# ---- design 1 ----
### Congestion heat map, design 1

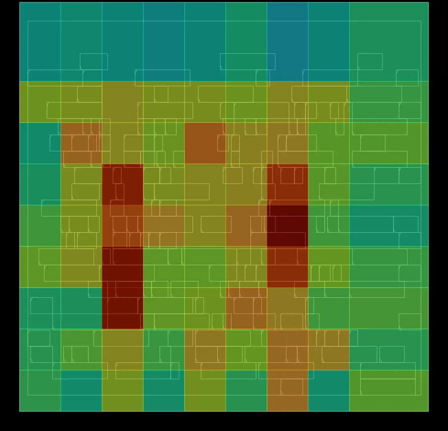
### Register map, names as in the netlist, design 1

Scale: 6 px per um. Other sequential cells in the stronger grey, the rest of the logic in the fainter grey.
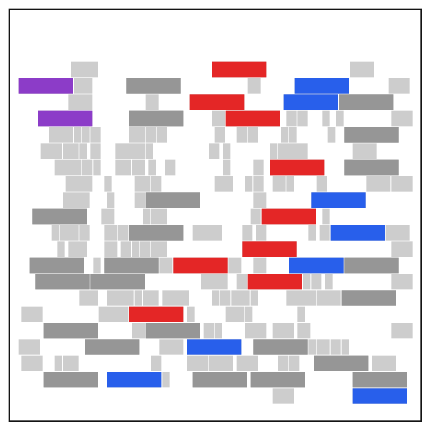
### config.mk
export PLATFORM = sky130hd
export DESIGN_NAME = pdm_decimator
export DESIGN_NICKNAME = d
export VERILOG_FILES = /design/src/rtl/pdm_decimator.sv
export SDC_FILE = /design/constraint.sdc
export NUM_CORES = 1
export LEC_CHECK = 0
export CORE_UTILIZATION = 40
export DETAILED_ROUTE_END_ITERATION = 10
export PLACE_DENSITY = 0.62
export REMOVE_ABC_BUFFERS = 1
export SLEW_MARGIN = 40
export SYNTH_ARGS = -nofsm -noshare
export SYNTH_HDL_FRONTEND = slang
export SYNTH_SLANG_ARGS = --single-unit
### constraint.sdc
create_clock -name clk -period 2.3 [get_ports clk]
set_input_delay 0.23 -clock clk [delete_from_list [all_inputs] [get_ports clk]]
set_output_delay 0.23 -clock clk [all_outputs]
set_load 0.005 [all_outputs]
### src/rtl/pdm_decimator.sv
// pdm_decimator: converts the asynchronous 1-bit OTA pulse-density stream into
//   OUT_W-bit sample words by counting ones over 2^OSR_LOG2 cycles
//   (accumulate-and-dump). The result goes out through a single-entry valid/ready buffer.
// Latency: 2 cycles synchroniser to count; 2 cycles last counted sample to sample_valid.
// Backpressure: while the buffer is full and not accepted, a newly completed result is
//   dropped and the sticky overrun flag is set. A transfer clears overrun.
// Ports: clk, rst (async active-high), en, pdm_in, pdm_drv (both async inputs),
//   sample_data/sample_valid/sample_ready (output handshake), overrun (sticky flag).
// Option: define PDM_DEC_HOLD_EN so that undriven cycles (s_drv=0) count the last
//   driven bit, which models the OTA keeper. Without it, undriven cycles count as 0.
module pdm_decimator #(
  parameter int OSR_LOG2 = 8,
  parameter int OUT_W    = 8
) (
  input  logic             clk,
  input  logic             rst,
  input  logic             en,
  input  logic             pdm_in,
  input  logic             pdm_drv,
  output logic [OUT_W-1:0] sample_data,
  output logic             sample_valid,
  input  logic             sample_ready,
  output logic             overrun
);

  localparam int CNT_W  = OSR_LOG2;
  localparam int ONES_W = OSR_LOG2 + 1;
  localparam int SHIFT  = OSR_LOG2 - OUT_W;

  typedef enum logic [1:0] {IDLE, ACCUM, DUMP} state_t;

  // Two-flop synchronisers; bit [1] is the synchronised copy.
  logic [1:0]        sync_bit_q, sync_bit_d;
  logic [1:0]        sync_drv_q, sync_drv_d;
  logic              s_bit, s_drv, eff;

  state_t            state_q, state_d;
  logic [CNT_W-1:0]  cnt_q, cnt_d;
  logic [ONES_W-1:0] ones_q, ones_d;
  logic [OUT_W-1:0]  res_q, res_d;
  logic              res_vld_q, res_vld_d;
  logic [OUT_W-1:0]  data_q, data_d;
  logic              valid_q, valid_d;
  logic              overrun_q, overrun_d;
  logic [ONES_W-1:0] ones_shift;
  logic [OUT_W-1:0]  scaled;
  logic              xfer;

  assign s_bit = sync_bit_q[1];
  assign s_drv = sync_drv_q[1];

  always_comb begin
    sync_bit_d = {sync_bit_q[0], pdm_in};
    sync_drv_d = {sync_drv_q[0], pdm_drv};
  end

`ifdef PDM_DEC_HOLD_EN
  logic last_drv_q, last_drv_d;

  always_comb begin
    last_drv_d = s_drv ? s_bit : last_drv_q;
    eff        = s_drv ? s_bit : last_drv_q;
  end

  always_ff @(posedge clk or posedge rst) begin
    if (rst) last_drv_q <= 1'b0;
    else     last_drv_q <= last_drv_d;
  end
`else
  always_comb eff = s_drv & s_bit;
`endif

  // A full window of ones (top bit set) saturates instead of wrapping to zero.
  assign ones_shift = ones_q >> SHIFT;
  assign scaled     = ones_q[ONES_W-1] ? {OUT_W{1'b1}} : ones_shift[OUT_W-1:0];

  always_comb begin
    state_d   = state_q;
    cnt_d     = cnt_q;
    ones_d    = ones_q;
    res_d     = res_q;
    res_vld_d = 1'b0;
    case (state_q)
      IDLE: begin
        cnt_d  = '0;
        ones_d = '0;
        if (en) state_d = ACCUM;
      end
      ACCUM: begin
        if (!en) begin
          state_d = IDLE;
          cnt_d   = '0;
          ones_d  = '0;
        end else begin
          ones_d = ones_q + ONES_W'(eff);
          cnt_d  = cnt_q + CNT_W'(1);
          if (cnt_q == {CNT_W{1'b1}}) state_d = DUMP;
        end
      end
      DUMP: begin
        // The result is captured even if en has fallen. This cycle's sample
        // opens the next window, so continuous conversion loses no samples.
        res_d     = scaled;
        res_vld_d = 1'b1;
        if (en) begin
          state_d = ACCUM;
          ones_d  = ONES_W'(eff);
          cnt_d   = CNT_W'(1);
        end else begin
          state_d = IDLE;
          ones_d  = '0;
          cnt_d   = '0;
        end
      end
      default: begin
        state_d = IDLE;
        cnt_d   = '0;
        ones_d  = '0;
      end
    endcase
  end

  // Output buffer. A result can load into a slot that drains this cycle.
  // A result that meets a full, stalled slot is dropped and raises overrun.
  assign xfer = valid_q & sample_ready;

  always_comb begin
    data_d    = data_q;
    valid_d   = valid_q;
    overrun_d = overrun_q;
    if (xfer) begin
      valid_d   = 1'b0;
      overrun_d = 1'b0;
    end
    if (res_vld_q) begin
      if (!valid_q || xfer) begin
        data_d  = res_q;
        valid_d = 1'b1;
      end else begin
        overrun_d = 1'b1;
      end
    end
  end

  always_ff @(posedge clk or posedge rst) begin
    if (rst) begin
      sync_bit_q <= '0;
      sync_drv_q <= '0;
      state_q    <= IDLE;
      cnt_q      <= '0;
      ones_q     <= '0;
      res_q      <= '0;
      res_vld_q  <= 1'b0;
      data_q     <= '0;
      valid_q    <= 1'b0;
      overrun_q  <= 1'b0;
    end else begin
      sync_bit_q <= sync_bit_d;
      sync_drv_q <= sync_drv_d;
      state_q    <= state_d;
      cnt_q      <= cnt_d;
      ones_q     <= ones_d;
      res_q      <= res_d;
      res_vld_q  <= res_vld_d;
      data_q     <= data_d;
      valid_q    <= valid_d;
      overrun_q  <= overrun_d;
    end
  end

  assign sample_data  = data_q;
  assign sample_valid = valid_q;
  assign overrun      = overrun_q;

endmodule

==> out/metrics.csv <==
stage,metric,value,unit
run_status,status,"finished, final reports clean",
power_and_ir_drop,sw frac,0.263,
setup_path,Worst Reg-to-Reg Cells,6,
placed_design,Setup WS pre-CTS,0.576,ns
synth,Post-synth seq share,0.596,
power_and_ir_drop,Clk power,0.000456,W
final_layout,NonClk Buf Share,0.0803,
final_layout,nets@finish,193,
synth,largest area contributor in the netlist,dfrtp_1,
final_layout,share of layout cells above drive strength 1,0.111,
drt,post-route ant nets,0,
timing,"Hold Violations, Final",0,
setup_path,crit path to,ones_q[8],
synth,yosys stat chip area,1760,um^2
placed_design,Area after DPL,1980,um^2
synth,most instantiated cells after synthesis,"dfrtp_1 (42), nor2_1 (26), a21oi_1 (19)",
About 'Congestion heat map' of design 1:
GR Layer Usage met3: 0.0400
met1 Use GR: 0.189

About 'Register map, names as in the netlist' of design 1:
legend:
  blue:
    netlist_name: res_q
    sequential_cells: 8
  red:
    netlist_name: ones_q
    sequential_cells: 9
  purple:
    netlist_name: state_q
    sequential_cells: 2
not coloured: 23


# ---- design 2 ----
### Congestion heat map, design 2

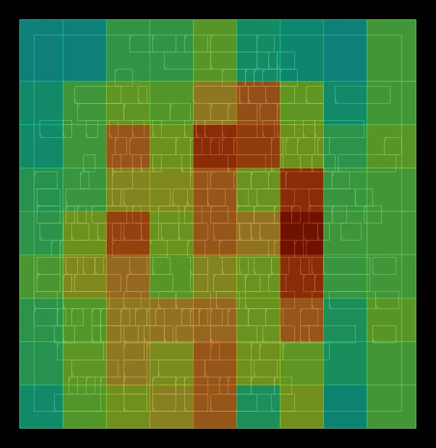
### Selected gate families, design 2

Scale: 4 px per um.
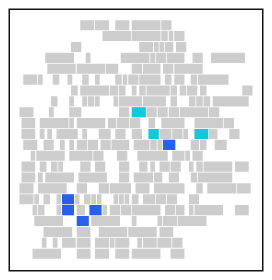
--- config.mk ---
export PLATFORM = sky130hd
export DESIGN_NAME = scan_test_controller
export DESIGN_NICKNAME = d
export VERILOG_FILES = /design/src/rtl/scan_test_controller.sv
export SDC_FILE = /design/constraint.sdc
export NUM_CORES = 1
export LEC_CHECK = 0
export CORE_AREA = 2 2 61 63
export DETAILED_ROUTE_END_ITERATION = 6
export DIE_AREA = 0 0 63 65
export PLACE_DENSITY = 0.75
export SYNTH_ARGS = -nofsm -noshare
export SYNTH_HDL_FRONTEND = slang
export SYNTH_SLANG_ARGS = --single-unit
--- constraint.sdc ---
create_clock -name BrdClk -period 1.7 [get_ports BrdClk]
set_clock_uncertainty 0.15 [all_clocks]
set_input_delay 0.255 -clock BrdClk [delete_from_list [all_inputs] [get_ports BrdClk]]
set_output_delay 0.255 -clock BrdClk [all_outputs]
set_load 0.01 [all_outputs]
--- src/rtl/scan_test_controller.sv ---
// Purpose : drives one scan test (load pattern, functional capture, unload) into an external scan chain.
// Latency : bDone is high in the cycle ending 2*CHAIN_LEN + bCapCycles + 1 rising edges after the bStart edge.
// Backpr. : none; bStart is accepted only while idle and is ignored while bBusy is high.
//
// Ports
//   BrdClk      - clock, all state changes on its rising edge
//   aReset      - synchronous active-high reset; beats a coincident bStart
//   bStart      - one-cycle run request, sampled only in IDLE
//   bLoadData   - pattern shifted into the chain, MSB first
//   bExpect     - expected unload value
//   bCapCycles  - number of scan-disabled (functional) cycles, 0..15
//   bScanEn     - drives the chain's scan enable
//   bScanData   - drives the chain's serial input
//   bScanRet    - chain's serial output (its MSB)
//   bBusy       - high in every state except IDLE
//   bDone       - one-cycle completion pulse
//   bUnload     - chain contents read back, held until the next DONE or reset
//   bPass       - bUnload == latched bExpect, valid from bDone onward
module scan_test_controller #(
    parameter int CHAIN_LEN = 4
) (
    input  logic                 BrdClk,
    input  logic                 aReset,
    input  logic                 bStart,
    input  logic [CHAIN_LEN-1:0] bLoadData,
    input  logic [CHAIN_LEN-1:0] bExpect,
    input  logic [3:0]           bCapCycles,
    output logic                 bScanEn,
    output logic                 bScanData,
    input  logic                 bScanRet,
    output logic                 bBusy,
    output logic                 bDone,
    output logic [CHAIN_LEN-1:0] bUnload,
    output logic                 bPass
);

    // Bit counter is one bit wider than needed to index the chain so that it
    // can never wrap while counting 0..CHAIN_LEN-1.
    localparam int            CW       = $clog2(CHAIN_LEN) + 1;
    localparam logic [CW-1:0] LAST_BIT = CW'(CHAIN_LEN - 1);
    localparam logic [CW-1:0] ONE_BIT  = CW'(1);

    localparam logic [2:0] S_IDLE    = 3'd0;
    localparam logic [2:0] S_LOAD    = 3'd1;
    localparam logic [2:0] S_CAPTURE = 3'd2;
    localparam logic [2:0] S_UNLOAD  = 3'd3;
    localparam logic [2:0] S_DONE    = 3'd4;

    logic [2:0]           state_q,    state_d;
    logic [CW-1:0]        bit_cnt_q,  bit_cnt_d;
    logic [3:0]           cap_cnt_q,  cap_cnt_d;
    logic [3:0]           caps_q,     caps_d;
    logic [CHAIN_LEN-1:0] pat_q,      pat_d;
    logic [CHAIN_LEN-1:0] expect_q,   expect_d;
    logic [CHAIN_LEN-1:0] shift_q,    shift_d;
    logic [CHAIN_LEN-1:0] unload_q,   unload_d;
    logic                 pass_q,     pass_d;
    logic                 scan_en_q,  scan_en_d;
    logic                 scan_dat_q, scan_dat_d;
    logic                 busy_q,     busy_d;
    logic                 done_q,     done_d;

    always_comb begin
        state_d    = state_q;
        bit_cnt_d  = bit_cnt_q;
        cap_cnt_d  = cap_cnt_q;
        caps_d     = caps_q;
        pat_d      = pat_q;
        expect_d   = expect_q;
        shift_d    = shift_q;
        unload_d   = unload_q;
        pass_d     = pass_q;
        scan_dat_d = 1'b0;

        case (state_q)
            S_IDLE: begin
                if (bStart) begin
                    state_d    = S_LOAD;
                    bit_cnt_d  = '0;
                    cap_cnt_d  = '0;
                    caps_d     = bCapCycles;
                    expect_d   = bExpect;
                    shift_d    = '0;
                    // The MSB goes out in the first LOAD cycle; the pattern
                    // register keeps the remaining bits, next one at its MSB.
                    scan_dat_d = bLoadData[CHAIN_LEN-1];
                    pat_d      = bLoadData << 1;
                end
            end

            S_LOAD: begin
                if (bit_cnt_q == LAST_BIT) begin
                    bit_cnt_d = '0;
                    if (caps_q != 4'd0) begin
                        state_d   = S_CAPTURE;
                        cap_cnt_d = caps_q;
                    end else begin
                        state_d   = S_UNLOAD;
                    end
                end else begin
                    bit_cnt_d  = bit_cnt_q + ONE_BIT;
                    scan_dat_d = pat_q[CHAIN_LEN-1];
                    pat_d      = pat_q << 1;
                end
            end

            S_CAPTURE: begin
                // Counts down to 1 so the state lasts exactly caps_q cycles.
                if (cap_cnt_q == 4'd1) begin
                    state_d   = S_UNLOAD;
                    cap_cnt_d = '0;
                    bit_cnt_d = '0;
                end else begin
                    cap_cnt_d = cap_cnt_q - 4'd1;
                end
            end

            S_UNLOAD: begin
                // The chain MSB appears first, so shifting in at the LSB
                // rebuilds the chain value as it stood on UNLOAD entry.
                shift_d = {shift_q[CHAIN_LEN-2:0], bScanRet};
                if (bit_cnt_q == LAST_BIT) begin
                    state_d   = S_DONE;
                    bit_cnt_d = '0;
                    unload_d  = shift_d;
                    pass_d    = (shift_d == expect_q);
                end else begin
                    bit_cnt_d = bit_cnt_q + ONE_BIT;
                end
            end

            S_DONE: begin
                state_d = S_IDLE;
            end

            default: begin
                state_d = S_IDLE;
            end
        endcase

        // Outputs are registered, so they are derived from the next state.
        scan_en_d = (state_d == S_LOAD) || (state_d == S_UNLOAD);
        busy_d    = (state_d != S_IDLE);
        done_d    = (state_d == S_DONE);
    end

    always_ff @(posedge BrdClk) begin
        if (aReset) begin
            state_q    <= S_IDLE;
            bit_cnt_q  <= '0;
            cap_cnt_q  <= '0;
            caps_q     <= '0;
            pat_q      <= '0;
            expect_q   <= '0;
            shift_q    <= '0;
            unload_q   <= '0;
            pass_q     <= 1'b0;
            scan_en_q  <= 1'b0;
            scan_dat_q <= 1'b0;
            busy_q     <= 1'b0;
            done_q     <= 1'b0;
        end else begin
            state_q    <= state_d;
            bit_cnt_q  <= bit_cnt_d;
            cap_cnt_q  <= cap_cnt_d;
            caps_q     <= caps_d;
            pat_q      <= pat_d;
            expect_q   <= expect_d;
            shift_q    <= shift_d;
            unload_q   <= unload_d;
            pass_q     <= pass_d;
            scan_en_q  <= scan_en_d;
            scan_dat_q <= scan_dat_d;
            busy_q     <= busy_d;
            done_q     <= done_d;
        end
    end

    assign bScanEn   = scan_en_q;
    assign bScanData = scan_dat_q;
    assign bBusy     = busy_q;
    assign bDone     = done_q;
    assign bUnload   = unload_q;
    assign bPass     = pass_q;

endmodule

==> out/metrics.csv <==
stage,metric,value,unit
run_status,status,"finished, violations left",
run_status,failing checks,negative setup slack,
synth,Top cell area share,0.430,
final_layout,Comb/total area,0.401,
global_routing,first-pass GRT wire length,5670,um
worst_hold_path,Min-Delay Endpoint,expect_q[2],
drt,routed wire length,3320,um
synth,total number of yosys warnings,0,
synth,Netlist Area Pre-Place,1540,um^2
timing,Final WS setup,-0.00920,ns
synth,Synth Area in Simple Gates,0.219,
global_routing,Global Route Usage Sum,0.178,
clock_tree,Post-CTS Setup Inserts,0,
synth,# Cells Yosys,174,
power_and_ir_drop,sw frac,0.266,
power_and_ir_drop,sequential fraction of design power,0.547,
synth,Syn Nets,193,
placed_design,Final HPWL DP,2390,um
final_layout,Logic Gate Count,124,
placed_design,Setup WS pre-CTS,-0.203,ns
final_layout,buffers outside the clock class,55,
final_layout,proportion of cell area occupied by registers,0.315,
final_layout,Reg area,672,um^2
power_and_ir_drop,Clock Power Share,0.276,
synth,"EDFF count, synth",0,
setup_path,crit path to,cap_cnt_q[2],
job,maxcap violations,0,
global_routing,Overflow after GRT,0,
final_layout,synthesis-to-layout area growth,38.9,%
setup_path,FF-to-FF setup slack,-0.009,ns
timing,Final setup viols,1,
global_routing,GR Layer Usage met3,0.0538,
global_routing,met1 Use GR,0.218,
## Picture notes: 'Congestion heat map' of design 2
GR peak layer: met2
Post-Route Utilization: 0.611

## Picture notes: 'Selected gate families' of design 2
legend:
  blue:
    family: xor and xnor cells
    cells: 5
    most_used: xor2_1
  cyan:
    family: non-inverting ao/oa cells
    cells: 3


# ---- design 3 ----
### src/rtl/add_sub_pipe_if.sv
// ============================================================================
// Module  : add_sub_pipe_if
// Brief   : Operand/result stream bundle for the pipelined adder/subtractor.
// Revision: 1.0 - initial release
// ============================================================================
`default_nettype none

interface add_sub_pipe_if #(
    parameter int WIDTH = 32
);
    logic             in_valid;
    logic             in_ready;
    logic [1:0]       op;
    logic [WIDTH-1:0] a;
    logic [WIDTH-1:0] b;
    logic             out_valid;
    logic             out_ready;
    logic [WIDTH-1:0] result;
    logic [1:0]       overflow;
    logic             zero;
    logic             negative;

    modport master (
        output in_valid, op, a, b, out_ready,
        input  in_ready, out_valid, result, overflow, zero, negative
    );

    modport slave (
        input  in_valid, op, a, b, out_ready,
        output in_ready, out_valid, result, overflow, zero, negative
    );
endinterface

`default_nettype wire

### src/rtl/add_sub_pipe.sv
// ============================================================================
// Module  : add_sub_pipe
// Brief   : Sliced carry-pipelined add/sub with saturation, flags and backpressure.
// Revision: 1.0 - initial release
// ============================================================================
`default_nettype none

module add_sub_pipe #(
    parameter int WIDTH       = 32,
    parameter int STAGES      = 4,
    parameter int SATURATE_EN = 1
) (
    input  logic          clk,
    input  logic          rst_n,
    add_sub_pipe_if.slave bus
);
    localparam int c_SW   = WIDTH / STAGES;
    localparam int c_LAST = STAGES - 1;
    localparam int c_REGS = (STAGES > 1) ? STAGES - 1 : 1;
    localparam int c_MSB  = WIDTH - 1;
    localparam logic [WIDTH-1:0] c_MAX_POS = {1'b0, {(WIDTH-1){1'b1}}};
    localparam logic [WIDTH-1:0] c_MIN_NEG = {1'b1, {(WIDTH-1){1'b0}}};

    logic             w_stall;

    // Per-stage inputs (w_a .. w_sat) and the partial sum after that stage's slice.
    logic [WIDTH-1:0] w_a    [STAGES];
    logic [WIDTH-1:0] w_bp   [STAGES];
    logic [WIDTH-1:0] w_part [STAGES];
    logic [WIDTH-1:0] w_sum  [STAGES];
    logic             w_cy   [STAGES];
    logic             w_cout [STAGES];
    logic             w_vld  [STAGES];
    logic             w_sub  [STAGES];
    logic             w_sat  [STAGES];
    logic [c_SW:0]    w_slice[STAGES];

    logic [WIDTH-1:0] r_a    [c_REGS];
    logic [WIDTH-1:0] r_bp   [c_REGS];
    logic [WIDTH-1:0] r_part [c_REGS];
    logic             r_cy   [c_REGS];
    logic             r_vld  [c_REGS];
    logic             r_sub  [c_REGS];
    logic             r_sat  [c_REGS];

    logic             r_out_vld;
    logic [WIDTH-1:0] r_result;
    logic [1:0]       r_ovf;
    logic             r_zero;
    logic             r_neg;

    logic [WIDTH-1:0] w_wrap;
    logic [WIDTH-1:0] w_res;
    logic             w_sovf;
    logic             w_uovf;

    assign w_stall      = r_out_vld && !bus.out_ready;
    assign bus.in_ready = !w_stall;

    always_comb begin
        w_a[0]    = bus.a;
        w_bp[0]   = bus.op[0] ? ~bus.b : bus.b;
        w_part[0] = '0;
        w_cy[0]   = bus.op[0];
        w_vld[0]  = bus.in_valid;
        w_sub[0]  = bus.op[0];
        w_sat[0]  = bus.op[1] && (SATURATE_EN != 0);
        for (int k = 1; k < STAGES; k++) begin
            w_a[k]    = r_a[k-1];
            w_bp[k]   = r_bp[k-1];
            w_part[k] = r_part[k-1];
            w_cy[k]   = r_cy[k-1];
            w_vld[k]  = r_vld[k-1];
            w_sub[k]  = r_sub[k-1];
            w_sat[k]  = r_sat[k-1];
        end
        for (int k = 0; k < STAGES; k++) begin
            w_slice[k] = {1'b0, w_a[k][k*c_SW +: c_SW]}
                       + {1'b0, w_bp[k][k*c_SW +: c_SW]}
                       + {{c_SW{1'b0}}, w_cy[k]};
            w_sum[k]   = w_part[k];
            w_sum[k][k*c_SW +: c_SW] = w_slice[k][c_SW-1:0];
            w_cout[k]  = w_slice[k][c_SW];
        end
    end

    // Flags and saturation resolve in the last stage, ahead of the output register.
    always_comb begin
        w_wrap = w_sum[c_LAST];
        w_sovf = (w_a[c_LAST][c_MSB] == w_bp[c_LAST][c_MSB])
              && (w_wrap[c_MSB] != w_a[c_LAST][c_MSB]);
        w_uovf = w_sub[c_LAST] ? ~w_cout[c_LAST] : w_cout[c_LAST];
        w_res  = w_wrap;
        if (w_sat[c_LAST] && w_sovf) begin
            w_res = w_a[c_LAST][c_MSB] ? c_MIN_NEG : c_MAX_POS;
        end
    end

    always_ff @(posedge clk or negedge rst_n) begin
        if (!rst_n) begin
            for (int k = 0; k < STAGES - 1; k++) begin
                r_a[k]    <= '0;
                r_bp[k]   <= '0;
                r_part[k] <= '0;
                r_cy[k]   <= 1'b0;
                r_vld[k]  <= 1'b0;
                r_sub[k]  <= 1'b0;
                r_sat[k]  <= 1'b0;
            end
            r_out_vld <= 1'b0;
            r_result  <= '0;
            r_ovf     <= 2'b00;
            r_zero    <= 1'b0;
            r_neg     <= 1'b0;
        end else if (!w_stall) begin
            for (int k = 0; k < STAGES - 1; k++) begin
                r_a[k]    <= w_a[k];
                r_bp[k]   <= w_bp[k];
                r_part[k] <= w_sum[k];
                r_cy[k]   <= w_cout[k];
                r_vld[k]  <= w_vld[k];
                r_sub[k]  <= w_sub[k];
                r_sat[k]  <= w_sat[k];
            end
            r_out_vld <= w_vld[c_LAST];
            if (w_vld[c_LAST]) begin
                r_result <= w_res;
                r_ovf    <= {w_uovf, w_sovf};
                r_zero   <= (w_res == '0);
                r_neg    <= w_res[c_MSB];
            end
        end
    end

    assign bus.out_valid = r_out_vld;
    assign bus.result    = r_result;
    assign bus.overflow  = r_ovf;
    assign bus.zero      = r_zero;
    assign bus.negative  = r_neg;
endmodule

`default_nettype wire

### src/flat_wrapper.sv
// flat-port wrapper written by rule: the top's interface ports become plain ports
module add_sub_pipe_flat 
#(
    parameter int WIDTH       = 32,
    parameter int STAGES      = 4,
    parameter int SATURATE_EN = 1
)
  (clk, rst_n, bus_in_valid, bus_op, bus_a, bus_b, bus_out_ready, bus_in_ready, bus_out_valid, bus_result, bus_overflow, bus_zero, bus_negative);
  add_sub_pipe_if #(.WIDTH(WIDTH)) bus_i ();
  input  logic clk;
  input  logic rst_n;
  input wire logic [$bits(bus_i.in_valid)-1:0] bus_in_valid;
  input wire logic [$bits(bus_i.op)-1:0] bus_op;
  input wire logic [$bits(bus_i.a)-1:0] bus_a;
  input wire logic [$bits(bus_i.b)-1:0] bus_b;
  input wire logic [$bits(bus_i.out_ready)-1:0] bus_out_ready;
  output wire logic [$bits(bus_i.in_ready)-1:0] bus_in_ready;
  output wire logic [$bits(bus_i.out_valid)-1:0] bus_out_valid;
  output wire logic [$bits(bus_i.result)-1:0] bus_result;
  output wire logic [$bits(bus_i.overflow)-1:0] bus_overflow;
  output wire logic [$bits(bus_i.zero)-1:0] bus_zero;
  output wire logic [$bits(bus_i.negative)-1:0] bus_negative;
  assign bus_i.in_valid = bus_in_valid;
  assign bus_i.op = bus_op;
  assign bus_i.a = bus_a;
  assign bus_i.b = bus_b;
  assign bus_i.out_ready = bus_out_ready;
  assign bus_in_ready = bus_i.in_ready;
  assign bus_out_valid = bus_i.out_valid;
  assign bus_result = bus_i.result;
  assign bus_overflow = bus_i.overflow;
  assign bus_zero = bus_i.zero;
  assign bus_negative = bus_i.negative;
  add_sub_pipe #(.WIDTH(WIDTH), .STAGES(STAGES), .SATURATE_EN(SATURATE_EN)) u_core (.clk(clk), .rst_n(rst_n), .bus(bus_i));
endmodule
### config.mk
export PLATFORM = sky130hd
export DESIGN_NAME = add_sub_pipe_flat
export DESIGN_NICKNAME = d
export VERILOG_FILES = /design/src/rtl/add_sub_pipe_if.sv /design/src/rtl/add_sub_pipe.sv /design/src/flat_wrapper.sv
export SDC_FILE = /design/constraint.sdc
export NUM_CORES = 1
export LEC_CHECK = 0
export ABC_AREA = 1
export CORE_MARGIN = 8
export CORE_UTILIZATION = 36
export CTS_BUF_LIST = sky130_fd_sc_hd__clkbuf_4 sky130_fd_sc_hd__clkbuf_8
export CTS_CLUSTER_DIAMETER = 60
export DETAILED_ROUTE_END_ITERATION = 10
export PLACE_DENSITY_LB_ADDON = 0.15
export SKIP_LAST_GASP = 1
export SYNTH_ARGS = -nofsm -noshare
export SYNTH_HDL_FRONTEND = slang
export SYNTH_SLANG_ARGS = --single-unit
### constraint.sdc
create_clock -name clk -period 2.6 [get_ports clk]
set_clock_uncertainty 0.1 [all_clocks]
set_input_delay 0.26 -clock clk [delete_from_list [all_inputs] [get_ports clk]]
set_output_delay 0.26 -clock clk [all_outputs]
set_load 0.05 [all_outputs]
### Layout detail, design 3

Region (117, 117) to (142, 142) um. Cells in grey, sequential cells in the stronger grey; small squares are vias.
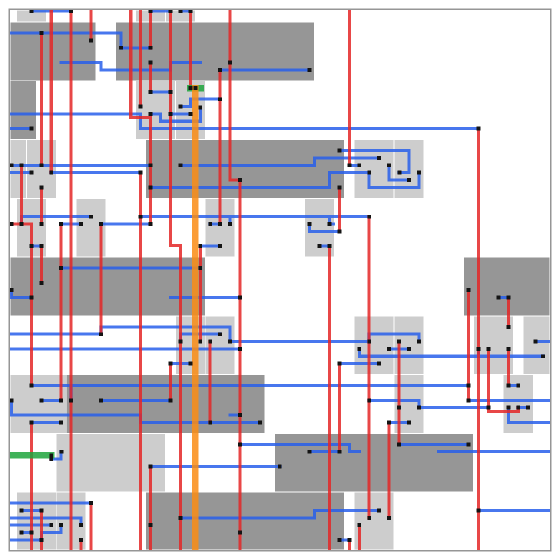
legend:
  blue:
    layer: M1
  green:
    layer: M3
  orange:
    layer: M4
  red:
    layer: M2
sequential cells in the window: 6
netlist names of flops here include: u_core.r_a (3), u_core.r_sat (2)
cells with their middle in the window: 28
most frequent: nand2_1 (13), dfrtp_1 (6), o21ai_0 (5)

==> out/metrics.csv <==
stage,metric,value,unit
synth,"EDFF count, synth",0,
clock_tree,Post-CTS Setup Inserts,0,
power_and_ir_drop,P_seq,0.00512,W
synth,Synth Area in Simple Gates,0.207,
setup_path,CP max stage delay,0.44,ns
synth,Dominant comb cell,simple AND/OR/NAND/NOR gates,
final_layout,Commonest Layout Cell,nand2_1,
synth,Top cell area share,0.543,
clock_tree,CTS tree,built,
run_status,status,"finished, final reports clean",
final_layout,Area-dominant class,registers,
clock_tree,Worst-path clk slew,0.10,ns
floorplanning,chip height,173,um
final_layout,synthesis-to-layout area growth,21.9,%
setup_path,sequence of cells on the critical path,fa_1 -> inv_1 -> fa_1 -> inv_1 -> nand4_1 -> nand3_1 -> xor2_1 -> nand2_1 -> nand2_1 -> nor2_1 -> nand2_1 -> nor2_1 -> nand3_1 -> nand2_1,
synth,# Cells Yosys,1022,

# ---- design 4 ----
### Register map, names as in the netlist, design 4

Scale: 8 px per um. Other sequential cells in the stronger grey, the rest of the logic in the fainter grey.
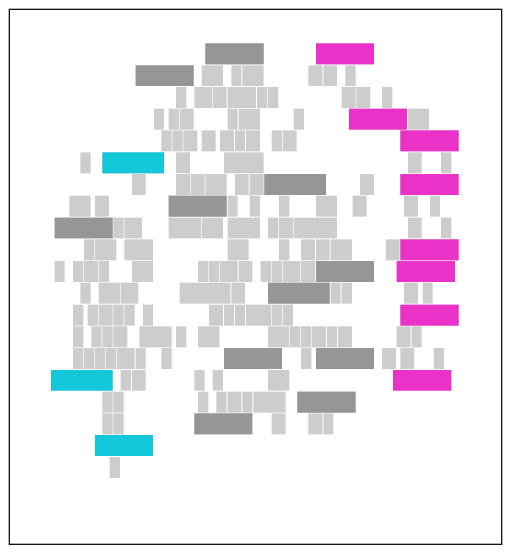
<file path="src/rtl/pulse_width_meter.sv">
// Measures the width, in clock cycles, of the next complete high pulse on `in`
// after a soc/eoc handshake; the result saturates at 2^WIDTH-1 and sets ovf.
//
// state    | meaning
// ---------+---------------------------------------------------------------
// S_IDLE   | eoc=1, last result valid; soc=1 starts a transaction
// S_ACK    | eoc=0, waiting for the consumer to drop soc
// S_ARM    | waiting for in=0 so a pulse already in progress is discarded
// S_WAITH  | waiting for the rising edge of the pulse to measure
// S_COUNT  | counting high cycles; first low sample publishes the result
module pulse_width_meter #(
  parameter int WIDTH = 8
) (
  input  logic             clock,
  input  logic             reset,
  input  logic             soc,
  input  logic             in,
  output logic             eoc,
  output logic [WIDTH-1:0] numero,
  output logic             ovf
);

  typedef enum logic [2:0] {
    S_IDLE,
    S_ACK,
    S_ARM,
    S_WAITH,
    S_COUNT
  } state_t;

  localparam logic [WIDTH-1:0] CNT_MAX = '1;

  state_t           state;
  logic [WIDTH-1:0] counter;
  logic             sat;

  always_ff @(posedge clock) begin
    if (reset) begin
      state   <= S_IDLE;
      eoc     <= 1'b1;
      numero  <= '0;
      ovf     <= 1'b0;
      counter <= '0;
      sat     <= 1'b0;
    end else begin
      case (state)
        S_IDLE: begin
          if (soc) begin
            eoc   <= 1'b0;
            state <= S_ACK;
          end
        end
        S_ACK: begin
          if (!soc) state <= S_ARM;
        end
        S_ARM: begin
          if (!in) begin
            sat   <= 1'b0;
            state <= S_WAITH;
          end
        end
        S_WAITH: begin
          if (in) begin
            counter <= WIDTH'(1);
            state   <= S_COUNT;
          end
        end
        S_COUNT: begin
          if (in) begin
            // Hold at the ceiling instead of wrapping; remember that we clipped.
            if (counter == CNT_MAX) sat <= 1'b1;
            else                    counter <= counter + 1'b1;
          end else begin
            numero <= counter;
            ovf    <= sat;
            eoc    <= 1'b1;
            state  <= S_IDLE;
          end
        end
        default: begin
          eoc   <= 1'b1;
          state <= S_IDLE;
        end
      endcase
    end
  end

endmodule

</file>
<file path="config.mk">
export PLATFORM = sky130hd
export DESIGN_NAME = pulse_width_meter
export DESIGN_NICKNAME = d
export VERILOG_FILES = /design/src/rtl/pulse_width_meter.sv
export SDC_FILE = /design/constraint.sdc
export NUM_CORES = 1
export LEC_CHECK = 0
export ABC_AREA = 1
export CORE_ASPECT_RATIO = 1.1
export CORE_MARGIN = 4
export CORE_UTILIZATION = 35
export DETAILED_ROUTE_END_ITERATION = 10
export DONT_BUFFER_PORTS = 1
export PLACE_DENSITY = 0.53
export SLEW_MARGIN = 20
export SYNTH_ARGS = -nofsm -noshare
export SYNTH_HDL_FRONTEND = slang
export SYNTH_SLANG_ARGS = --single-unit
</file>
<file path="constraint.sdc">
create_clock -name clock -period 1.4 [get_ports clock]
set_input_delay 0.21 -clock clock [delete_from_list [all_inputs] [get_ports clock]]
set_output_delay 0.21 -clock clock [all_outputs]
set_load 0.01 [all_outputs]
</file>
==> out/metrics.csv <==
stage,metric,value,unit
timing,clock skew,0.00169,ns
global_routing,initial antenna violation count,0,
job,Log Warnings,27,
synth,Synth mux share,0,
worst_hold_path,Min-Delay Endpoint,state[2],
worst_hold_path,Worst Hold Class,in2reg,
floorplanning,tap cell count,34,
job,maxcap violations,0,
timing,fin crit period,1.31,ns
power_and_ir_drop,Pwr Density,1270,nW/um^2
synth,yosys adder share,0.0114,
power_and_ir_drop,sequential fraction of design power,0.487,
timing,hold_ws,0.0594,ns
clock_tree,Post-CTS Setup Inserts,0,
setup_path,crit path DRT,1.63,ns
clock_tree,clk sinks,22,
floorplanning,core area,3020,um^2
synth,total number of yosys warnings,0,
timing,Final WS setup,0.0858,ns
power_and_ir_drop,Clk power,0.000363,W
run_status,status,"finished, final reports clean",
floorplanning,chip height,66.7,um
synth,Dominant comb cell,simple AND/OR/NAND/NOR gates,
final_layout,Area-dominant class,logic gates,
setup_path,sequence of cells on the critical path,ha_2 -> nand2_2 -> nor2_4 -> nand2_2 -> nand2_4 -> nand2_4 -> a21oi_1 -> nor2_1,
drt,routed wire length,2340,um
timing,Slew @ Worst Pin,0.532,ns
power_and_ir_drop,Clock Power Share,0.227,
synth,Yosys cell types,22,
setup_path,crit path buf inv count,0,
floorplanning,Die X,61.4,um
floorplanning,I/O pin count,14,
power_and_ir_drop,P_seq,0.000779,W
final_layout,registers,22,
clock_tree,worst skew pair latency,0.32,ns
drt,uppermost layer routed,met4,
final_layout,buffers outside the clock class,10,
setup_path,crit path to,counter[2],
## Picture notes: 'Register map, names as in the netlist' of design 4
legend:
  magenta:
    netlist_name: numero
    sequential_cells: 8
  cyan:
    netlist_name: state
    sequential_cells: 3
not coloured: 11


# ---- design 5 ----
<file path="src/rtl/cotm32_pkg.sv">
// Shared types for the processor core's memory-side blocks.
// Holds the arbiter's state and owner encodings plus the starve counter width.
package cotm32_pkg;

    localparam int STARVE_W = 4;

    typedef enum logic [1:0] {
        ARB_IDLE = 2'd0,
        ARB_REQ  = 2'd1,
        ARB_RESP = 2'd2
    } arb_state_t;

    typedef enum logic {
        ARB_OWN_IF = 1'b0,
        ARB_OWN_D  = 1'b1
    } arb_owner_t;

endpackage

</file>
<file path="src/rtl/mem_arb_select.sv">
// Fetch/data priority pick with a saturating starve counter; combinational pick, counter registered.
// The pick is only committed when i_arbitrate is high; no backpressure of its own.
module mem_arb_select
    import cotm32_pkg::*;
#(
    parameter int MAX_STARVE = 4
) (
    input  logic       i_clk,
    input  logic       i_rst_n,
    input  logic       i_if_req,
    input  logic       i_d_req,
    input  logic       i_arbitrate,
    output arb_owner_t o_owner,
    output logic       o_has_winner
);

    localparam logic [STARVE_W-1:0] STARVE_LIM = STARVE_W'(MAX_STARVE);

    logic [STARVE_W-1:0] starve_q;
    logic                fetch_forced;

    // Fetch overrides data priority once data has won MAX_STARVE times in a row.
    assign fetch_forced = i_if_req && (starve_q == STARVE_LIM);
    assign o_owner      = (i_d_req && !fetch_forced) ? ARB_OWN_D : ARB_OWN_IF;
    assign o_has_winner = i_if_req || i_d_req;

    always_ff @(posedge i_clk or negedge i_rst_n) begin
        if (!i_rst_n) begin
            starve_q <= '0;
        end else if (i_arbitrate && o_has_winner) begin
            if ((o_owner == ARB_OWN_D) && i_if_req) begin
                if (starve_q != STARVE_LIM) begin
                    starve_q <= starve_q + 1'b1;
                end
            end else begin
                starve_q <= '0;
            end
        end
    end

endmodule

</file>
<file path="src/rtl/mem_bus_arbiter.sv">
// Shares one memory bus between fetch and load/store, one transaction in flight, data first.
// Request reaches o_m_req one cycle after arbitration; held until i_m_gnt, response routed to owner.
module mem_bus_arbiter
    import cotm32_pkg::*;
#(
    parameter int ADDR_W     = 32,
    parameter int DATA_W     = 32,
    parameter int MAX_STARVE = 4
) (
    input  logic                i_clk,
    input  logic                i_rst_n,
    input  logic                i_if_req,
    input  logic [ADDR_W-1:0]   i_if_addr,
    output logic                o_if_gnt,
    output logic                o_if_rvalid,
    output logic [DATA_W-1:0]   o_if_rdata,
    input  logic                i_d_req,
    input  logic                i_d_we,
    input  logic [DATA_W/8-1:0] i_d_be,
    input  logic [ADDR_W-1:0]   i_d_addr,
    input  logic [DATA_W-1:0]   i_d_wdata,
    output logic                o_d_gnt,
    output logic                o_d_rvalid,
    output logic [DATA_W-1:0]   o_d_rdata,
    output logic                o_m_req,
    output logic                o_m_we,
    output logic [DATA_W/8-1:0] o_m_be,
    output logic [ADDR_W-1:0]   o_m_addr,
    output logic [DATA_W-1:0]   o_m_wdata,
    input  logic                i_m_gnt,
    input  logic                i_m_rvalid,
    input  logic [DATA_W-1:0]   i_m_rdata,
    output logic                o_busy
);

    arb_state_t state_q;
    arb_state_t state_d;
    arb_owner_t owner_q;
    arb_owner_t owner_nxt;
    logic       arbitrate;
    logic       has_winner;

    // A new owner may be picked while idle or in the very cycle the current response lands.
    assign arbitrate = (state_q == ARB_IDLE) || ((state_q == ARB_RESP) && i_m_rvalid);

    mem_arb_select #(
        .MAX_STARVE (MAX_STARVE)
    ) u_select (
        .i_clk        (i_clk),
        .i_rst_n      (i_rst_n),
        .i_if_req     (i_if_req),
        .i_d_req      (i_d_req),
        .i_arbitrate  (arbitrate),
        .o_owner      (owner_nxt),
        .o_has_winner (has_winner)
    );

    always_ff @(posedge i_clk or negedge i_rst_n) begin
        if (!i_rst_n) begin
            state_q <= ARB_IDLE;
            owner_q <= ARB_OWN_IF;
        end else begin
            state_q <= state_d;
            if (arbitrate && has_winner) begin
                owner_q <= owner_nxt;
            end
        end
    end

    always_comb begin
        state_d = state_q;
        case (state_q)
            ARB_IDLE: begin
                if (has_winner) begin
                    state_d = ARB_REQ;
                end
            end
            ARB_REQ: begin
                if (i_m_gnt) begin
                    state_d = ARB_RESP;
                end
            end
            ARB_RESP: begin
                if (i_m_rvalid) begin
                    state_d = has_winner ? ARB_REQ : ARB_IDLE;
                end
            end
            default: state_d = ARB_IDLE;
        endcase
    end

    // Bus fields are a pure mux of the owner's held inputs; the other port is masked.
    always_comb begin
        o_if_gnt    = 1'b0;
        o_if_rvalid = 1'b0;
        o_if_rdata  = '0;
        o_d_gnt     = 1'b0;
        o_d_rvalid  = 1'b0;
        o_d_rdata   = '0;
        o_m_req     = 1'b0;
        o_m_we      = 1'b0;
        o_m_be      = '0;
        o_m_addr    = '0;
        o_m_wdata   = '0;
        o_busy      = (state_q != ARB_IDLE);
        case (state_q)
            ARB_REQ: begin
                o_m_req = 1'b1;
                if (owner_q == ARB_OWN_D) begin
                    o_m_we    = i_d_we;
                    o_m_be    = i_d_be;
                    o_m_addr  = i_d_addr;
                    o_m_wdata = i_d_wdata;
                    o_d_gnt   = i_m_gnt;
                end else begin
                    o_m_be    = '1;
                    o_m_addr  = i_if_addr;
                    o_if_gnt  = i_m_gnt;
                end
            end
            ARB_RESP: begin
                if (owner_q == ARB_OWN_D) begin
                    o_d_rvalid = i_m_rvalid;
                    o_d_rdata  = i_m_rvalid ? i_m_rdata : '0;
                end else begin
                    o_if_rvalid = i_m_rvalid;
                    o_if_rdata  = i_m_rvalid ? i_m_rdata : '0;
                end
            end
            default: ;
        endcase
    end

endmodule
</file>
<file path="config.mk">
export PLATFORM = sky130hd
export DESIGN_NAME = mem_bus_arbiter
export DESIGN_NICKNAME = d
export VERILOG_FILES = /design/src/rtl/cotm32_pkg.sv /design/src/rtl/mem_arb_select.sv /design/src/rtl/mem_bus_arbiter.sv
export SDC_FILE = /design/constraint.sdc
export NUM_CORES = 1
export LEC_CHECK = 0
export ABC_AREA = 0
export CAP_MARGIN = 20
export CORE_AREA = 3 3 108 110
export DETAILED_ROUTE_END_ITERATION = 16
export DIE_AREA = 0 0 111 113
export GPL_TIMING_DRIVEN = 0
export HOLD_SLACK_MARGIN = 0.05
export PLACE_DENSITY_LB_ADDON = 0.15
export SYNTH_ARGS = -nofsm -noshare
export SYNTH_HDL_FRONTEND = slang
export SYNTH_HIERARCHICAL = 1
export SYNTH_SLANG_ARGS = --single-unit
export TNS_END_PERCENT = 30
</file>
<file path="constraint.sdc">
create_clock -name i_clk -period 2.1 [get_ports i_clk]
set_input_delay 0.42 -clock i_clk [delete_from_list [all_inputs] [get_ports i_clk]]
set_output_delay 0.42 -clock i_clk [all_outputs]
set_load 0.005 [all_outputs]
</file>
### Layout detail, design 5

Region (71, 72) to (96, 97) um. Cells in grey, sequential cells in the stronger grey; small squares are vias.
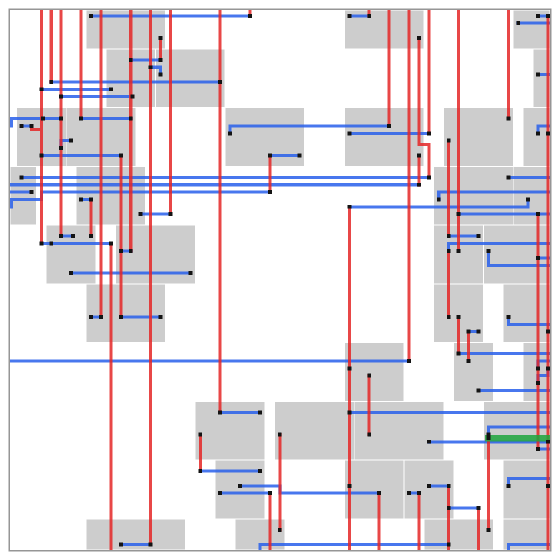
legend:
  red:
    layer: M2
  blue:
    layer: M1
  green:
    layer: M3
sequential cells in the window: 0
cells with their middle in the window: 35
most frequent: clkdlybuf4s50_1 (12), and2_1 (8), dlygate4sd2_1 (6)

### Congestion heat map, design 5

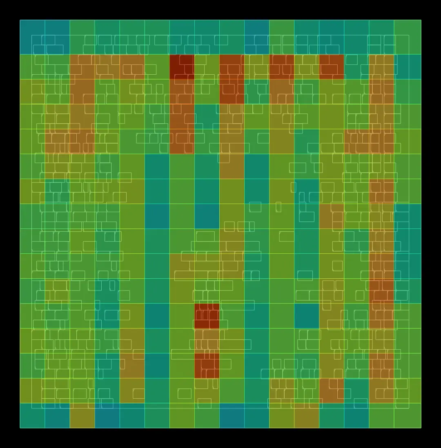
wire per inst: 14.6 um
met1 Use GR: 0.143
GR peak layer: met2

### Register map, names as in the netlist, design 5

Scale: 4 px per um. Other sequential cells in the stronger grey, the rest of the logic in the fainter grey.
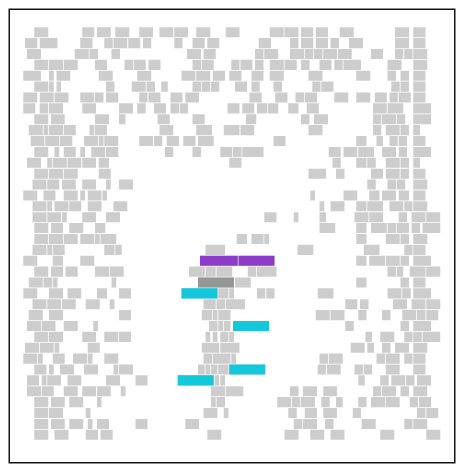
legend:
  cyan:
    netlist_name: u_select/starve_q
    sequential_cells: 4
    where: bottom middle
  purple:
    netlist_name: state_q
    sequential_cells: 2
not coloured: 1

==> out/metrics.csv <==
stage,metric,value,unit
final_layout,buffers outside the clock class,311,
timing,Slew @ Worst Pin,0.333,ns
floorplanning,I/O pin count,278,
timing,RSZ-0062 raised after global routing,yes,
run_status,failing checks,negative setup slack,
synth,yosys stat chip area,1730,um^2
synth,most instantiated cells after synthesis,"and2_1 (62), and3_1 (35), nor2_1 (35)",
clock_tree,H-tree lvl count,1,
power_and_ir_drop,Max IR drop VDD,0.409,mV
timing,Final WS setup,-0.0787,ns
drt,post-route ant nets,0,
job,maxcap violations,0,
global_routing,M2 GR Usage,0.287,
power_and_ir_drop,P_int,0.00191,W
drt,routed wire length,9770,um
final_layout,Post-Route Utilization,0.438,
global_routing,Overflow after GRT,0,
final_layout,NonClk Buf Share,0.625,
setup_path,cell family with most CP delay,buffers and inverters,
final_layout,Reg area,176,um^2
final_layout,Largest regs,"u_select/starve_q x4, state_q x2, owner_q x1",
synth,Synth Flop Type,dfrtp_1,
final_layout,synthesis-to-layout area growth,174,%
timing,hold_ws,0.459,ns
synth,Synth top cell by count,and2_1,
clock_tree,hold buffers post-CTS,0,
clock_tree,CTS tree,built,
clock_tree,clk sinks,7,
final_layout,Largest Register,u_select/starve_q,
drt,uppermost layer routed,met4,
run_status,status,"finished, violations left",
synth,top post-synthesis cells by area,"and2_1 (22%), mux2i_1 (19%), and3_1 (13%), dfrtp_1 (10%), nor2_1 (7.6%)",
timing,Final setup viols,2,
timing,"Hold Violations, Final",0,
setup_path,CP Launch Point,state_q[1],
power_and_ir_drop,sequential fraction of design power,0.070,
clock_tree,worst skew pair latency,0.23,ns
power_and_ir_drop,P_seq,0.000227,W

# ---- design 6 ----
==> config.mk <==
export PLATFORM = sky130hd
export DESIGN_NAME = rv_fetch
export DESIGN_NICKNAME = d
export VERILOG_FILES = /design/src/rtl/rv_fetch.sv
export SDC_FILE = /design/constraint.sdc
export NUM_CORES = 1
export LEC_CHECK = 0
export ABC_AREA = 1
export CAP_MARGIN = 20
export CORE_UTILIZATION = 60
export CTS_CLUSTER_DIAMETER = 100
export CTS_CLUSTER_SIZE = 40
export DETAILED_ROUTE_END_ITERATION = 6
export PLACE_DENSITY = 0.95
export SLEW_MARGIN = 20
export SYNTH_ARGS = -nofsm -noshare
export SYNTH_HDL_FRONTEND = slang
export SYNTH_SLANG_ARGS = --single-unit
==> constraint.sdc <==
create_clock -name clk_i -period 12.8 [get_ports clk_i]
set_clock_uncertainty 0.2 [all_clocks]
set_input_delay 2.56 -clock clk_i [delete_from_list [all_inputs] [get_ports clk_i]]
set_output_delay 2.56 -clock clk_i [all_outputs]
set_load 0.02 [all_outputs]
==> src/rtl/rv_fetch.sv <==
// Instruction fetch: one outstanding req/gnt/rvalid read, PC-tagged FIFO feeding the decoder.
// Latency: a returned word is presented to the decoder the cycle after its rvalid.
// Backpressure: decoder stalls via instr_ready_i; fetching pauses (IDLE) while the FIFO is full.
module rv_fetch #(
  parameter logic [31:0] BOOT_ADDR  = 32'h0000_0000,
  parameter int          FIFO_DEPTH = 2
) (
  input  logic        clk_i,
  input  logic        rst_ni,
  output logic        imem_req_o,
  output logic [31:0] imem_addr_o,
  input  logic        imem_gnt_i,
  input  logic        imem_rvalid_i,
  input  logic [31:0] imem_rdata_i,
  input  logic        redirect_i,
  input  logic [31:0] redirect_pc_i,
  output logic        instr_valid_o,
  input  logic        instr_ready_i,
  output logic [31:0] instr_o,
  output logic [31:0] instr_pc_o
);

  localparam int PW = (FIFO_DEPTH > 1) ? $clog2(FIFO_DEPTH) : 1;
  localparam int CW = $clog2(FIFO_DEPTH + 1);
  localparam logic [CW-1:0] DEPTH_C = CW'(FIFO_DEPTH);
  localparam logic [CW-1:0] ONE_C   = CW'(1);
  localparam logic [PW-1:0] LAST_C  = PW'(FIFO_DEPTH - 1);

  typedef enum logic [1:0] {
    IDLE = 2'd0,
    REQ  = 2'd1,
    WAIT = 2'd2
  } state_t;

  state_t        state;
  logic [31:0]   fetch_pc;
  logic [31:0]   req_pc;      // PC of the request currently outstanding
  logic [31:0]   pend_pc;     // redirect target captured while a request awaits grant
  logic          pend_vld;
  logic          discard;     // drop the next response (it belongs to a flushed path)
  logic [31:0]   target;

  logic [31:0]   mem_instr [FIFO_DEPTH];
  logic [31:0]   mem_pc    [FIFO_DEPTH];
  logic [PW-1:0] wr_ptr, rd_ptr, wr_inc, rd_inc;
  logic [CW-1:0] count, count_nxt;
  logic          push, pop;
  logic          unused_pc_lsbs;

  assign target         = {redirect_pc_i[31:2], 2'b00};
  assign unused_pc_lsbs = ^redirect_pc_i[1:0];

  assign imem_req_o    = (state == REQ);
  assign imem_addr_o   = fetch_pc;
  assign instr_valid_o = (count != '0);

  // A redirect overrides any same-cycle push or pop.
  assign push = (state == WAIT) && imem_rvalid_i && !discard && !redirect_i;
  assign pop  = instr_valid_o && instr_ready_i && !redirect_i;

  assign wr_inc = (wr_ptr == LAST_C) ? '0 : wr_ptr + 1'b1;
  assign rd_inc = (rd_ptr == LAST_C) ? '0 : rd_ptr + 1'b1;

  // Occupancy after this edge; the FSM uses it to decide whether to fetch again.
  always_comb begin
    count_nxt = count;
    if (redirect_i) begin
      count_nxt = '0;
    end else if (push && !pop) begin
      count_nxt = count + 1'b1;
    end else if (pop && !push) begin
      count_nxt = count - 1'b1;
    end
  end

  // Fetch FSM: PC sequencing, redirect capture and response discard.
  always_ff @(posedge clk_i or negedge rst_ni) begin
    if (!rst_ni) begin
      state    <= IDLE;
      fetch_pc <= BOOT_ADDR;
      req_pc   <= BOOT_ADDR;
      pend_pc  <= '0;
      pend_vld <= 1'b0;
      discard  <= 1'b0;
    end else begin
      case (state)
        IDLE: begin
          if (redirect_i) fetch_pc <= target;
          if (count < DEPTH_C) state <= REQ;
        end
        REQ: begin
          if (imem_gnt_i) begin
            state    <= WAIT;
            req_pc   <= fetch_pc;
            pend_vld <= 1'b0;
            if (redirect_i) begin
              fetch_pc <= target;
              discard  <= 1'b1;
            end else if (pend_vld) begin
              fetch_pc <= pend_pc;
            end else begin
              fetch_pc <= fetch_pc + 32'd4;
            end
          end else if (redirect_i) begin
            // Address must stay stable until granted; apply the target afterwards.
            pend_pc  <= target;
            pend_vld <= 1'b1;
            discard  <= 1'b1;
          end
        end
        WAIT: begin
          if (redirect_i) fetch_pc <= target;
          if (imem_rvalid_i) begin
            discard <= 1'b0;
            state   <= (count_nxt < DEPTH_C) ? REQ : IDLE;
          end else if (redirect_i) begin
            discard <= 1'b1;
          end
        end
        default: state <= IDLE;
      endcase
    end
  end

  // FIFO pointers, occupancy and the registered head outputs.
  always_ff @(posedge clk_i or negedge rst_ni) begin
    if (!rst_ni) begin
      wr_ptr     <= '0;
      rd_ptr     <= '0;
      count      <= '0;
      instr_o    <= '0;
      instr_pc_o <= '0;
    end else begin
      count <= count_nxt;
      if (redirect_i) begin
        wr_ptr <= '0;
        rd_ptr <= '0;
      end else begin
        if (push) wr_ptr <= wr_inc;
        if (pop)  rd_ptr <= rd_inc;
        if (pop) begin
          if (count == ONE_C) begin
            if (push) begin
              instr_o    <= imem_rdata_i;
              instr_pc_o <= req_pc;
            end
          end else begin
            instr_o    <= mem_instr[rd_inc];
            instr_pc_o <= mem_pc[rd_inc];
          end
        end else if (count == '0 && push) begin
          instr_o    <= imem_rdata_i;
          instr_pc_o <= req_pc;
        end
      end
    end
  end

  // FIFO storage.
  always_ff @(posedge clk_i) begin
    if (push) begin
      mem_instr[wr_ptr] <= imem_rdata_i;
      mem_pc[wr_ptr]    <= req_pc;
    end
  end

endmodule
==> out/metrics.csv <==
stage,metric,value,unit
run_status,status,"finished, final reports clean",
synth,most instantiated cells after synthesis,"nor2_1 (267), nand2_1 (183), dfrtp_1 (160)",
power_and_ir_drop,Comb power,0.00131,W
final_layout,share of layout cells above drive strength 1,0.105,
clock_tree,Worst-path clk slew,0.13,ns
timing,Final WS setup,7.63,ns
floorplanning,I/O pin count,168,
synth,yosys stat chip area,12900,um^2
timing,Max Fclk,0.193,GHz
floorplanning,tap cell count,275,
power_and_ir_drop,Leak,5.93,nW
clock_tree,# resized after CTS,0,
power_and_ir_drop,sequential fraction of design power,0.455,
synth,Top cell area share,0.311,
clock_tree,H-tree lvl count,1,
timing,fin crit period,5.17,ns
clock_tree,CTS Buffer Depth,3,
drt,DR iter-0 viols,857,
placed_design,Final HPWL DP,18700,um
setup_path,RR Startpoint,state[0],
### Selected gate families, design 6

Scale: 2 px per um.
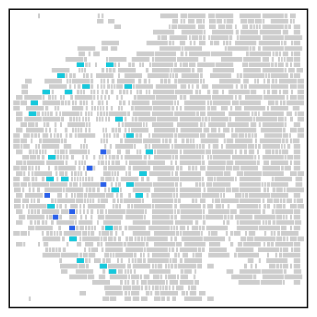
legend:
  blue:
    family: xor and xnor cells
    cells: 7
    most_used: xor2_1
  cyan:
    family: mux cells
    cells: 25
    most_used: mux2_2

### Metal 1, design 6

Scale: 2 px per um.
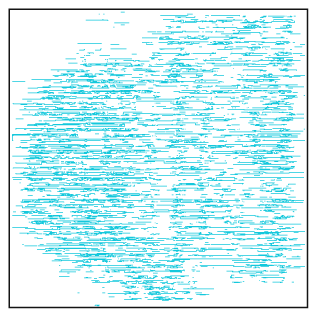
nets with wire on the layer: 1313
share of all routed wire: 42%
main direction: horizontal
wire length on this layer: 11900 um


# ---- design 7 ----
`src/rtl/dau_ascii_char_to_sym.sv`:
```
// ----------------------------------------------------------------------------
// dau_ascii_char_to_sym
// Receive-side translator: turns the ASCII byte stream from the UART RX into
// DAU symbols for the RPN core. Digits and the four operators map one-to-one.
// Whitespace runs collapse to a single SEPARATOR, and CR, LF and CRLF each
// collapse to one RESULT. Illegal bytes are dropped and flagged. Symbols are
// buffered in a first-word-fall-through FIFO because the UART cannot be
// stalled.
//
// Ports
//   i_clk          clock
//   i_rst          synchronous active-high reset
//   i_char         ASCII byte from the UART RX
//   i_char_valid   one-cycle strobe qualifying i_char; there is no backpressure
//   o_sym          FIFO head symbol (0 while the FIFO is empty)
//   o_sym_valid    FIFO non-empty
//   i_sym_ready    the head is popped when o_sym_valid & i_sym_ready
//   o_invalid_char one-cycle pulse, the cycle after an illegal byte
//   o_overflow     sticky; a symbol was lost on a full FIFO; cleared by i_rst
// ----------------------------------------------------------------------------

`ifndef DAU_SYM_WIDTH
`define DAU_SYM_WIDTH     4
`define DAU_SYM_0         4'd0
`define DAU_SYM_1         4'd1
`define DAU_SYM_2         4'd2
`define DAU_SYM_3         4'd3
`define DAU_SYM_4         4'd4
`define DAU_SYM_5         4'd5
`define DAU_SYM_6         4'd6
`define DAU_SYM_7         4'd7
`define DAU_SYM_8         4'd8
`define DAU_SYM_9         4'd9
`define DAU_SYM_PLUS      4'd10
`define DAU_SYM_MINUS     4'd11
`define DAU_SYM_MUL       4'd12
`define DAU_SYM_DIV       4'd13
`define DAU_SYM_SEPARATOR 4'd14
`define DAU_SYM_RESULT    4'd15
`endif

module dau_ascii_char_to_sym #(
  parameter int FIFO_DEPTH = 8
) (
  input  logic                      i_clk,
  input  logic                      i_rst,
  input  logic [7:0]                i_char,
  input  logic                      i_char_valid,
  output logic [`DAU_SYM_WIDTH-1:0] o_sym,
  output logic                      o_sym_valid,
  input  logic                      i_sym_ready,
  output logic                      o_invalid_char,
  output logic                      o_overflow
);

  localparam int PTR_W = $clog2(FIFO_DEPTH);
  localparam int CNT_W = PTR_W + 1;

  typedef enum logic [1:0] {
    S_START = 2'd0,
    S_TOKEN = 2'd1,
    S_SEP   = 2'd2,
    S_CR    = 2'd3
  } state_t;

  typedef enum logic [2:0] {
    C_SYM     = 3'd0,
    C_WS      = 3'd1,
    C_CR      = 3'd2,
    C_LF      = 3'd3,
    C_INVALID = 3'd4
  } char_class_t;

  // Byte classification; digits and operators share one class.
  function automatic char_class_t classify(input logic [7:0] c);
    char_class_t k;
    case (c)
      8'h30, 8'h31, 8'h32, 8'h33, 8'h34,
      8'h35, 8'h36, 8'h37, 8'h38, 8'h39,
      8'h2B, 8'h2D, 8'h2A, 8'h2F: k = C_SYM;
      8'h20, 8'h09:               k = C_WS;
      8'h0D:                      k = C_CR;
      8'h0A:                      k = C_LF;
      default:                    k = C_INVALID;
    endcase
    return k;
  endfunction

  // Symbol for a byte of class C_SYM.
  function automatic logic [`DAU_SYM_WIDTH-1:0] map_sym(input logic [7:0] c);
    logic [`DAU_SYM_WIDTH-1:0] s;
    case (c)
      8'h30:   s = `DAU_SYM_0;
      8'h31:   s = `DAU_SYM_1;
      8'h32:   s = `DAU_SYM_2;
      8'h33:   s = `DAU_SYM_3;
      8'h34:   s = `DAU_SYM_4;
      8'h35:   s = `DAU_SYM_5;
      8'h36:   s = `DAU_SYM_6;
      8'h37:   s = `DAU_SYM_7;
      8'h38:   s = `DAU_SYM_8;
      8'h39:   s = `DAU_SYM_9;
      8'h2B:   s = `DAU_SYM_PLUS;
      8'h2D:   s = `DAU_SYM_MINUS;
      8'h2A:   s = `DAU_SYM_MUL;
      8'h2F:   s = `DAU_SYM_DIV;
      default: s = `DAU_SYM_0;
    endcase
    return s;
  endfunction

  state_t                    r_state;
  state_t                    w_next_state;
  logic                      w_push;
  logic [`DAU_SYM_WIDTH-1:0] w_push_sym;
  logic                      w_invalid;

  logic [`DAU_SYM_WIDTH-1:0] r_mem [FIFO_DEPTH];
  logic [PTR_W-1:0]          r_wr_ptr;
  logic [PTR_W-1:0]          r_rd_ptr;
  logic [CNT_W-1:0]          r_count;
  logic                      r_invalid;
  logic                      r_overflow;

  logic                      w_empty;
  logic                      w_full;
  logic                      w_pop;
  logic                      w_wr;

  // Next-state and push decision for the tokenizer.
  always_comb begin
    w_next_state = r_state;
    w_push       = 1'b0;
    w_push_sym   = `DAU_SYM_0;
    w_invalid    = 1'b0;
    if (i_char_valid) begin
      case (classify(i_char))
        C_SYM: begin
          w_push       = 1'b1;
          w_push_sym   = map_sym(i_char);
          w_next_state = S_TOKEN;
        end
        C_WS: begin
          // Only the first blank after a token is significant.
          case (r_state)
            S_TOKEN: begin
              w_push       = 1'b1;
              w_push_sym   = `DAU_SYM_SEPARATOR;
              w_next_state = S_SEP;
            end
            S_CR:    w_next_state = S_START;
            default: w_next_state = r_state;
          endcase
        end
        C_CR: begin
          w_push       = 1'b1;
          w_push_sym   = `DAU_SYM_RESULT;
          w_next_state = S_CR;
        end
        C_LF: begin
          // LF right after CR completes a CRLF pair that already emitted RESULT.
          if (r_state == S_CR) begin
            w_next_state = S_START;
          end else begin
            w_push       = 1'b1;
            w_push_sym   = `DAU_SYM_RESULT;
            w_next_state = S_START;
          end
        end
        default: begin
          w_invalid = 1'b1;
          if (r_state == S_CR) begin
            w_next_state = S_START;
          end else begin
            w_next_state = r_state;
          end
        end
      endcase
    end else begin
      w_next_state = r_state;
    end
  end

  assign w_empty = (r_count == {CNT_W{1'b0}});
  assign w_full  = (r_count == CNT_W'(FIFO_DEPTH));
  assign w_pop   = i_sym_ready & ~w_empty;
  // A full FIFO still accepts a push when the head leaves in the same cycle.
  assign w_wr    = w_push & (~w_full | w_pop);

  // Tokenizer state, FIFO pointers/count and status flags.
  always_ff @(posedge i_clk) begin
    if (i_rst) begin
      r_state    <= S_START;
      r_wr_ptr   <= {PTR_W{1'b0}};
      r_rd_ptr   <= {PTR_W{1'b0}};
      r_count    <= {CNT_W{1'b0}};
      r_invalid  <= 1'b0;
      r_overflow <= 1'b0;
    end else begin
      r_state   <= w_next_state;
      r_invalid <= w_invalid;
      if (w_push & ~w_wr) begin
        r_overflow <= 1'b1;
      end
      if (w_wr) begin
        r_wr_ptr <= r_wr_ptr + PTR_W'(1);
      end
      if (w_pop) begin
        r_rd_ptr <= r_rd_ptr + PTR_W'(1);
      end
      case ({w_wr, w_pop})
        2'b10:   r_count <= r_count + CNT_W'(1);
        2'b01:   r_count <= r_count - CNT_W'(1);
        default: r_count <= r_count;
      endcase
    end
  end

  // FIFO storage; contents are don't-care until written.
  always_ff @(posedge i_clk) begin
    if (!i_rst && w_wr) begin
      r_mem[r_wr_ptr] <= w_push_sym;
    end
  end

  // The head is masked to 0 while empty so stale entries never show.
  assign o_sym          = w_empty ? `DAU_SYM_0 : r_mem[r_rd_ptr];
  assign o_sym_valid    = ~w_empty;
  assign o_invalid_char = r_invalid;
  assign o_overflow     = r_overflow;

endmodule

```
`config.mk`:
```
export PLATFORM = sky130hd
export DESIGN_NAME = dau_ascii_char_to_sym
export DESIGN_NICKNAME = d
export VERILOG_FILES = /design/src/rtl/dau_ascii_char_to_sym.sv
export SDC_FILE = /design/constraint.sdc
export NUM_CORES = 1
export LEC_CHECK = 0
export CAP_MARGIN = 20
export CORE_ASPECT_RATIO = 1.75
export CORE_MARGIN = 2
export CORE_UTILIZATION = 30
export CTS_CLUSTER_DIAMETER = 100
export CTS_CLUSTER_SIZE = 20
export DETAILED_ROUTE_END_ITERATION = 6
export PLACE_DENSITY = 0.43
export SLEW_MARGIN = 15
export SYNTH_ARGS = -nofsm -noshare
export SYNTH_HDL_FRONTEND = slang
export SYNTH_SLANG_ARGS = --single-unit
```
`constraint.sdc`:
```
create_clock -name i_clk -period 5.75 [get_ports i_clk]
set_input_delay 0.575 -clock i_clk [delete_from_list [all_inputs] [get_ports i_clk]]
set_output_delay 0.575 -clock i_clk [all_outputs]
set_load 0.005 [all_outputs]
```
### Metal 1, design 7

Scale: 3 px per um.
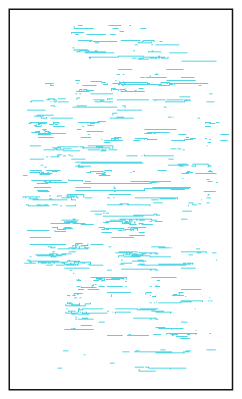
wire length on this layer: 1910 um
longest straight run: 23.0 um

### Register map, names as in the netlist, design 7

Scale: 4 px per um. Other sequential cells in the stronger grey, the rest of the logic in the fainter grey.
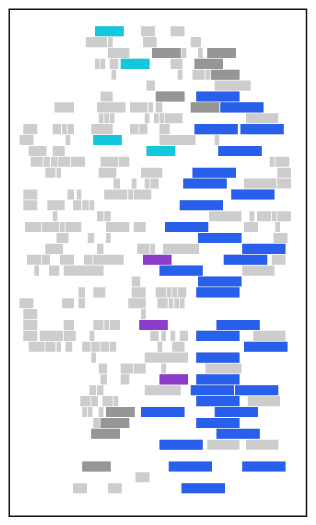
legend:
  cyan:
    netlist_name: r_count
    sequential_cells: 4
  purple:
    netlist_name: r_wr_ptr
    sequential_cells: 3
  blue:
    netlist_name: r_mem
    sequential_cells: 32
not coloured: 10

==> out/metrics.csv <==
stage,metric,value,unit
clock_tree,TritonCTS Buffers,5,
final_layout,Largest register FFs,32,
final_layout,final std cells w/o fill,345,
floorplanning,die area,9340,um^2
timing,Slew @ Worst Pin,0.978,ns
global_routing,Overflow after GRT,0,
global_routing,initial antenna violation count,0,
placed_design,Setup WS pre-CTS,1.71,ns
synth,Synth Area in Simple Gates,0.176,
global_routing,first-pass GRT wire length,9120,um
power_and_ir_drop,Clock Power Share,0.347,
run_status,status,"finished, final reports clean",
timing,hold_ws,0.495,ns
final_layout,buffers outside the clock class,19,
clock_tree,CTS Buffer Depth,2,
global_routing,largest net degree at the start of global routing,24,
drt,post-route ant nets,0,
clock_tree,H-tree lvl count,2,
setup_path,CP Capture Type,register,
setup_path,Startpoint Class,primary input,
power_and_ir_drop,Switch Pwr,0.000240,W

# ---- design 8 ----
<file path="config.mk">
export PLATFORM = sky130hd
export DESIGN_NAME = decode_repeat_ctrl
export DESIGN_NICKNAME = d
export VERILOG_FILES = /design/src/rtl/decode_repeat_ctrl.sv
export SDC_FILE = /design/constraint.sdc
export NUM_CORES = 1
export LEC_CHECK = 0
export CORE_AREA = 2 2 134 136
export DETAILED_ROUTE_END_ITERATION = 7
export DIE_AREA = 0 0 136 138
export GPL_TIMING_DRIVEN = 0
export HOLD_SLACK_MARGIN = 0.06
export MAX_ROUTING_LAYER = met4
export PLACE_DENSITY_LB_ADDON = 0.12
export SKIP_LAST_GASP = 1
export SYNTH_ARGS = -nofsm -noshare
export SYNTH_HDL_FRONTEND = slang
export SYNTH_SLANG_ARGS = --single-unit
</file>
<file path="constraint.sdc">
create_clock -name clk -period 2.9 [get_ports clk]
set_input_delay 0.58 -clock clk [delete_from_list [all_inputs] [get_ports clk]]
set_output_delay 0.58 -clock clk [all_outputs]
set_load 0.01 [all_outputs]
</file>
<file path="src/rtl/decode_repeat_ctrl.sv">
// REP/REPE/REPNE iteration controller: replays one decoded string instruction once per
// ECX/CX count, writes back the decremented count, and opens an interrupt window between beats.
module decode_repeat_ctrl #(
    parameter int unsigned PAYW   = 128,
    parameter int unsigned IADDRW = 32
) (
    input  logic            clk,
    input  logic            reset,
    input  logic            flush,
    input  logic            in_valid,
    output logic            in_ready,
    input  logic [PAYW-1:0] in_payload,
    input  logic [1:0]      in_rep,
    input  logic            in_cmp,
    input  logic            in_addr16,
    input  logic [31:0]     ecx_register,
    input  logic            zf_valid,
    input  logic            zf,
    input  logic            pending_int,
    output logic            hold_int,
    output logic            int_window,
    output logic            out_valid,
    input  logic            out_ready,
    output logic [PAYW-1:0] out_payload,
    output logic            out_last,
    output logic            wb_valid,
    output logic [2:0]      wb_reg,
    output logic [31:0]     wb_data,
    output logic [2:0]      wb_size
);

    typedef enum logic [1:0] {StIdle, StIter, StWaitFlag, StIntHold} state_e;

    state_e      r_state;
    logic [31:0] r_count;

    logic [31:0] w_eff_count;
    logic        w_rep;
    logic        w_last;
    logic        w_zf_term;
    logic [15:0] w_cx_dec;

    assign w_eff_count = in_addr16 ? {16'b0, ecx_register[15:0]} : ecx_register;
    assign w_rep       = (in_rep != 2'b00);
    assign w_last      = (r_count == 32'd1);
    assign w_zf_term   = ((in_rep == 2'b10) && !zf) || ((in_rep == 2'b11) && zf);
    assign w_cx_dec    = r_count[15:0] - 16'd1;

    assign wb_reg   = 3'b001;
    assign wb_size  = in_addr16 ? 3'd2 : 3'd3;
    assign hold_int = pending_int && ((r_state == StIter) || (r_state == StWaitFlag)) && !flush;

    always_comb begin
        in_ready   = 1'b0;
        out_valid  = 1'b0;
        out_last   = 1'b0;
        wb_valid   = 1'b0;
        int_window = 1'b0;
        unique case (r_state)
            StIdle: begin
                if (!w_rep) begin
                    out_valid = in_valid;
                    in_ready  = out_ready;
                    out_last  = 1'b1;
                end else if (in_valid && (w_eff_count == 32'd0)) begin
                    in_ready = 1'b1;
                end
            end
            StIter: begin
                out_valid = 1'b1;
                out_last  = w_last;
                wb_valid  = out_ready;
                in_ready  = out_ready && w_last;
            end
            StWaitFlag: begin
                in_ready = zf_valid && w_zf_term;
            end
            StIntHold: begin
                int_window = 1'b1;
            end
            default: ;
        endcase
        if (flush) begin
            in_ready  = 1'b0;
            out_valid = 1'b0;
            wb_valid  = 1'b0;
        end
    end

    // Gated so idle outputs read as zero rather than stale payload or count-1.
    assign out_payload = out_valid ? in_payload : '0;
    assign wb_data     = !wb_valid ? 32'd0 :
                         in_addr16 ? {ecx_register[31:16], w_cx_dec} : (r_count - 32'd1);

    always_ff @(posedge clk) begin
        if (reset || flush) begin
            r_state <= StIdle;
            r_count <= 32'd0;
        end else begin
            unique case (r_state)
                StIdle: begin
                    if (w_rep && in_valid && (w_eff_count != 32'd0)) begin
                        r_count <= w_eff_count;
                        r_state <= StIter;
                    end
                end
                StIter: begin
                    if (out_ready) begin
                        r_count <= r_count - 32'd1;
                        if (w_last) begin
                            r_state <= StIdle;
                        end else if (in_cmp && in_rep[1]) begin
                            r_state <= StWaitFlag;
                        end else if (pending_int) begin
                            r_state <= StIntHold;
                        end
                    end
                end
                StWaitFlag: begin
                    if (zf_valid) begin
                        if (w_zf_term) begin
                            r_state <= StIdle;
                        end else if (pending_int) begin
                            r_state <= StIntHold;
                        end else begin
                            r_state <= StIter;
                        end
                    end
                end
                // Only a flush leaves; stage 0 refetches after IRET with the updated ECX.
                StIntHold: r_state <= StIntHold;
                default:   r_state <= StIdle;
            endcase
        end
    end

endmodule
</file>
### Selected gate families, design 8

Scale: 2 px per um.
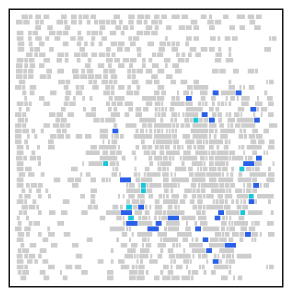
legend:
  cyan:
    family: non-inverting ao/oa cells
    cells: 9
    most_used: o21a_1
  blue:
    family: xor and xnor cells
    cells: 27
    most_used: xor2_1

==> out/metrics.csv <==
stage,metric,value,unit
setup_path,crit path to,wb_data[31],
final_layout,final std cells w/o fill,1224,
clock_tree,worst skew pair latency,0.29,ns
power_and_ir_drop,P_int,0.00167,W
final_layout,Fillers,1786,
final_layout,Largest register FFs,32,
final_layout,share of layout cells above drive strength 1,0.278,
clock_tree,TritonCTS Buffers,5,
synth,"EDFF count, synth",0,
worst_hold_path,WHS Path Cells,2,
global_routing,GR Layer Usage met3,0.0935,
clock_tree,Clk Tree Root Cell,clkbuf_16,
setup_path,kind of critical path,reg2out,
run_status,status,"finished, violations left",
synth,Post-synth seq share,0.173,
clock_tree,H-tree lvl count,2,
synth,Netlist Area Pre-Place,3930,um^2
power_and_ir_drop,P_seq,0.000526,W
global_routing,first-pass GRT wire length,42200,um
worst_hold_path,Min-Delay Endpoint,r_count[7],
setup_path,sequence of cells on the critical path,or4_4 -> buf_12 -> nor3_4 -> nand2_2 -> or3_4 -> xor2_2 -> a211oi_2 -> buf_2,
global_routing,largest net degree at the start of global routing,12,
final_layout,clk_buf instances,6,
synth,Synth Area per Inst,6.76,um^2
worst_hold_path,hold wc startpoint,r_count[7],
floorplanning,tap cell count,229,
power_and_ir_drop,Top Consumer,combinational cells,
run_status,failing checks,negative setup slack,
setup_path,cell family with most CP delay,simple AND/OR/NAND/NOR gates,
timing,Slew @ Worst Pin,0.756,ns
synth,Synth top cell by count,and2_1,
timing,Final WS setup,-0.276,ns
timing,Final Max-Slew Violation Tally,0,
timing,Final setup viols,13,
final_layout,design area,8760,um^2
placed_design,Area after DPL,7600,um^2
final_layout,nets@finish,1165,
setup_path,Worst Reg-to-Reg Cells,7,
### Layout detail, design 8

Region (90, 91) to (115, 116) um. Cells in grey, sequential cells in the stronger grey; small squares are vias.
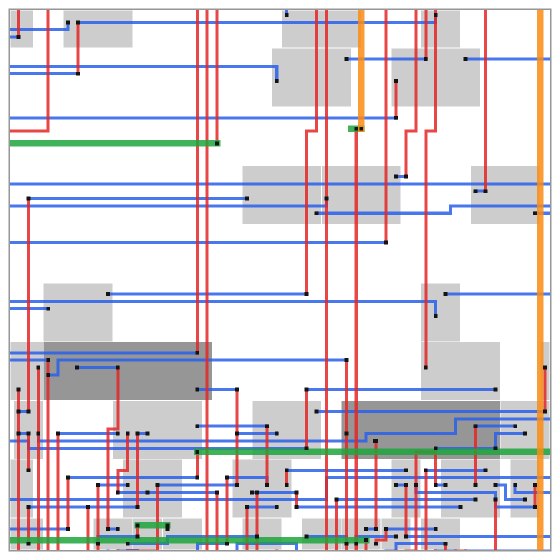
legend:
  green:
    layer: M3
  red:
    layer: M2
  orange:
    layer: M4
  blue:
    layer: M1
netlist names of flops here include: r_count (2)
most frequent: nand2_1 (4), dlygate4sd2_1 (3), clkdlybuf4s15_1 (3)
cells with their middle in the window: 30
sequential cells in the window: 2


# ---- design 9 ----
**src/rtl/exu_mul_sched_if.sv**
```systemverilog
// rtl/exu_mul_sched_if.sv - multiplier issue packet type and scheduler port bundle
package exu_mul_sched_pkg;
    typedef struct packed {
        logic valid;
        logic rs1_sign;
        logic rs2_sign;
        logic low;
        logic load_mul_rs1_bypass_e1;
        logic load_mul_rs2_bypass_e1;
    } mul_pkt_t;
endpackage

interface exu_mul_sched_if #(
    parameter int TAG_W = 5
);
    import exu_mul_sched_pkg::*;

    logic             freeze;
    logic             i0_req;
    logic             i0_rs1_sign;
    logic             i0_rs2_sign;
    logic             i0_low;
    logic             i0_ld_byp1;
    logic             i0_ld_byp2;
    logic [TAG_W-1:0] i0_tag;
    logic             i0_gnt;
    logic             i1_req;
    logic             i1_rs1_sign;
    logic             i1_rs2_sign;
    logic             i1_low;
    logic             i1_ld_byp1;
    logic             i1_ld_byp2;
    logic [TAG_W-1:0] i1_tag;
    logic             i1_gnt;
    mul_pkt_t         mp;
    logic             op_sel;
    logic             flush_e1;
    logic             flush_e2;
    logic [TAG_W-1:0] busy_tag_q;
    logic             busy_hit;
    logic             res_valid;
    logic [TAG_W-1:0] res_tag;
    logic             res_slot;

    modport master (
        output freeze,
        output i0_req, i0_rs1_sign, i0_rs2_sign, i0_low, i0_ld_byp1, i0_ld_byp2, i0_tag,
        output i1_req, i1_rs1_sign, i1_rs2_sign, i1_low, i1_ld_byp1, i1_ld_byp2, i1_tag,
        output flush_e1, flush_e2, busy_tag_q,
        input  i0_gnt, i1_gnt, mp, op_sel, busy_hit, res_valid, res_tag, res_slot
    );

    modport slave (
        input  freeze,
        input  i0_req, i0_rs1_sign, i0_rs2_sign, i0_low, i0_ld_byp1, i0_ld_byp2, i0_tag,
        input  i1_req, i1_rs1_sign, i1_rs2_sign, i1_low, i1_ld_byp1, i1_ld_byp2, i1_tag,
        input  flush_e1, flush_e2, busy_tag_q,
        output i0_gnt, i1_gnt, mp, op_sel, busy_hit, res_valid, res_tag, res_slot
    );
endinterface

```
**src/rtl/exu_mul_sched.sv**
```systemverilog
// rtl/exu_mul_sched.sv - issue scheduler/tracker for the 3-stage multiplier; RV_MUL_SCHED_PERF_EN adds perf counters
module exu_mul_sched
    import exu_mul_sched_pkg::*;
#(
    parameter int TAG_W = 5
`ifdef RV_MUL_SCHED_PERF_EN
    ,
    parameter int CNT_W = 32
`endif
) (
    input  logic             clk,
    input  logic             rst,
    exu_mul_sched_if.slave   bus
`ifdef RV_MUL_SCHED_PERF_EN
    ,
    output logic [CNT_W-1:0] perf_issue,
    output logic [CNT_W-1:0] perf_conflict
`endif
);

    typedef struct packed {
        logic             v;
        logic [TAG_W-1:0] tag;
        logic             slot;
    } stage_t;

    stage_t   s1_q, s2_q, s3_q;
    stage_t   s1_n, s2_n, s3_n;
    stage_t   grant_e;
    logic     gnt0, gnt1;
    logic     kill_s1, kill_s2;
    mul_pkt_t mp_c;
    logic     busy_c;

    // Fixed priority: i0 is older in program order; reset masks grants immediately.
    always_comb begin
        gnt0 = bus.i0_req & ~bus.freeze & ~rst;
        gnt1 = bus.i1_req & ~bus.i0_req & ~bus.freeze & ~rst;
    end

    always_comb begin
        mp_c = '0;
        if (gnt0) begin
            mp_c.valid                  = 1'b1;
            mp_c.rs1_sign               = bus.i0_rs1_sign;
            mp_c.rs2_sign               = bus.i0_rs2_sign;
            mp_c.low                    = bus.i0_low;
            mp_c.load_mul_rs1_bypass_e1 = bus.i0_ld_byp1;
            mp_c.load_mul_rs2_bypass_e1 = bus.i0_ld_byp2;
        end else if (gnt1) begin
            mp_c.valid                  = 1'b1;
            mp_c.rs1_sign               = bus.i1_rs1_sign;
            mp_c.rs2_sign               = bus.i1_rs2_sign;
            mp_c.low                    = bus.i1_low;
            mp_c.load_mul_rs1_bypass_e1 = bus.i1_ld_byp1;
            mp_c.load_mul_rs2_bypass_e1 = bus.i1_ld_byp2;
        end
    end

    always_comb begin
        grant_e      = '0;
        grant_e.v    = gnt0 | gnt1;
        grant_e.slot = gnt1;
        if (gnt0) begin
            grant_e.tag = bus.i0_tag;
        end else if (gnt1) begin
            grant_e.tag = bus.i1_tag;
        end
    end

    // flush_e2 reaches back into E1 as well; the entry being granted now is never killed.
    always_comb begin
        kill_s1 = bus.flush_e1 | bus.flush_e2;
        kill_s2 = bus.flush_e2;
    end

    always_comb begin
        s1_n = s1_q;
        s2_n = s2_q;
        s3_n = s3_q;
        if (!bus.freeze) begin
            s1_n   = grant_e;
            s2_n   = s1_q;
            s2_n.v = s1_q.v & ~kill_s1;
            s3_n   = s2_q;
            s3_n.v = s2_q.v & ~kill_s2;
        end else begin
            s1_n.v = s1_q.v & ~kill_s1;
            s2_n.v = s2_q.v & ~kill_s2;
        end
    end

    always_ff @(posedge clk or posedge rst) begin
        if (rst) begin
            s1_q <= '0;
            s2_q <= '0;
            s3_q <= '0;
        end else begin
            s1_q <= s1_n;
            s2_q <= s2_n;
            s3_q <= s3_n;
        end
    end

    // Tag 0 is the hardwired-zero register and never creates a dependency.
    always_comb begin
        busy_c = 1'b0;
        if (bus.busy_tag_q != '0) begin
            busy_c = (s1_q.v && (s1_q.tag == bus.busy_tag_q)) ||
                     (s2_q.v && (s2_q.tag == bus.busy_tag_q)) ||
                     (s3_q.v && (s3_q.tag == bus.busy_tag_q));
        end
    end

    assign bus.i0_gnt    = gnt0;
    assign bus.i1_gnt    = gnt1;
    assign bus.mp        = mp_c;
    assign bus.op_sel    = gnt1;
    assign bus.busy_hit  = busy_c;
    assign bus.res_valid = s3_q.v & ~bus.freeze;
    assign bus.res_tag   = s3_q.tag;
    assign bus.res_slot  = s3_q.slot;

`ifdef RV_MUL_SCHED_PERF_EN
    logic [CNT_W-1:0] issue_q, conflict_q;
    logic             conflict_c;

    assign conflict_c = bus.i0_req & bus.i1_req & ~bus.freeze;

    always_ff @(posedge clk or posedge rst) begin
        if (rst) begin
            issue_q    <= '0;
            conflict_q <= '0;
        end else begin
            if ((gnt0 | gnt1) && !(&issue_q)) begin
                issue_q <= issue_q + 1'b1;
            end
            if (conflict_c && !(&conflict_q)) begin
                conflict_q <= conflict_q + 1'b1;
            end
        end
    end

    assign perf_issue    = issue_q;
    assign perf_conflict = conflict_q;
`endif

endmodule
```
**src/flat_wrapper.sv**
```systemverilog
// flat-port wrapper written by rule: the top's interface ports become plain ports
module exu_mul_sched_flat import exu_mul_sched_pkg::*;
#(
    parameter int TAG_W = 5

)
  (clk, rst, bus_freeze, bus_i0_req, bus_i0_rs1_sign, bus_i0_rs2_sign, bus_i0_low, bus_i0_ld_byp1, bus_i0_ld_byp2, bus_i0_tag, bus_i1_req, bus_i1_rs1_sign, bus_i1_rs2_sign, bus_i1_low, bus_i1_ld_byp1, bus_i1_ld_byp2, bus_i1_tag, bus_flush_e1, bus_flush_e2, bus_busy_tag_q, bus_i0_gnt, bus_i1_gnt, bus_mp, bus_op_sel, bus_busy_hit, bus_res_valid, bus_res_tag, bus_res_slot);
  exu_mul_sched_if #(.TAG_W(TAG_W)) bus_i ();
  input  logic clk;
  input  logic rst;
  input wire logic [$bits(bus_i.freeze)-1:0] bus_freeze;
  input wire logic [$bits(bus_i.i0_req)-1:0] bus_i0_req;
  input wire logic [$bits(bus_i.i0_rs1_sign)-1:0] bus_i0_rs1_sign;
  input wire logic [$bits(bus_i.i0_rs2_sign)-1:0] bus_i0_rs2_sign;
  input wire logic [$bits(bus_i.i0_low)-1:0] bus_i0_low;
  input wire logic [$bits(bus_i.i0_ld_byp1)-1:0] bus_i0_ld_byp1;
  input wire logic [$bits(bus_i.i0_ld_byp2)-1:0] bus_i0_ld_byp2;
  input wire logic [$bits(bus_i.i0_tag)-1:0] bus_i0_tag;
  input wire logic [$bits(bus_i.i1_req)-1:0] bus_i1_req;
  input wire logic [$bits(bus_i.i1_rs1_sign)-1:0] bus_i1_rs1_sign;
  input wire logic [$bits(bus_i.i1_rs2_sign)-1:0] bus_i1_rs2_sign;
  input wire logic [$bits(bus_i.i1_low)-1:0] bus_i1_low;
  input wire logic [$bits(bus_i.i1_ld_byp1)-1:0] bus_i1_ld_byp1;
  input wire logic [$bits(bus_i.i1_ld_byp2)-1:0] bus_i1_ld_byp2;
  input wire logic [$bits(bus_i.i1_tag)-1:0] bus_i1_tag;
  input wire logic [$bits(bus_i.flush_e1)-1:0] bus_flush_e1;
  input wire logic [$bits(bus_i.flush_e2)-1:0] bus_flush_e2;
  input wire logic [$bits(bus_i.busy_tag_q)-1:0] bus_busy_tag_q;
  output wire logic [$bits(bus_i.i0_gnt)-1:0] bus_i0_gnt;
  output wire logic [$bits(bus_i.i1_gnt)-1:0] bus_i1_gnt;
  output wire logic [$bits(bus_i.mp)-1:0] bus_mp;
  output wire logic [$bits(bus_i.op_sel)-1:0] bus_op_sel;
  output wire logic [$bits(bus_i.busy_hit)-1:0] bus_busy_hit;
  output wire logic [$bits(bus_i.res_valid)-1:0] bus_res_valid;
  output wire logic [$bits(bus_i.res_tag)-1:0] bus_res_tag;
  output wire logic [$bits(bus_i.res_slot)-1:0] bus_res_slot;
  assign bus_i.freeze = bus_freeze;
  assign bus_i.i0_req = bus_i0_req;
  assign bus_i.i0_rs1_sign = bus_i0_rs1_sign;
  assign bus_i.i0_rs2_sign = bus_i0_rs2_sign;
  assign bus_i.i0_low = bus_i0_low;
  assign bus_i.i0_ld_byp1 = bus_i0_ld_byp1;
  assign bus_i.i0_ld_byp2 = bus_i0_ld_byp2;
  assign bus_i.i0_tag = bus_i0_tag;
  assign bus_i.i1_req = bus_i1_req;
  assign bus_i.i1_rs1_sign = bus_i1_rs1_sign;
  assign bus_i.i1_rs2_sign = bus_i1_rs2_sign;
  assign bus_i.i1_low = bus_i1_low;
  assign bus_i.i1_ld_byp1 = bus_i1_ld_byp1;
  assign bus_i.i1_ld_byp2 = bus_i1_ld_byp2;
  assign bus_i.i1_tag = bus_i1_tag;
  assign bus_i.flush_e1 = bus_flush_e1;
  assign bus_i.flush_e2 = bus_flush_e2;
  assign bus_i.busy_tag_q = bus_busy_tag_q;
  assign bus_i0_gnt = bus_i.i0_gnt;
  assign bus_i1_gnt = bus_i.i1_gnt;
  assign bus_mp = bus_i.mp;
  assign bus_op_sel = bus_i.op_sel;
  assign bus_busy_hit = bus_i.busy_hit;
  assign bus_res_valid = bus_i.res_valid;
  assign bus_res_tag = bus_i.res_tag;
  assign bus_res_slot = bus_i.res_slot;
  exu_mul_sched #(.TAG_W(TAG_W)) u_core (.clk(clk), .rst(rst), .bus(bus_i));
endmodule
```
**config.mk**
```make
export PLATFORM = sky130hd
export DESIGN_NAME = exu_mul_sched_flat
export DESIGN_NICKNAME = d
export VERILOG_FILES = /design/src/rtl/exu_mul_sched_if.sv /design/src/rtl/exu_mul_sched.sv /design/src/flat_wrapper.sv
export SDC_FILE = /design/constraint.sdc
export NUM_CORES = 1
export LEC_CHECK = 0
export CORE_MARGIN = 1.5
export CORE_UTILIZATION = 38
export DETAILED_ROUTE_END_ITERATION = 8
export HOLD_SLACK_MARGIN = 0.1
export PLACE_DENSITY = 0.87
export SYNTH_ARGS = -nofsm -noshare
export SYNTH_HDL_FRONTEND = slang
export SYNTH_SLANG_ARGS = --single-unit
```
**constraint.sdc**
```tcl
create_clock -name clk -period 1.2 [get_ports clk]
set_input_delay 0.24 -clock clk [delete_from_list [all_inputs] [get_ports clk]]
set_output_delay 0.24 -clock clk [all_outputs]
set_load 0.05 [all_outputs]
```
### Layout detail, design 9

Region (31, 31) to (56, 56) um. Cells in grey, sequential cells in the stronger grey; small squares are vias.
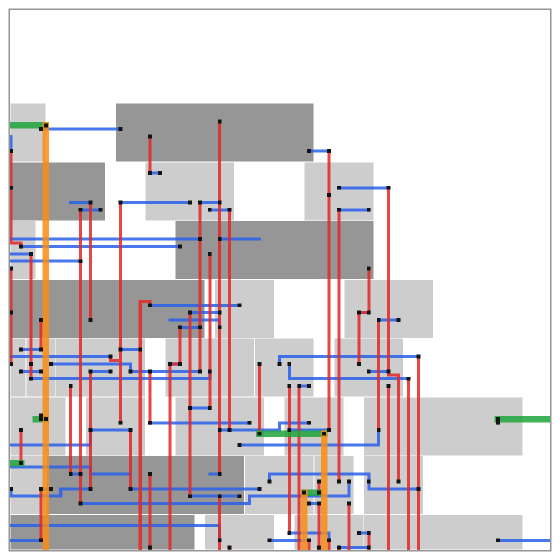
legend:
  red:
    layer: M2
  orange:
    layer: M4
  green:
    layer: M3
  blue:
    layer: M1
sequential cells in the window: 5
cells with their middle in the window: 28
most frequent: buf_4 (5), dfrtp_1 (5)
netlist names of flops here include: u_core.s2_q (3)

### Selected gate families, design 9

Scale: 4 px per um.
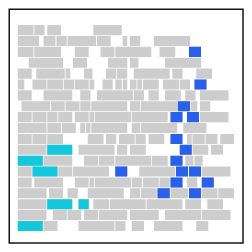
legend:
  cyan:
    family: non-inverting ao/oa cells
    cells: 6
    most_used: a22o_4
    where: bottom left
  blue:
    family: xor and xnor cells
    cells: 15
    most_used: xor2_1

==> out/metrics.csv <==
stage,metric,value,unit
run_status,status,"finished, violations left",
run_status,failing checks,negative setup slack,
synth,"Compound Share, Synth",0.109,
placed_design,Inst Count DP,194,
final_layout,Fillers,170,
synth,ys async rst share,1.00,
drt,DR WL met2,1730,um
timing,setup TNS,-2.53,ns
synth,yosys stat chip area,1150,um^2
clock_tree,TritonCTS Buffers,3,
setup_path,kind of critical path,reg2out,
synth,Netlist Area Pre-Place,1150,um^2
drt,uppermost layer routed,met4,
final_layout,nets@finish,204,
synth,largest area contributor in the netlist,dfrtp_1,
synth,Yosys cell types,28,
synth,top post-synthesis cells by area,"dfrtp_1 (46%), mux2_2 (12%), xor2_1 (9.1%), buf_4 (4.6%), a222oi_1 (4.3%)",
setup_path,RR Startpoint,u_core.s1_q[5],
power_and_ir_drop,part of the total power dissipated in combinational logic,0.411,
synth,Synth Area in Simple Gates,0.111,
setup_path,crit path buf inv count,1,
drt,met1 WL,1170,um
synth,Synth top cell by count,dfrtp_1,
power_and_ir_drop,"Power, Total",0.00199,W
synth,Synth mux share,0.117,
worst_hold_path,Min-Delay Endpoint,u_core.s3_q[6],
timing,Max Fclk,0.499,GHz
placed_design,Setup WS pre-CTS,-0.874,ns
timing,Final WS setup,-0.804,ns
timing,RSZ-0062 raised after global routing,yes,
timing,Final setup viols,15,
drt,TritonRoute pass-1 iters,6,
setup_path,CP max stage delay,0.41,ns
global_routing,first-pass GRT wire length,5350,um
drt,wire per inst,16.0,um
drt,post-route ant nets,0,
global_routing,largest net degree at the start of global routing,25,
setup_path,Startpoint Class,register,
worst_hold_path,hold wc startpoint,bus_freeze,
final_layout,Signal inverters,6,
drt,vias per inst,5.30,
job,Log Warnings,29,
job,maxcap violations,0,
### Metal 1, design 9

Scale: 4 px per um.
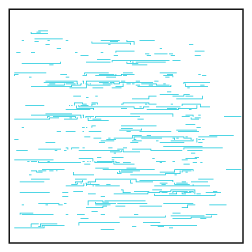
share of all routed wire: 36%
main direction: horizontal
longest straight run: 15.2 um


# ---- design 10 ----
$ cat src/rtl/l2_arbiter.sv
// l2_arbiter: shares one L2 port between the L1 I-cache and L1 D-cache.
// One whole-line transaction at a time; D first, I forced after a starvation bound.
module l2_arbiter #(
    parameter int LINE_WIDTH   = 256,
    parameter int ADDR_WIDTH   = 32,
    parameter int STARVE_LIMIT = 4
) (
    input  logic                  clk,
    input  logic                  rst,
    input  logic                  i_read,
    input  logic [ADDR_WIDTH-1:0] i_address,
    output logic                  i_resp,
    output logic [LINE_WIDTH-1:0] i_rdata,
    input  logic                  d_read,
    input  logic                  d_write,
    input  logic [ADDR_WIDTH-1:0] d_address,
    input  logic [LINE_WIDTH-1:0] d_wdata,
    output logic                  d_resp,
    output logic [LINE_WIDTH-1:0] d_rdata,
    output logic                  l2_read,
    output logic                  l2_write,
    output logic [ADDR_WIDTH-1:0] l2_address,
    output logic [LINE_WIDTH-1:0] l2_wdata,
    input  logic                  l2_resp,
    input  logic [LINE_WIDTH-1:0] l2_rdata
);

    localparam int CW = $clog2(STARVE_LIMIT + 1);
    localparam logic [CW-1:0] LIMIT = CW'(STARVE_LIMIT);
    localparam logic [CW-1:0] ONE   = CW'(1);

    typedef enum logic [1:0] {
        IDLE,
        SERVE_I,
        SERVE_D
    } state_e;

    state_e                state_q, state_d;
    logic [CW-1:0]         starve_q, starve_d;
    logic                  l2_read_q, l2_read_d;
    logic                  l2_write_q, l2_write_d;
    logic [ADDR_WIDTH-1:0] addr_q, addr_d;
    logic [LINE_WIDTH-1:0] wdata_q, wdata_d;

    logic i_req;
    logic d_req;
    logic d_win;
    logic [CW-1:0] starve_inc;

    assign i_req = i_read;
    assign d_req = d_read | d_write;

    // D wins unless I is waiting and D has already won LIMIT times in a row
    assign d_win = d_req && (!i_req || (starve_q < LIMIT));

    assign starve_inc = (starve_q == LIMIT) ? LIMIT : starve_q + ONE;

    // Grant, hold and release of the L2 port; resp pulses follow l2_resp
    always_comb begin
        state_d    = state_q;
        starve_d   = starve_q;
        l2_read_d  = l2_read_q;
        l2_write_d = l2_write_q;
        addr_d     = addr_q;
        wdata_d    = wdata_q;
        i_resp     = 1'b0;
        d_resp     = 1'b0;
        unique case (state_q)
            IDLE: begin
                if (d_win) begin
                    state_d    = SERVE_D;
                    l2_write_d = d_write;
                    l2_read_d  = !d_write;
                    addr_d     = d_address;
                    wdata_d    = d_wdata;
                    starve_d   = i_req ? starve_inc : '0;
                end else if (i_req) begin
                    state_d    = SERVE_I;
                    l2_read_d  = 1'b1;
                    l2_write_d = 1'b0;
                    addr_d     = i_address;
                    starve_d   = '0;
                end
            end
            SERVE_I: begin
                i_resp = l2_resp;
                if (l2_resp) begin
                    state_d    = IDLE;
                    l2_read_d  = 1'b0;
                    l2_write_d = 1'b0;
                end
            end
            SERVE_D: begin
                d_resp = l2_resp;
                if (l2_resp) begin
                    state_d    = IDLE;
                    l2_read_d  = 1'b0;
                    l2_write_d = 1'b0;
                end
            end
            default: begin
                state_d    = IDLE;
                l2_read_d  = 1'b0;
                l2_write_d = 1'b0;
            end
        endcase
    end

    // State and latched request registers; reset abandons any in-flight op
    always_ff @(posedge clk or posedge rst) begin
        if (rst) begin
            state_q    <= IDLE;
            starve_q   <= '0;
            l2_read_q  <= 1'b0;
            l2_write_q <= 1'b0;
            addr_q     <= '0;
            wdata_q    <= '0;
        end else begin
            state_q    <= state_d;
            starve_q   <= starve_d;
            l2_read_q  <= l2_read_d;
            l2_write_q <= l2_write_d;
            addr_q     <= addr_d;
            wdata_q    <= wdata_d;
        end
    end

    assign l2_read    = l2_read_q;
    assign l2_write   = l2_write_q;
    assign l2_address = addr_q;
    assign l2_wdata   = wdata_q;

    // Both L1s see the raw L2 line; only the granted side gets a resp pulse
    assign i_rdata = l2_rdata;
    assign d_rdata = l2_rdata;

    // The D-cache must never ask for a read and a write at once
    a_d_op_onehot : assert property (
        @(posedge clk) disable iff (rst) !(d_read && d_write)
    );

endmodule

$ cat config.mk
export PLATFORM = sky130hd
export DESIGN_NAME = l2_arbiter
export DESIGN_NICKNAME = d
export VERILOG_FILES = /design/src/rtl/l2_arbiter.sv
export SDC_FILE = /design/constraint.sdc
export NUM_CORES = 1
export LEC_CHECK = 0
export CORE_AREA = 2 2 544 546
export DETAILED_ROUTE_END_ITERATION = 8
export DIE_AREA = 0 0 546 548
export GPL_ROUTABILITY_DRIVEN = 0
export SETUP_SLACK_MARGIN = 0.15
export SYNTH_ARGS = -nofsm -noshare
export SYNTH_HDL_FRONTEND = slang
export SYNTH_SLANG_ARGS = --single-unit
$ cat constraint.sdc
create_clock -name clk -period 9.7 [get_ports clk]
set_clock_uncertainty 0.15 [all_clocks]
set_input_delay 1.94 -clock clk [delete_from_list [all_inputs] [get_ports clk]]
set_output_delay 1.94 -clock clk [all_outputs]
set_load 0.05 [all_outputs]
### Congestion heat map, design 10

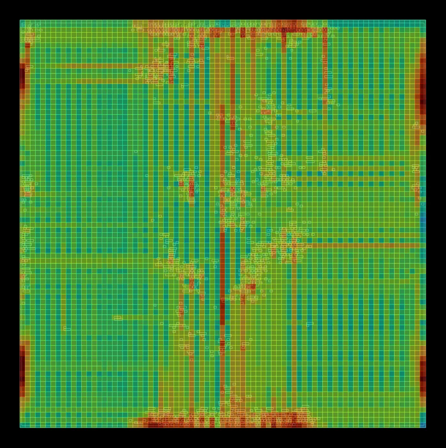
Global Route Usage Sum: 0.0980
M2 GR Usage: 0.134
met1 Use GR: 0.0893

==> out/metrics.csv <==
stage,metric,value,unit
run_status,status,"finished, final reports clean",
final_layout,Post-Route Utilization,0.0820,
final_layout,Clock-cell share,0.0669,
final_layout,final std cells w/o fill,5348,
floorplanning,chip height,548,um
clock_tree,clk sinks,295,
floorplanning,die area,299000,um^2
timing,Final setup viols,0,
final_layout,share of layout cells above drive strength 1,0.217,
timing,RSZ-0062 raised after global routing,no,
synth,Dominant comb cell,buffers and inverters,
synth,"XOR-XNOR Cells, Area Fraction",0,
power_and_ir_drop,part of the total power dissipated in combinational logic,0.596,
power_and_ir_drop,Clk power,0.00185,W
setup_path,kind of critical path,in2out,
final_layout,Signal inverters,5,
power_and_ir_drop,sw frac,0.536,
clock_tree,Worst-path clk slew,0.05,ns
clock_tree,# resized after CTS,0,

# ---- design 11 ----
<file path="src/rtl/eight_bit_serializer_pkg.sv">
// serializer_pkg: shared state encoding and framing constants for the
// eight_bit_serializer transmit path.
package serializer_pkg;

   // Frame phases; PARITY is only reachable when PARITY_EN is defined
   typedef enum logic [2:0] {
      IDLE   = 3'd0,
      START  = 3'd1,
      DATA   = 3'd2,
      PARITY = 3'd3,
      STOP   = 3'd4
   } state_e;

   localparam logic START_BIT = 1'b0;
   localparam logic STOP_BIT  = 1'b1;
   localparam int   DATA_BITS = 8;

endpackage

</file>
<file path="src/rtl/eight_bit_serializer_if.sv">
// eight_bit_serializer_if: byte load handshake plus serial line and status.
// master = byte producer, slave = serializer.
interface eight_bit_serializer_if;
   logic [7:0] d_in;
   logic       load;
   logic       ready;
   logic       busy;
   logic       ser_out;
   logic       done;

   modport master (output d_in, load, input ready, busy, ser_out, done);
   modport slave  (input d_in, load, output ready, busy, ser_out, done);
endinterface

</file>
<file path="src/rtl/eight_bit_serializer_bit_timer.sv">
// bit_timer: counts 0..BIT_CYCLES-1 clocks of one serial bit; tick marks the
// last clock. restart forces the count back to 0 for the next clock.
module bit_timer #(
   parameter int unsigned BIT_CYCLES = 4
) (
   input  logic clk,
   input  logic rst,
   input  logic restart,
   output logic tick
);
   localparam logic [7:0] LAST = 8'(BIT_CYCLES - 1);

   logic [7:0] cnt_q, cnt_d;

   assign tick = (cnt_q == LAST);

   // next count: reload on restart, otherwise advance
   always_comb begin
      cnt_d = cnt_q + 8'd1;
      if (restart) cnt_d = 8'd0;
   end

   // count register
   always_ff @(posedge clk) begin
      if (rst) cnt_q <= 8'd0;
      else     cnt_q <= cnt_d;
   end
endmodule

</file>
<file path="src/rtl/eight_bit_serializer.sv">
// eight_bit_serializer: parallel-in serial-out byte transmitter. Frame is a
// start bit (0), d_in[0..7] LSB first, optional even parity, stop bit (1),
// each held BIT_CYCLES clocks. Macro PARITY_EN inserts the parity bit.
// Outputs are registered from the current state, so the line lags the FSM by
// one clock: load sampled at edge N gives ser_out=0 from edge N+1.
module eight_bit_serializer
   import serializer_pkg::*;
#(
   parameter int unsigned BIT_CYCLES = 4
) (
   input logic                   clk,
   input logic                   rst,
   eight_bit_serializer_if.slave bus
);
   state_e     state_q, state_d;
   logic [7:0] shift_q, shift_d;
   logic [2:0] idx_q, idx_d;
   logic       ser_out_q, ser_out_d;
   logic       done_q, done_d;
   logic       ready_q, ready_d;
   logic       busy_q, busy_d;
   logic       tick, restart;
`ifdef PARITY_EN
   logic       par_q, par_d;
`endif

   // timer is held at 0 while idle and reloads at every bit boundary
   assign restart = (state_q == IDLE) || tick;

   bit_timer #(.BIT_CYCLES(BIT_CYCLES)) u_timer (
      .clk     (clk),
      .rst     (rst),
      .restart (restart),
      .tick    (tick)
   );

   // next-state, datapath and registered-output values
   always_comb begin
      state_d   = state_q;
      shift_d   = shift_q;
      idx_d     = idx_q;
      ser_out_d = STOP_BIT;
`ifdef PARITY_EN
      par_d     = par_q;
`endif
      case (state_q)
         IDLE: begin
            // ready_q gates acceptance so a load is only taken while ready shows 1
            if (bus.load && ready_q) begin
               shift_d = bus.d_in;
               idx_d   = 3'd0;
`ifdef PARITY_EN
               par_d   = ^bus.d_in;
`endif
               state_d = START;
            end
         end
         START: begin
            ser_out_d = START_BIT;
            if (tick) begin
               idx_d   = 3'd0;
               state_d = DATA;
            end
         end
         DATA: begin
            ser_out_d = shift_q[0];
            if (tick) begin
               shift_d = {1'b0, shift_q[7:1]};
               idx_d   = idx_q + 3'd1;
               if (idx_q == 3'(DATA_BITS - 1)) begin
`ifdef PARITY_EN
                  state_d = PARITY;
`else
                  state_d = STOP;
`endif
               end
            end
         end
`ifdef PARITY_EN
         PARITY: begin
            ser_out_d = par_q;
            if (tick) state_d = STOP;
         end
`endif
         STOP: begin
            if (tick) state_d = IDLE;
         end
         default: state_d = IDLE;
      endcase
      done_d  = (state_q == STOP) && tick;
      ready_d = (state_q == IDLE);
      busy_d  = !ready_d;
   end

   // state, datapath and output registers
   always_ff @(posedge clk) begin
      if (rst) begin
         state_q   <= IDLE;
         shift_q   <= 8'd0;
         idx_q     <= 3'd0;
         ser_out_q <= STOP_BIT;
         done_q    <= 1'b0;
         ready_q   <= 1'b1;
         busy_q    <= 1'b0;
      end else begin
         state_q   <= state_d;
         shift_q   <= shift_d;
         idx_q     <= idx_d;
         ser_out_q <= ser_out_d;
         done_q    <= done_d;
         ready_q   <= ready_d;
         busy_q    <= busy_d;
      end
   end

`ifdef PARITY_EN
   // parity bit latched with the byte; not disturbed by reset
   always_ff @(posedge clk) begin
      par_q <= par_d;
   end
`endif

   assign bus.ser_out = ser_out_q;
   assign bus.done    = done_q;
   assign bus.ready   = ready_q;
   assign bus.busy    = busy_q;
endmodule
</file>
<file path="src/flat_wrapper.sv">
// flat-port wrapper written by rule: the top's interface ports become plain ports
module eight_bit_serializer_flat import serializer_pkg::*;
#(
   parameter int unsigned BIT_CYCLES = 4
)
  (clk, rst, bus_d_in, bus_load, bus_ready, bus_busy, bus_ser_out, bus_done);
  eight_bit_serializer_if bus_i ();
  input logic clk;
  input logic rst;
  input wire logic [$bits(bus_i.d_in)-1:0] bus_d_in;
  input wire logic [$bits(bus_i.load)-1:0] bus_load;
  output wire logic [$bits(bus_i.ready)-1:0] bus_ready;
  output wire logic [$bits(bus_i.busy)-1:0] bus_busy;
  output wire logic [$bits(bus_i.ser_out)-1:0] bus_ser_out;
  output wire logic [$bits(bus_i.done)-1:0] bus_done;
  assign bus_i.d_in = bus_d_in;
  assign bus_i.load = bus_load;
  assign bus_ready = bus_i.ready;
  assign bus_busy = bus_i.busy;
  assign bus_ser_out = bus_i.ser_out;
  assign bus_done = bus_i.done;
  eight_bit_serializer #(.BIT_CYCLES(BIT_CYCLES)) u_core (.clk(clk), .rst(rst), .bus(bus_i));
endmodule
</file>
<file path="config.mk">
export PLATFORM = sky130hd
export DESIGN_NAME = eight_bit_serializer_flat
export DESIGN_NICKNAME = d
export VERILOG_FILES = /design/src/rtl/eight_bit_serializer_pkg.sv /design/src/rtl/eight_bit_serializer_if.sv /design/src/rtl/eight_bit_serializer_bit_timer.sv /design/src/rtl/eight_bit_serializer.sv /design/src/flat_wrapper.sv
export SDC_FILE = /design/constraint.sdc
export NUM_CORES = 1
export LEC_CHECK = 0
export ABC_AREA = 0
export CELL_PAD_IN_SITES_DETAIL_PLACEMENT = 1
export CELL_PAD_IN_SITES_GLOBAL_PLACEMENT = 1
export CORE_MARGIN = 2
export CORE_UTILIZATION = 45
export CTS_CLUSTER_DIAMETER = 80
export CTS_CLUSTER_SIZE = 10
export DETAILED_ROUTE_END_ITERATION = 12
export GPL_TIMING_DRIVEN = 0
export PLACE_DENSITY_LB_ADDON = 0.1
export RECOVER_POWER = 25
export SLEW_MARGIN = 20
export SYNTH_ARGS = -nofsm -noshare
export SYNTH_HDL_FRONTEND = slang
export SYNTH_SLANG_ARGS = --single-unit
</file>
<file path="constraint.sdc">
create_clock -name clk -period 3.1 [get_ports clk]
set_clock_uncertainty 0.2 [all_clocks]
set_input_delay 0.465 -clock clk [delete_from_list [all_inputs] [get_ports clk]]
set_output_delay 0.465 -clock clk [all_outputs]
set_load 0.005 [all_outputs]
</file>
### Congestion heat map, design 11

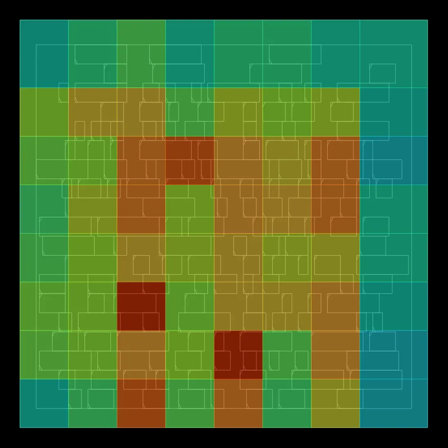
met1 Use GR: 0.258
GR peak layer: met2
M2 GR Usage: 0.367
wire per inst: 15.9 um

### Layout detail, design 11

Region (31, 31) to (56, 56) um. Cells in grey, sequential cells in the stronger grey; small squares are vias.
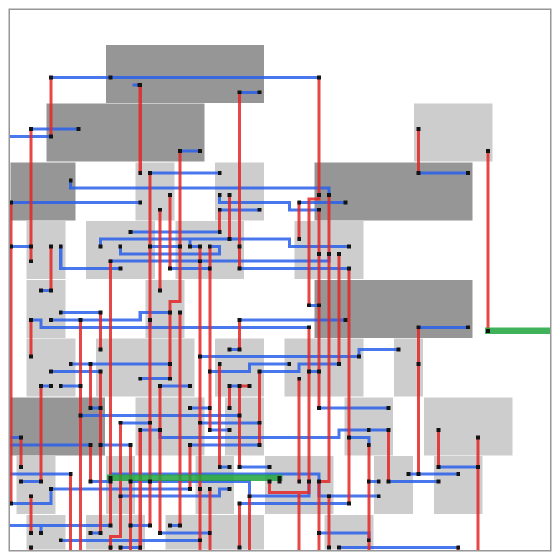
legend:
  red:
    layer: M2
  green:
    layer: M3
  blue:
    layer: M1
netlist names of flops here include: u_core.idx_q (3)
sequential cells in the window: 5
cells with their middle in the window: 33
most frequent: dfxtp_1 (5), nor3_1 (4)

==> out/metrics.csv <==
stage,metric,value,unit
final_layout,Largest regs,"u_core.shift_q x8, u_core.u_timer.cnt_q x8",
power_and_ir_drop,sequential fraction of design power,0.584,
synth,Netlist Area Pre-Place,1310,um^2
drt,uppermost layer routed,met4,
clock_tree,Clk Tree Root Cell,clkbuf_4,
drt,DR vias,1076,
synth,Post-synth seq share,0.398,
setup_path,Startpoint Class,register,
timing,Final WS setup,1.05,ns
global_routing,first-pass GRT wire length,5400,um
clock_tree,hold buffers post-CTS,0,
run_status,status,"finished, final reports clean",
synth,"EDFF count, synth",0,
setup_path,crit path to,u_core.shift_q[5],
setup_path,Critical Path Fanout Max,10,
drt,met1 WL,1370,um
final_layout,design area,1520,um^2
timing,period utilisation layout,0.662,
worst_hold_path,hold wc startpoint,u_core.shift_q[7],
floorplanning,chip height,57.9,um
final_layout,Area-dominant class,logic gates,

# ---- design 12 ----
**src/rtl/seq_alu.sv**
```systemverilog
// seq_alu: registered ALU with single-cycle ops and an optional shift-add multiplier.
// Define SEQ_ALU_MUL_EN to build the multi-cycle multiply (Function 110).
module seq_alu #(
    parameter int WIDTH = 4
) (
    input  logic               Clock,
    input  logic               Reset_b,
    input  logic [WIDTH-1:0]   A,
    input  logic [WIDTH-1:0]   B,
    input  logic [2:0]         Function,
    input  logic               start,
    input  logic               use_reg,
    output logic               busy,
    output logic               done,
    output logic [2*WIDTH-1:0] ALUout
);
    localparam int W2 = 2 * WIDTH;

    logic [W2-1:0]    r_alu;
    logic             r_done;
    logic             w_accept;
    logic             w_mul_start;
    logic             w_mul_last;
    logic [WIDTH-1:0] w_bop;
    logic [WIDTH:0]   w_c;
    logic [WIDTH-1:0] w_sum;
    logic [W2-1:0]    w_result;
    logic [W2-1:0]    w_mul_res;

    assign w_accept = start & ~busy;
    assign w_bop    = use_reg ? r_alu[WIDTH-1:0] : B;

    // Ripple-carry chain of full-adder cells
    assign w_c[0] = 1'b0;
    for (genvar g = 0; g < WIDTH; g++) begin : g_fa
        assign w_sum[g]   = A[g] ^ w_bop[g] ^ w_c[g];
        assign w_c[g+1]   = (A[g] & w_bop[g]) | (w_c[g] & (A[g] ^ w_bop[g]));
    end

    always_comb begin
        w_result = r_alu;
        unique case (Function)
            3'b000: w_result = {{(WIDTH-1){1'b0}}, w_c[WIDTH], w_sum};
            3'b001: w_result = {{WIDTH{1'b0}}, A} - {{WIDTH{1'b0}}, w_bop};
            3'b010: w_result = {{WIDTH{w_bop[WIDTH-1]}}, w_bop};
            3'b011: w_result = {{(W2-1){1'b0}}, |{A, w_bop}};
            3'b100: w_result = {{(W2-1){1'b0}}, &{A, w_bop}};
            3'b101: w_result = {A, w_bop};
            3'b110: w_result = '0;
            3'b111: w_result = r_alu;
        endcase
    end

`ifdef SEQ_ALU_MUL_EN
    localparam int CW = $clog2(WIDTH + 1);

    typedef enum logic {S_IDLE, S_MUL} state_t;

    state_t           r_state;
    state_t           w_next;
    logic [W2-1:0]    r_mcand;
    logic [WIDTH-1:0] r_mplier;
    logic [W2-1:0]    r_acc;
    logic [CW-1:0]    r_cnt;
    logic [W2-1:0]    w_pp;

    assign busy        = (r_state == S_MUL);
    assign w_mul_start = w_accept & (Function == 3'b110);
    assign w_pp        = r_mplier[0] ? r_mcand : '0;
    assign w_mul_res   = r_acc + w_pp;

    always_ff @(posedge Clock) begin
        if (!Reset_b) r_state <= S_IDLE;
        else          r_state <= w_next;
    end

    always_comb begin
        w_next     = r_state;
        w_mul_last = 1'b0;
        unique case (r_state)
            S_IDLE: if (w_mul_start) w_next = S_MUL;
            S_MUL: begin
                if (r_cnt == CW'(WIDTH - 1)) begin
                    w_next     = S_IDLE;
                    w_mul_last = 1'b1;
                end
            end
        endcase
    end

    // One partial product per cycle, LSB of multiplier first
    always_ff @(posedge Clock) begin
        if (!Reset_b) begin
            r_mcand  <= '0;
            r_mplier <= '0;
            r_acc    <= '0;
            r_cnt    <= '0;
        end else if (w_mul_start) begin
            r_mcand  <= {{WIDTH{1'b0}}, A};
            r_mplier <= w_bop;
            r_acc    <= '0;
            r_cnt    <= '0;
        end else if (busy) begin
            r_mcand  <= r_mcand << 1;
            r_mplier <= r_mplier >> 1;
            r_acc    <= w_mul_res;
            r_cnt    <= r_cnt + CW'(1);
        end
    end
`else
    assign busy        = 1'b0;
    assign w_mul_start = 1'b0;
    assign w_mul_last  = 1'b0;
    assign w_mul_res   = '0;
`endif

    always_ff @(posedge Clock) begin
        if (!Reset_b) begin
            r_alu  <= '0;
            r_done <= 1'b0;
        end else begin
            r_done <= 1'b0;
            if (w_mul_last) begin
                r_alu  <= w_mul_res;
                r_done <= 1'b1;
            end else if (w_accept && !w_mul_start) begin
                r_alu  <= w_result;
                r_done <= 1'b1;
            end
        end
    end

    assign ALUout = r_alu;
    assign done   = r_done;

endmodule

```
**config.mk**
```make
export PLATFORM = sky130hd
export DESIGN_NAME = seq_alu
export DESIGN_NICKNAME = d
export VERILOG_FILES = /design/src/rtl/seq_alu.sv
export SDC_FILE = /design/constraint.sdc
export NUM_CORES = 1
export LEC_CHECK = 0
export CAP_MARGIN = 20
export CORE_UTILIZATION = 51
export DETAILED_ROUTE_END_ITERATION = 8
export PLACE_DENSITY = 0.87
export SETUP_SLACK_MARGIN = 0.3
export SLEW_MARGIN = 0
export SYNTH_ARGS = -nofsm -noshare
export SYNTH_HDL_FRONTEND = slang
export SYNTH_SLANG_ARGS = --single-unit
```
**constraint.sdc**
```tcl
create_clock -name Clock -period 5.4 [get_ports Clock]
set_input_delay 1.08 -clock Clock [delete_from_list [all_inputs] [get_ports Clock]]
set_output_delay 1.08 -clock Clock [all_outputs]
set_load 0.005 [all_outputs]
```
### Selected gate families, design 12

Scale: 6 px per um.
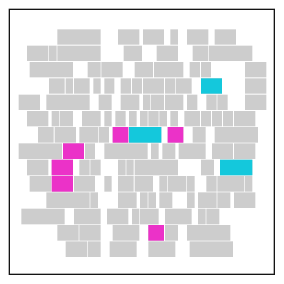
legend:
  magenta:
    family: non-inverting ao/oa cells
    cells: 6
  cyan:
    family: mux cells
    cells: 3
    most_used: mux2_4

==> out/metrics.csv <==
stage,metric,value,unit
run_status,status,"finished, final reports clean",
synth,Netlist Area Pre-Place,897,um^2
floorplanning,Die X,43.9,um
power_and_ir_drop,P_int,0.000138,W
drt,met1 WL,934,um
timing,RSZ-0062 raised after global routing,no,
final_layout,Fillers,136,
global_routing,Global Route Usage Sum,0.271,
floorplanning,core area,1580,um^2
floorplanning,FP Util,0.569,
setup_path,CP Launch Point,use_reg,
timing,Final WS setup,1.36,ns
drt,DR WL met2,1190,um
placed_design,buffers added on ports,23,
drt,DR vias,921,
clock_tree,# resized after CTS,0,
synth,most instantiated cells after synthesis,"inv_1 (11), dfxtp_1 (9), nand2_1 (8)",
final_layout,nets@finish,153,
drt,TritonRoute pass-1 iters,4,
final_layout,design area,1130,um^2
setup_path,CP Capture Type,register,
synth,yosys stat chip area,897,um^2
power_and_ir_drop,Switch Pwr,0.0000736,W
final_layout,clk_buf instances,3,
setup_path,CP max-delay cell,clkdlybuf4s50_1,
clock_tree,CTS Buffer Depth,2,
floorplanning,tap cell count,16,
setup_path,Worst Reg-to-Reg Cells,10,
clock_tree,Post-CTS Setup Inserts,0,
setup_path,RR Startpoint,ALUout[1],
timing,period utilisation layout,0.747,
worst_hold_path,Worst Hold Class,reg2reg,
drt,wire per inst,16.2,um
synth,Post-synth seq share,0.201,
clock_tree,H-tree lvl count,1,
job,Log Warnings,27,
timing,clock skew,0.00411,ns
drt,DR iter-0 viols,27,
timing,Final setup viols,0,
### Layout detail, design 12

Region (19, 19) to (44, 44) um. Cells in grey, sequential cells in the stronger grey; small squares are vias.
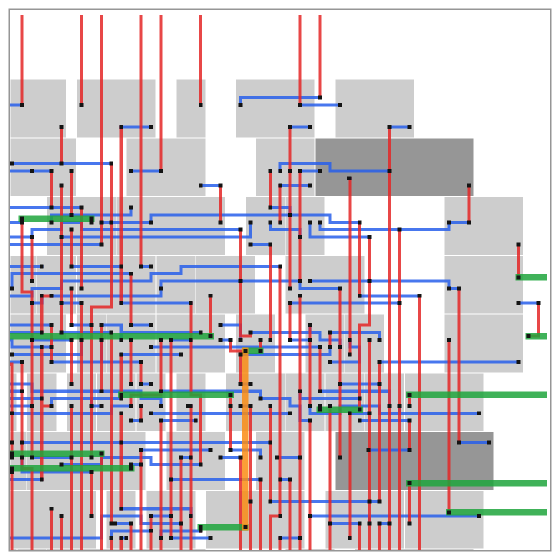
legend:
  orange:
    layer: M4
  red:
    layer: M2
  blue:
    layer: M1
  green:
    layer: M3
netlist names of flops here include: ALUout (2)
most frequent: clkdlybuf4s50_1 (11), nand3_1 (4), a21oi_1 (4)
sequential cells in the window: 2
cells with their middle in the window: 49


# ---- design 13 ----
### Layout detail, design 13

Region (254, 254) to (279, 279) um. Cells in grey, sequential cells in the stronger grey; small squares are vias.
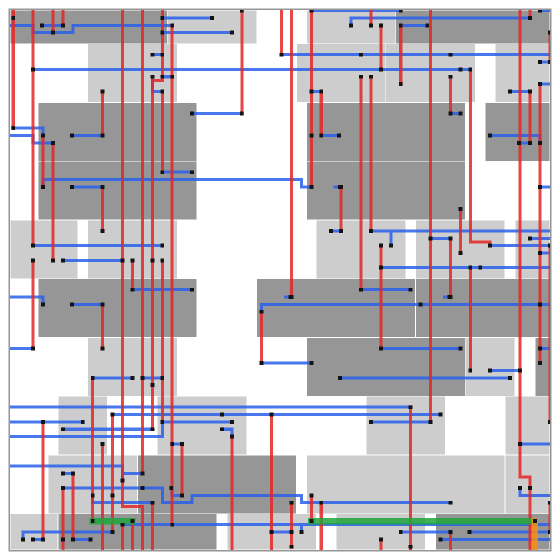
### Congestion heat map, design 13

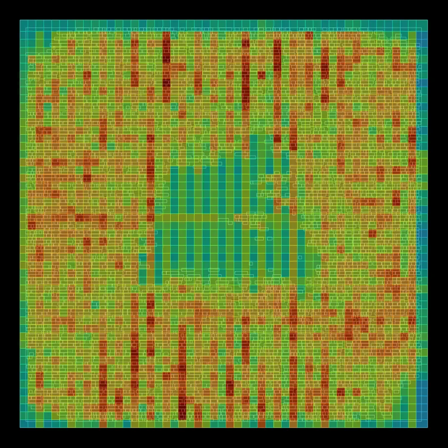
### Metal 1, design 13

Scale: 1 px per um.
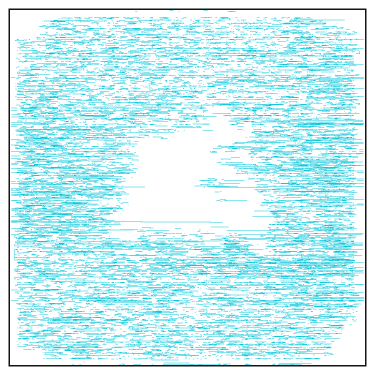
## config.mk

```make
export PLATFORM = sky130hd
export DESIGN_NAME = writeback_unit
export DESIGN_NICKNAME = d
export VERILOG_FILES = /design/src/rtl/writeback_unit.sv
export SDC_FILE = /design/constraint.sdc
export NUM_CORES = 2
export LEC_CHECK = 0
export CORE_MARGIN = 5
export CORE_UTILIZATION = 60
export CTS_CLUSTER_SIZE = 25
export DETAILED_ROUTE_END_ITERATION = 16
export PLACE_DENSITY = 0.82
export SETUP_SLACK_MARGIN = 0.5
export SLEW_MARGIN = 20
export SYNTH_ARGS = -nofsm -noshare
export SYNTH_HDL_FRONTEND = slang
export SYNTH_SLANG_ARGS = --single-unit
```

## constraint.sdc

```tcl
create_clock -name clock -period 28.8 [get_ports clock]
set_input_delay 4.32 -clock clock [delete_from_list [all_inputs] [get_ports clock]]
set_output_delay 4.32 -clock clock [all_outputs]
set_load 0.1 [all_outputs]
```

## src/rtl/writeback_unit.sv

```systemverilog
// rtl/writeback_unit.sv - dual-pipe writeback staging with even-wins collision stall
// Optional macro WB_STALL_CNT_EN adds the saturating stall_cnt output.
module wb_pipe #(
    parameter int MAX_LAT = 7,
    parameter int ADDR_W  = 7,
    parameter int DATA_W  = 128
) (
    input  logic              clock,
    input  logic              reset,
    input  logic              hold_i,
    input  logic              in_valid_i,
    input  logic [ADDR_W-1:0] in_addr_i,
    input  logic [DATA_W-1:0] in_value_i,
    input  logic [2:0]        in_lat_i,
    output logic              ready_o,
    output logic              lat_err_o,
    output logic              head_valid_o,
    output logic [ADDR_W-1:0] head_addr_o,
    output logic [DATA_W-1:0] head_value_o
);
    // Index k holds slot k+1; index 0 is the head.
    logic [MAX_LAT-1:0] valid_q, valid_d;
    logic [ADDR_W-1:0]  addr_q  [MAX_LAT];
    logic [ADDR_W-1:0]  addr_d  [MAX_LAT];
    logic [DATA_W-1:0]  value_q [MAX_LAT];
    logic [DATA_W-1:0]  value_d [MAX_LAT];
    logic               lat_ok, slot_busy, accept;

    assign lat_ok = (in_lat_i != 3'd0) && (int'(in_lat_i) <= MAX_LAT);

    // Slot L+1 must be empty so that slot L is free once the pipe shifts.
    always_comb begin
        slot_busy = 1'b0;
        for (int k = 1; k < MAX_LAT; k++) begin
            if (int'(in_lat_i) == k && valid_q[k]) slot_busy = 1'b1;
        end
    end

    assign ready_o   = reset | (!hold_i & (!lat_ok | !slot_busy));
    assign lat_err_o = !reset & !hold_i & in_valid_i & !lat_ok;
    assign accept    = !reset & !hold_i & in_valid_i & lat_ok & !slot_busy;

    always_comb begin
        valid_d = valid_q;
        addr_d  = addr_q;
        value_d = value_q;
        if (!hold_i) begin
            for (int k = 0; k < MAX_LAT; k++) begin
                if (k < MAX_LAT - 1) begin
                    valid_d[k] = valid_q[k+1];
                    addr_d[k]  = addr_q[k+1];
                    value_d[k] = value_q[k+1];
                end else begin
                    valid_d[k] = 1'b0;
                    addr_d[k]  = '0;
                    value_d[k] = '0;
                end
                if (accept && int'(in_lat_i) == k + 1) begin
                    valid_d[k] = 1'b1;
                    addr_d[k]  = in_addr_i;
                    value_d[k] = in_value_i;
                end
            end
        end
    end

    always_ff @(posedge clock) begin
        if (reset) valid_q <= '0;
        else       valid_q <= valid_d;
        addr_q  <= addr_d;
        value_q <= value_d;
    end

    assign head_valid_o = valid_q[0];
    assign head_addr_o  = valid_q[0] ? addr_q[0]  : '0;
    assign head_value_o = valid_q[0] ? value_q[0] : '0;
endmodule

module writeback_unit #(
    parameter int MAX_LAT = 7,
    parameter int ADDR_W  = 7,
    parameter int DATA_W  = 128
) (
    input  logic              clock,
    input  logic              reset,
    input  logic              ep_valid,
    input  logic [ADDR_W-1:0] ep_rt_addr,
    input  logic [DATA_W-1:0] ep_value,
    input  logic [2:0]        ep_lat,
    output logic              ep_ready,
    input  logic              op_valid,
    input  logic [ADDR_W-1:0] op_rt_addr,
    input  logic [DATA_W-1:0] op_value,
    input  logic [2:0]        op_lat,
    output logic              op_ready,
    output logic [ADDR_W-1:0] rt_ep_address,
    output logic [DATA_W-1:0] rt_value_ep,
    output logic              wrt_en_ep,
    output logic [ADDR_W-1:0] rt_op_address,
    output logic [DATA_W-1:0] rt_value_op,
    output logic              wrt_en_op,
    output logic              stall_odd,
`ifdef WB_STALL_CNT_EN
    output logic [15:0]       stall_cnt,
`endif
    output logic              lat_err
);
    logic              ep_hv, op_hv, ep_err, op_err;
    logic [ADDR_W-1:0] ep_ha, op_ha;
    logic [DATA_W-1:0] ep_hd, op_hd;

    wb_pipe #(.MAX_LAT(MAX_LAT), .ADDR_W(ADDR_W), .DATA_W(DATA_W)) u_even (
        .clock(clock), .reset(reset), .hold_i(1'b0),
        .in_valid_i(ep_valid), .in_addr_i(ep_rt_addr), .in_value_i(ep_value), .in_lat_i(ep_lat),
        .ready_o(ep_ready), .lat_err_o(ep_err),
        .head_valid_o(ep_hv), .head_addr_o(ep_ha), .head_value_o(ep_hd)
    );

    wb_pipe #(.MAX_LAT(MAX_LAT), .ADDR_W(ADDR_W), .DATA_W(DATA_W)) u_odd (
        .clock(clock), .reset(reset), .hold_i(stall_odd),
        .in_valid_i(op_valid), .in_addr_i(op_rt_addr), .in_value_i(op_value), .in_lat_i(op_lat),
        .ready_o(op_ready), .lat_err_o(op_err),
        .head_valid_o(op_hv), .head_addr_o(op_ha), .head_value_o(op_hd)
    );

    // Even pipe always wins a same-register collision; odd head waits in place.
    assign stall_odd     = !reset & ep_hv & op_hv & (ep_ha == op_ha);
    assign wrt_en_ep     = !reset & ep_hv;
    assign rt_ep_address = wrt_en_ep ? ep_ha : '0;
    assign rt_value_ep   = wrt_en_ep ? ep_hd : '0;
    assign wrt_en_op     = !reset & op_hv & !stall_odd;
    assign rt_op_address = wrt_en_op ? op_ha : '0;
    assign rt_value_op   = wrt_en_op ? op_hd : '0;
    assign lat_err       = ep_err | op_err;

`ifdef WB_STALL_CNT_EN
    logic [15:0] stall_cnt_q, stall_cnt_d;
    always_comb begin
        stall_cnt_d = stall_cnt_q;
        if (stall_odd && stall_cnt_q != 16'hFFFF) stall_cnt_d = stall_cnt_q + 16'd1;
    end
    always_ff @(posedge clock) begin
        if (reset) stall_cnt_q <= '0;
        else       stall_cnt_q <= stall_cnt_d;
    end
    assign stall_cnt = stall_cnt_q;
`endif
endmodule

```

==> out/metrics.csv <==
stage,metric,value,unit
power_and_ir_drop,Pwr Density,65.5,nW/um^2
setup_path,crit path buf inv count,5,
timing,fin crit period,13.50,ns
synth,Synthesized registers,1904,
timing,Slew @ Worst Pin,1.18,ns
final_layout,buffers outside the clock class,599,
final_layout,Logic Gate Count,2264,
power_and_ir_drop,P_seq,0.00296,W
placed_design,Final HPWL DP,81300,um
setup_path,CP Launch Point,reset,
floorplanning,tap cell count,1536,
setup_path,sequence of cells on the critical path,clkdlybuf4s50_1 -> buf_4 -> and2b_4 -> o2111ai_1 -> a2111oi_2 -> nand3_4 -> inv_2 -> nor3b_4 -> buf_6 -> and2_1 -> clkdlybuf4s50_1,
drt,DR DRC count,0,
setup_path,CP Depth,11,
final_layout,synthesis-to-layout area growth,17.7,%
run_status,status,"finished, final reports clean",
clock_tree,H-tree lvl count,4,
setup_path,Critical Path Fanout Max,133,
final_layout,registers,1904,
final_layout,design area,84000,um^2
worst_hold_path,hold wc startpoint,u_even.value_q[346],
setup_path,cell family with most CP delay,buffers and inverters,
timing,setup TNS,0,ns
About 'Layout detail' of design 13:
legend:
  red:
    layer: M2
  green:
    layer: M3
  blue:
    layer: M1
  orange:
    layer: M4
netlist names of flops here include: u_even.value_q (13)
sequential cells in the window: 13
most frequent: mux2_2 (16), dfxtp_1 (13), and2_1 (4)
cells with their middle in the window: 35

About 'Congestion heat map' of design 13:
GR Layer Usage met3: 0.0472
wire per inst: 21.3 um
GR peak layer: met2
Post-Route Utilization: 0.711

About 'Metal 1' of design 13:
nets with wire on the layer: 4978
share of all routed wire: 43%
longest straight run: 80.0 um



==> gallery <==
Clock network drawn from the DEF.
(a)
Scale: 1 px per um.
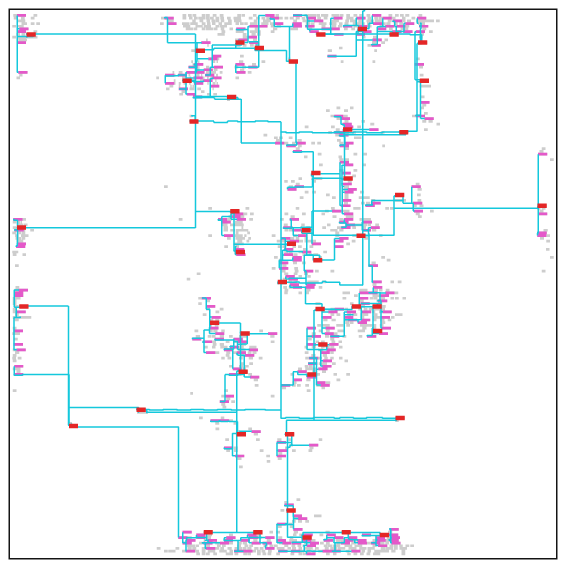
(b)
Scale: 6 px per um.
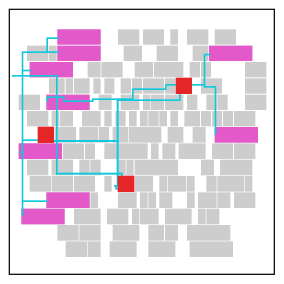
(c)
Scale: 4 px per um.
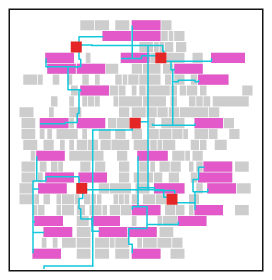
Design 2 is (c).
Design 10 is (a).
Design 12 is (b).


## Gallery

Register map, names as in the netlist.
image #1
Scale: 3 px per um. Other sequential cells in the stronger grey, the rest of the logic in the fainter grey.
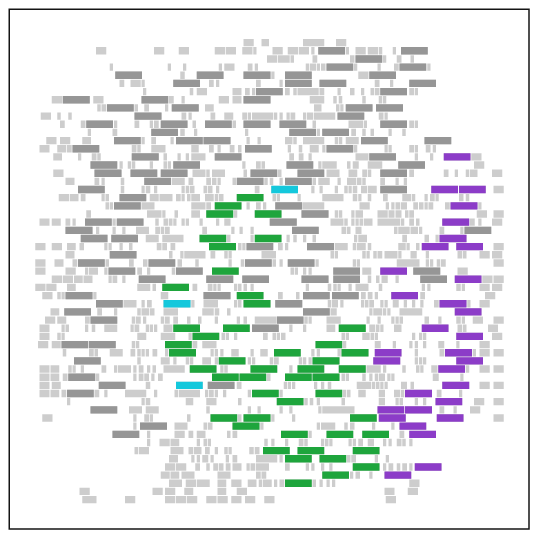
image #2
Scale: 3 px per um. Other sequential cells in the stronger grey, the rest of the logic in the fainter grey.
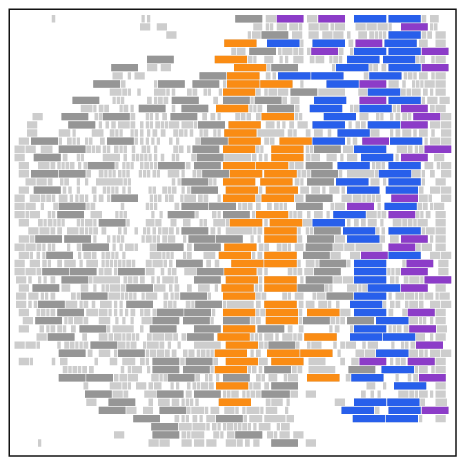
image #3
Scale: 1 px per um. Other sequential cells in the stronger grey, the rest of the logic in the fainter grey.
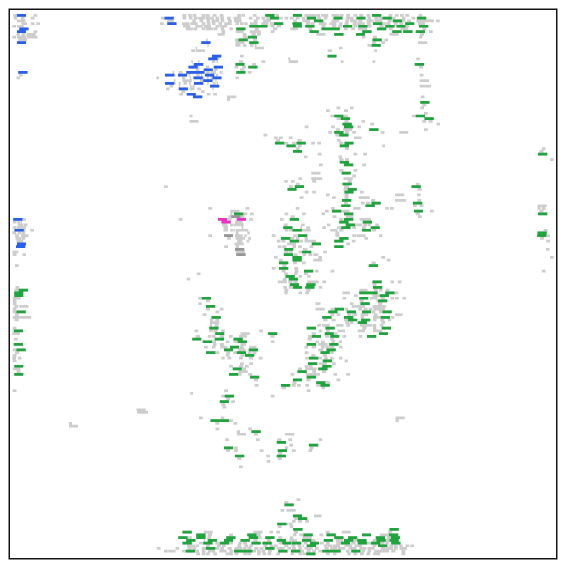
image #4
Scale: 8 px per um. Other sequential cells in the stronger grey, the rest of the logic in the fainter grey.
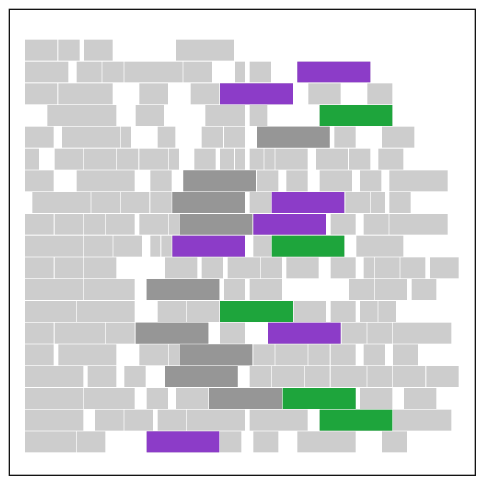
image #5
Scale: 3 px per um. Other cells in grey.
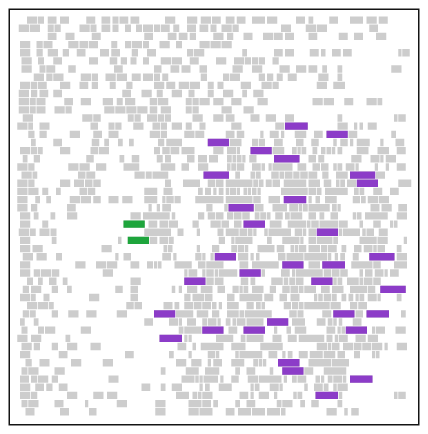
image #6
Scale: 8 px per um. Other sequential cells in the stronger grey, the rest of the logic in the fainter grey.
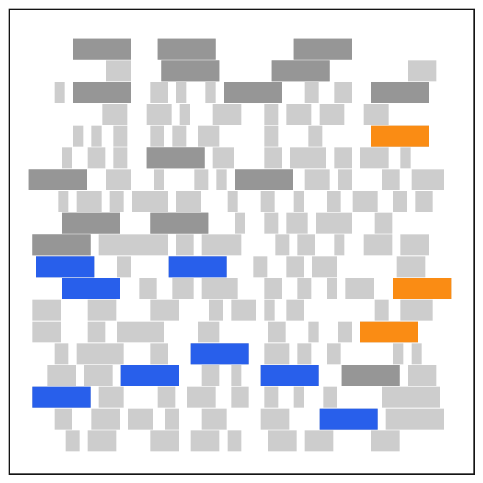
image #2: design 6
image #5: design 8
image #4: design 9
image #1: design 3
image #6: design 11
image #3: design 10

Power and IR drop assume default switching activity.
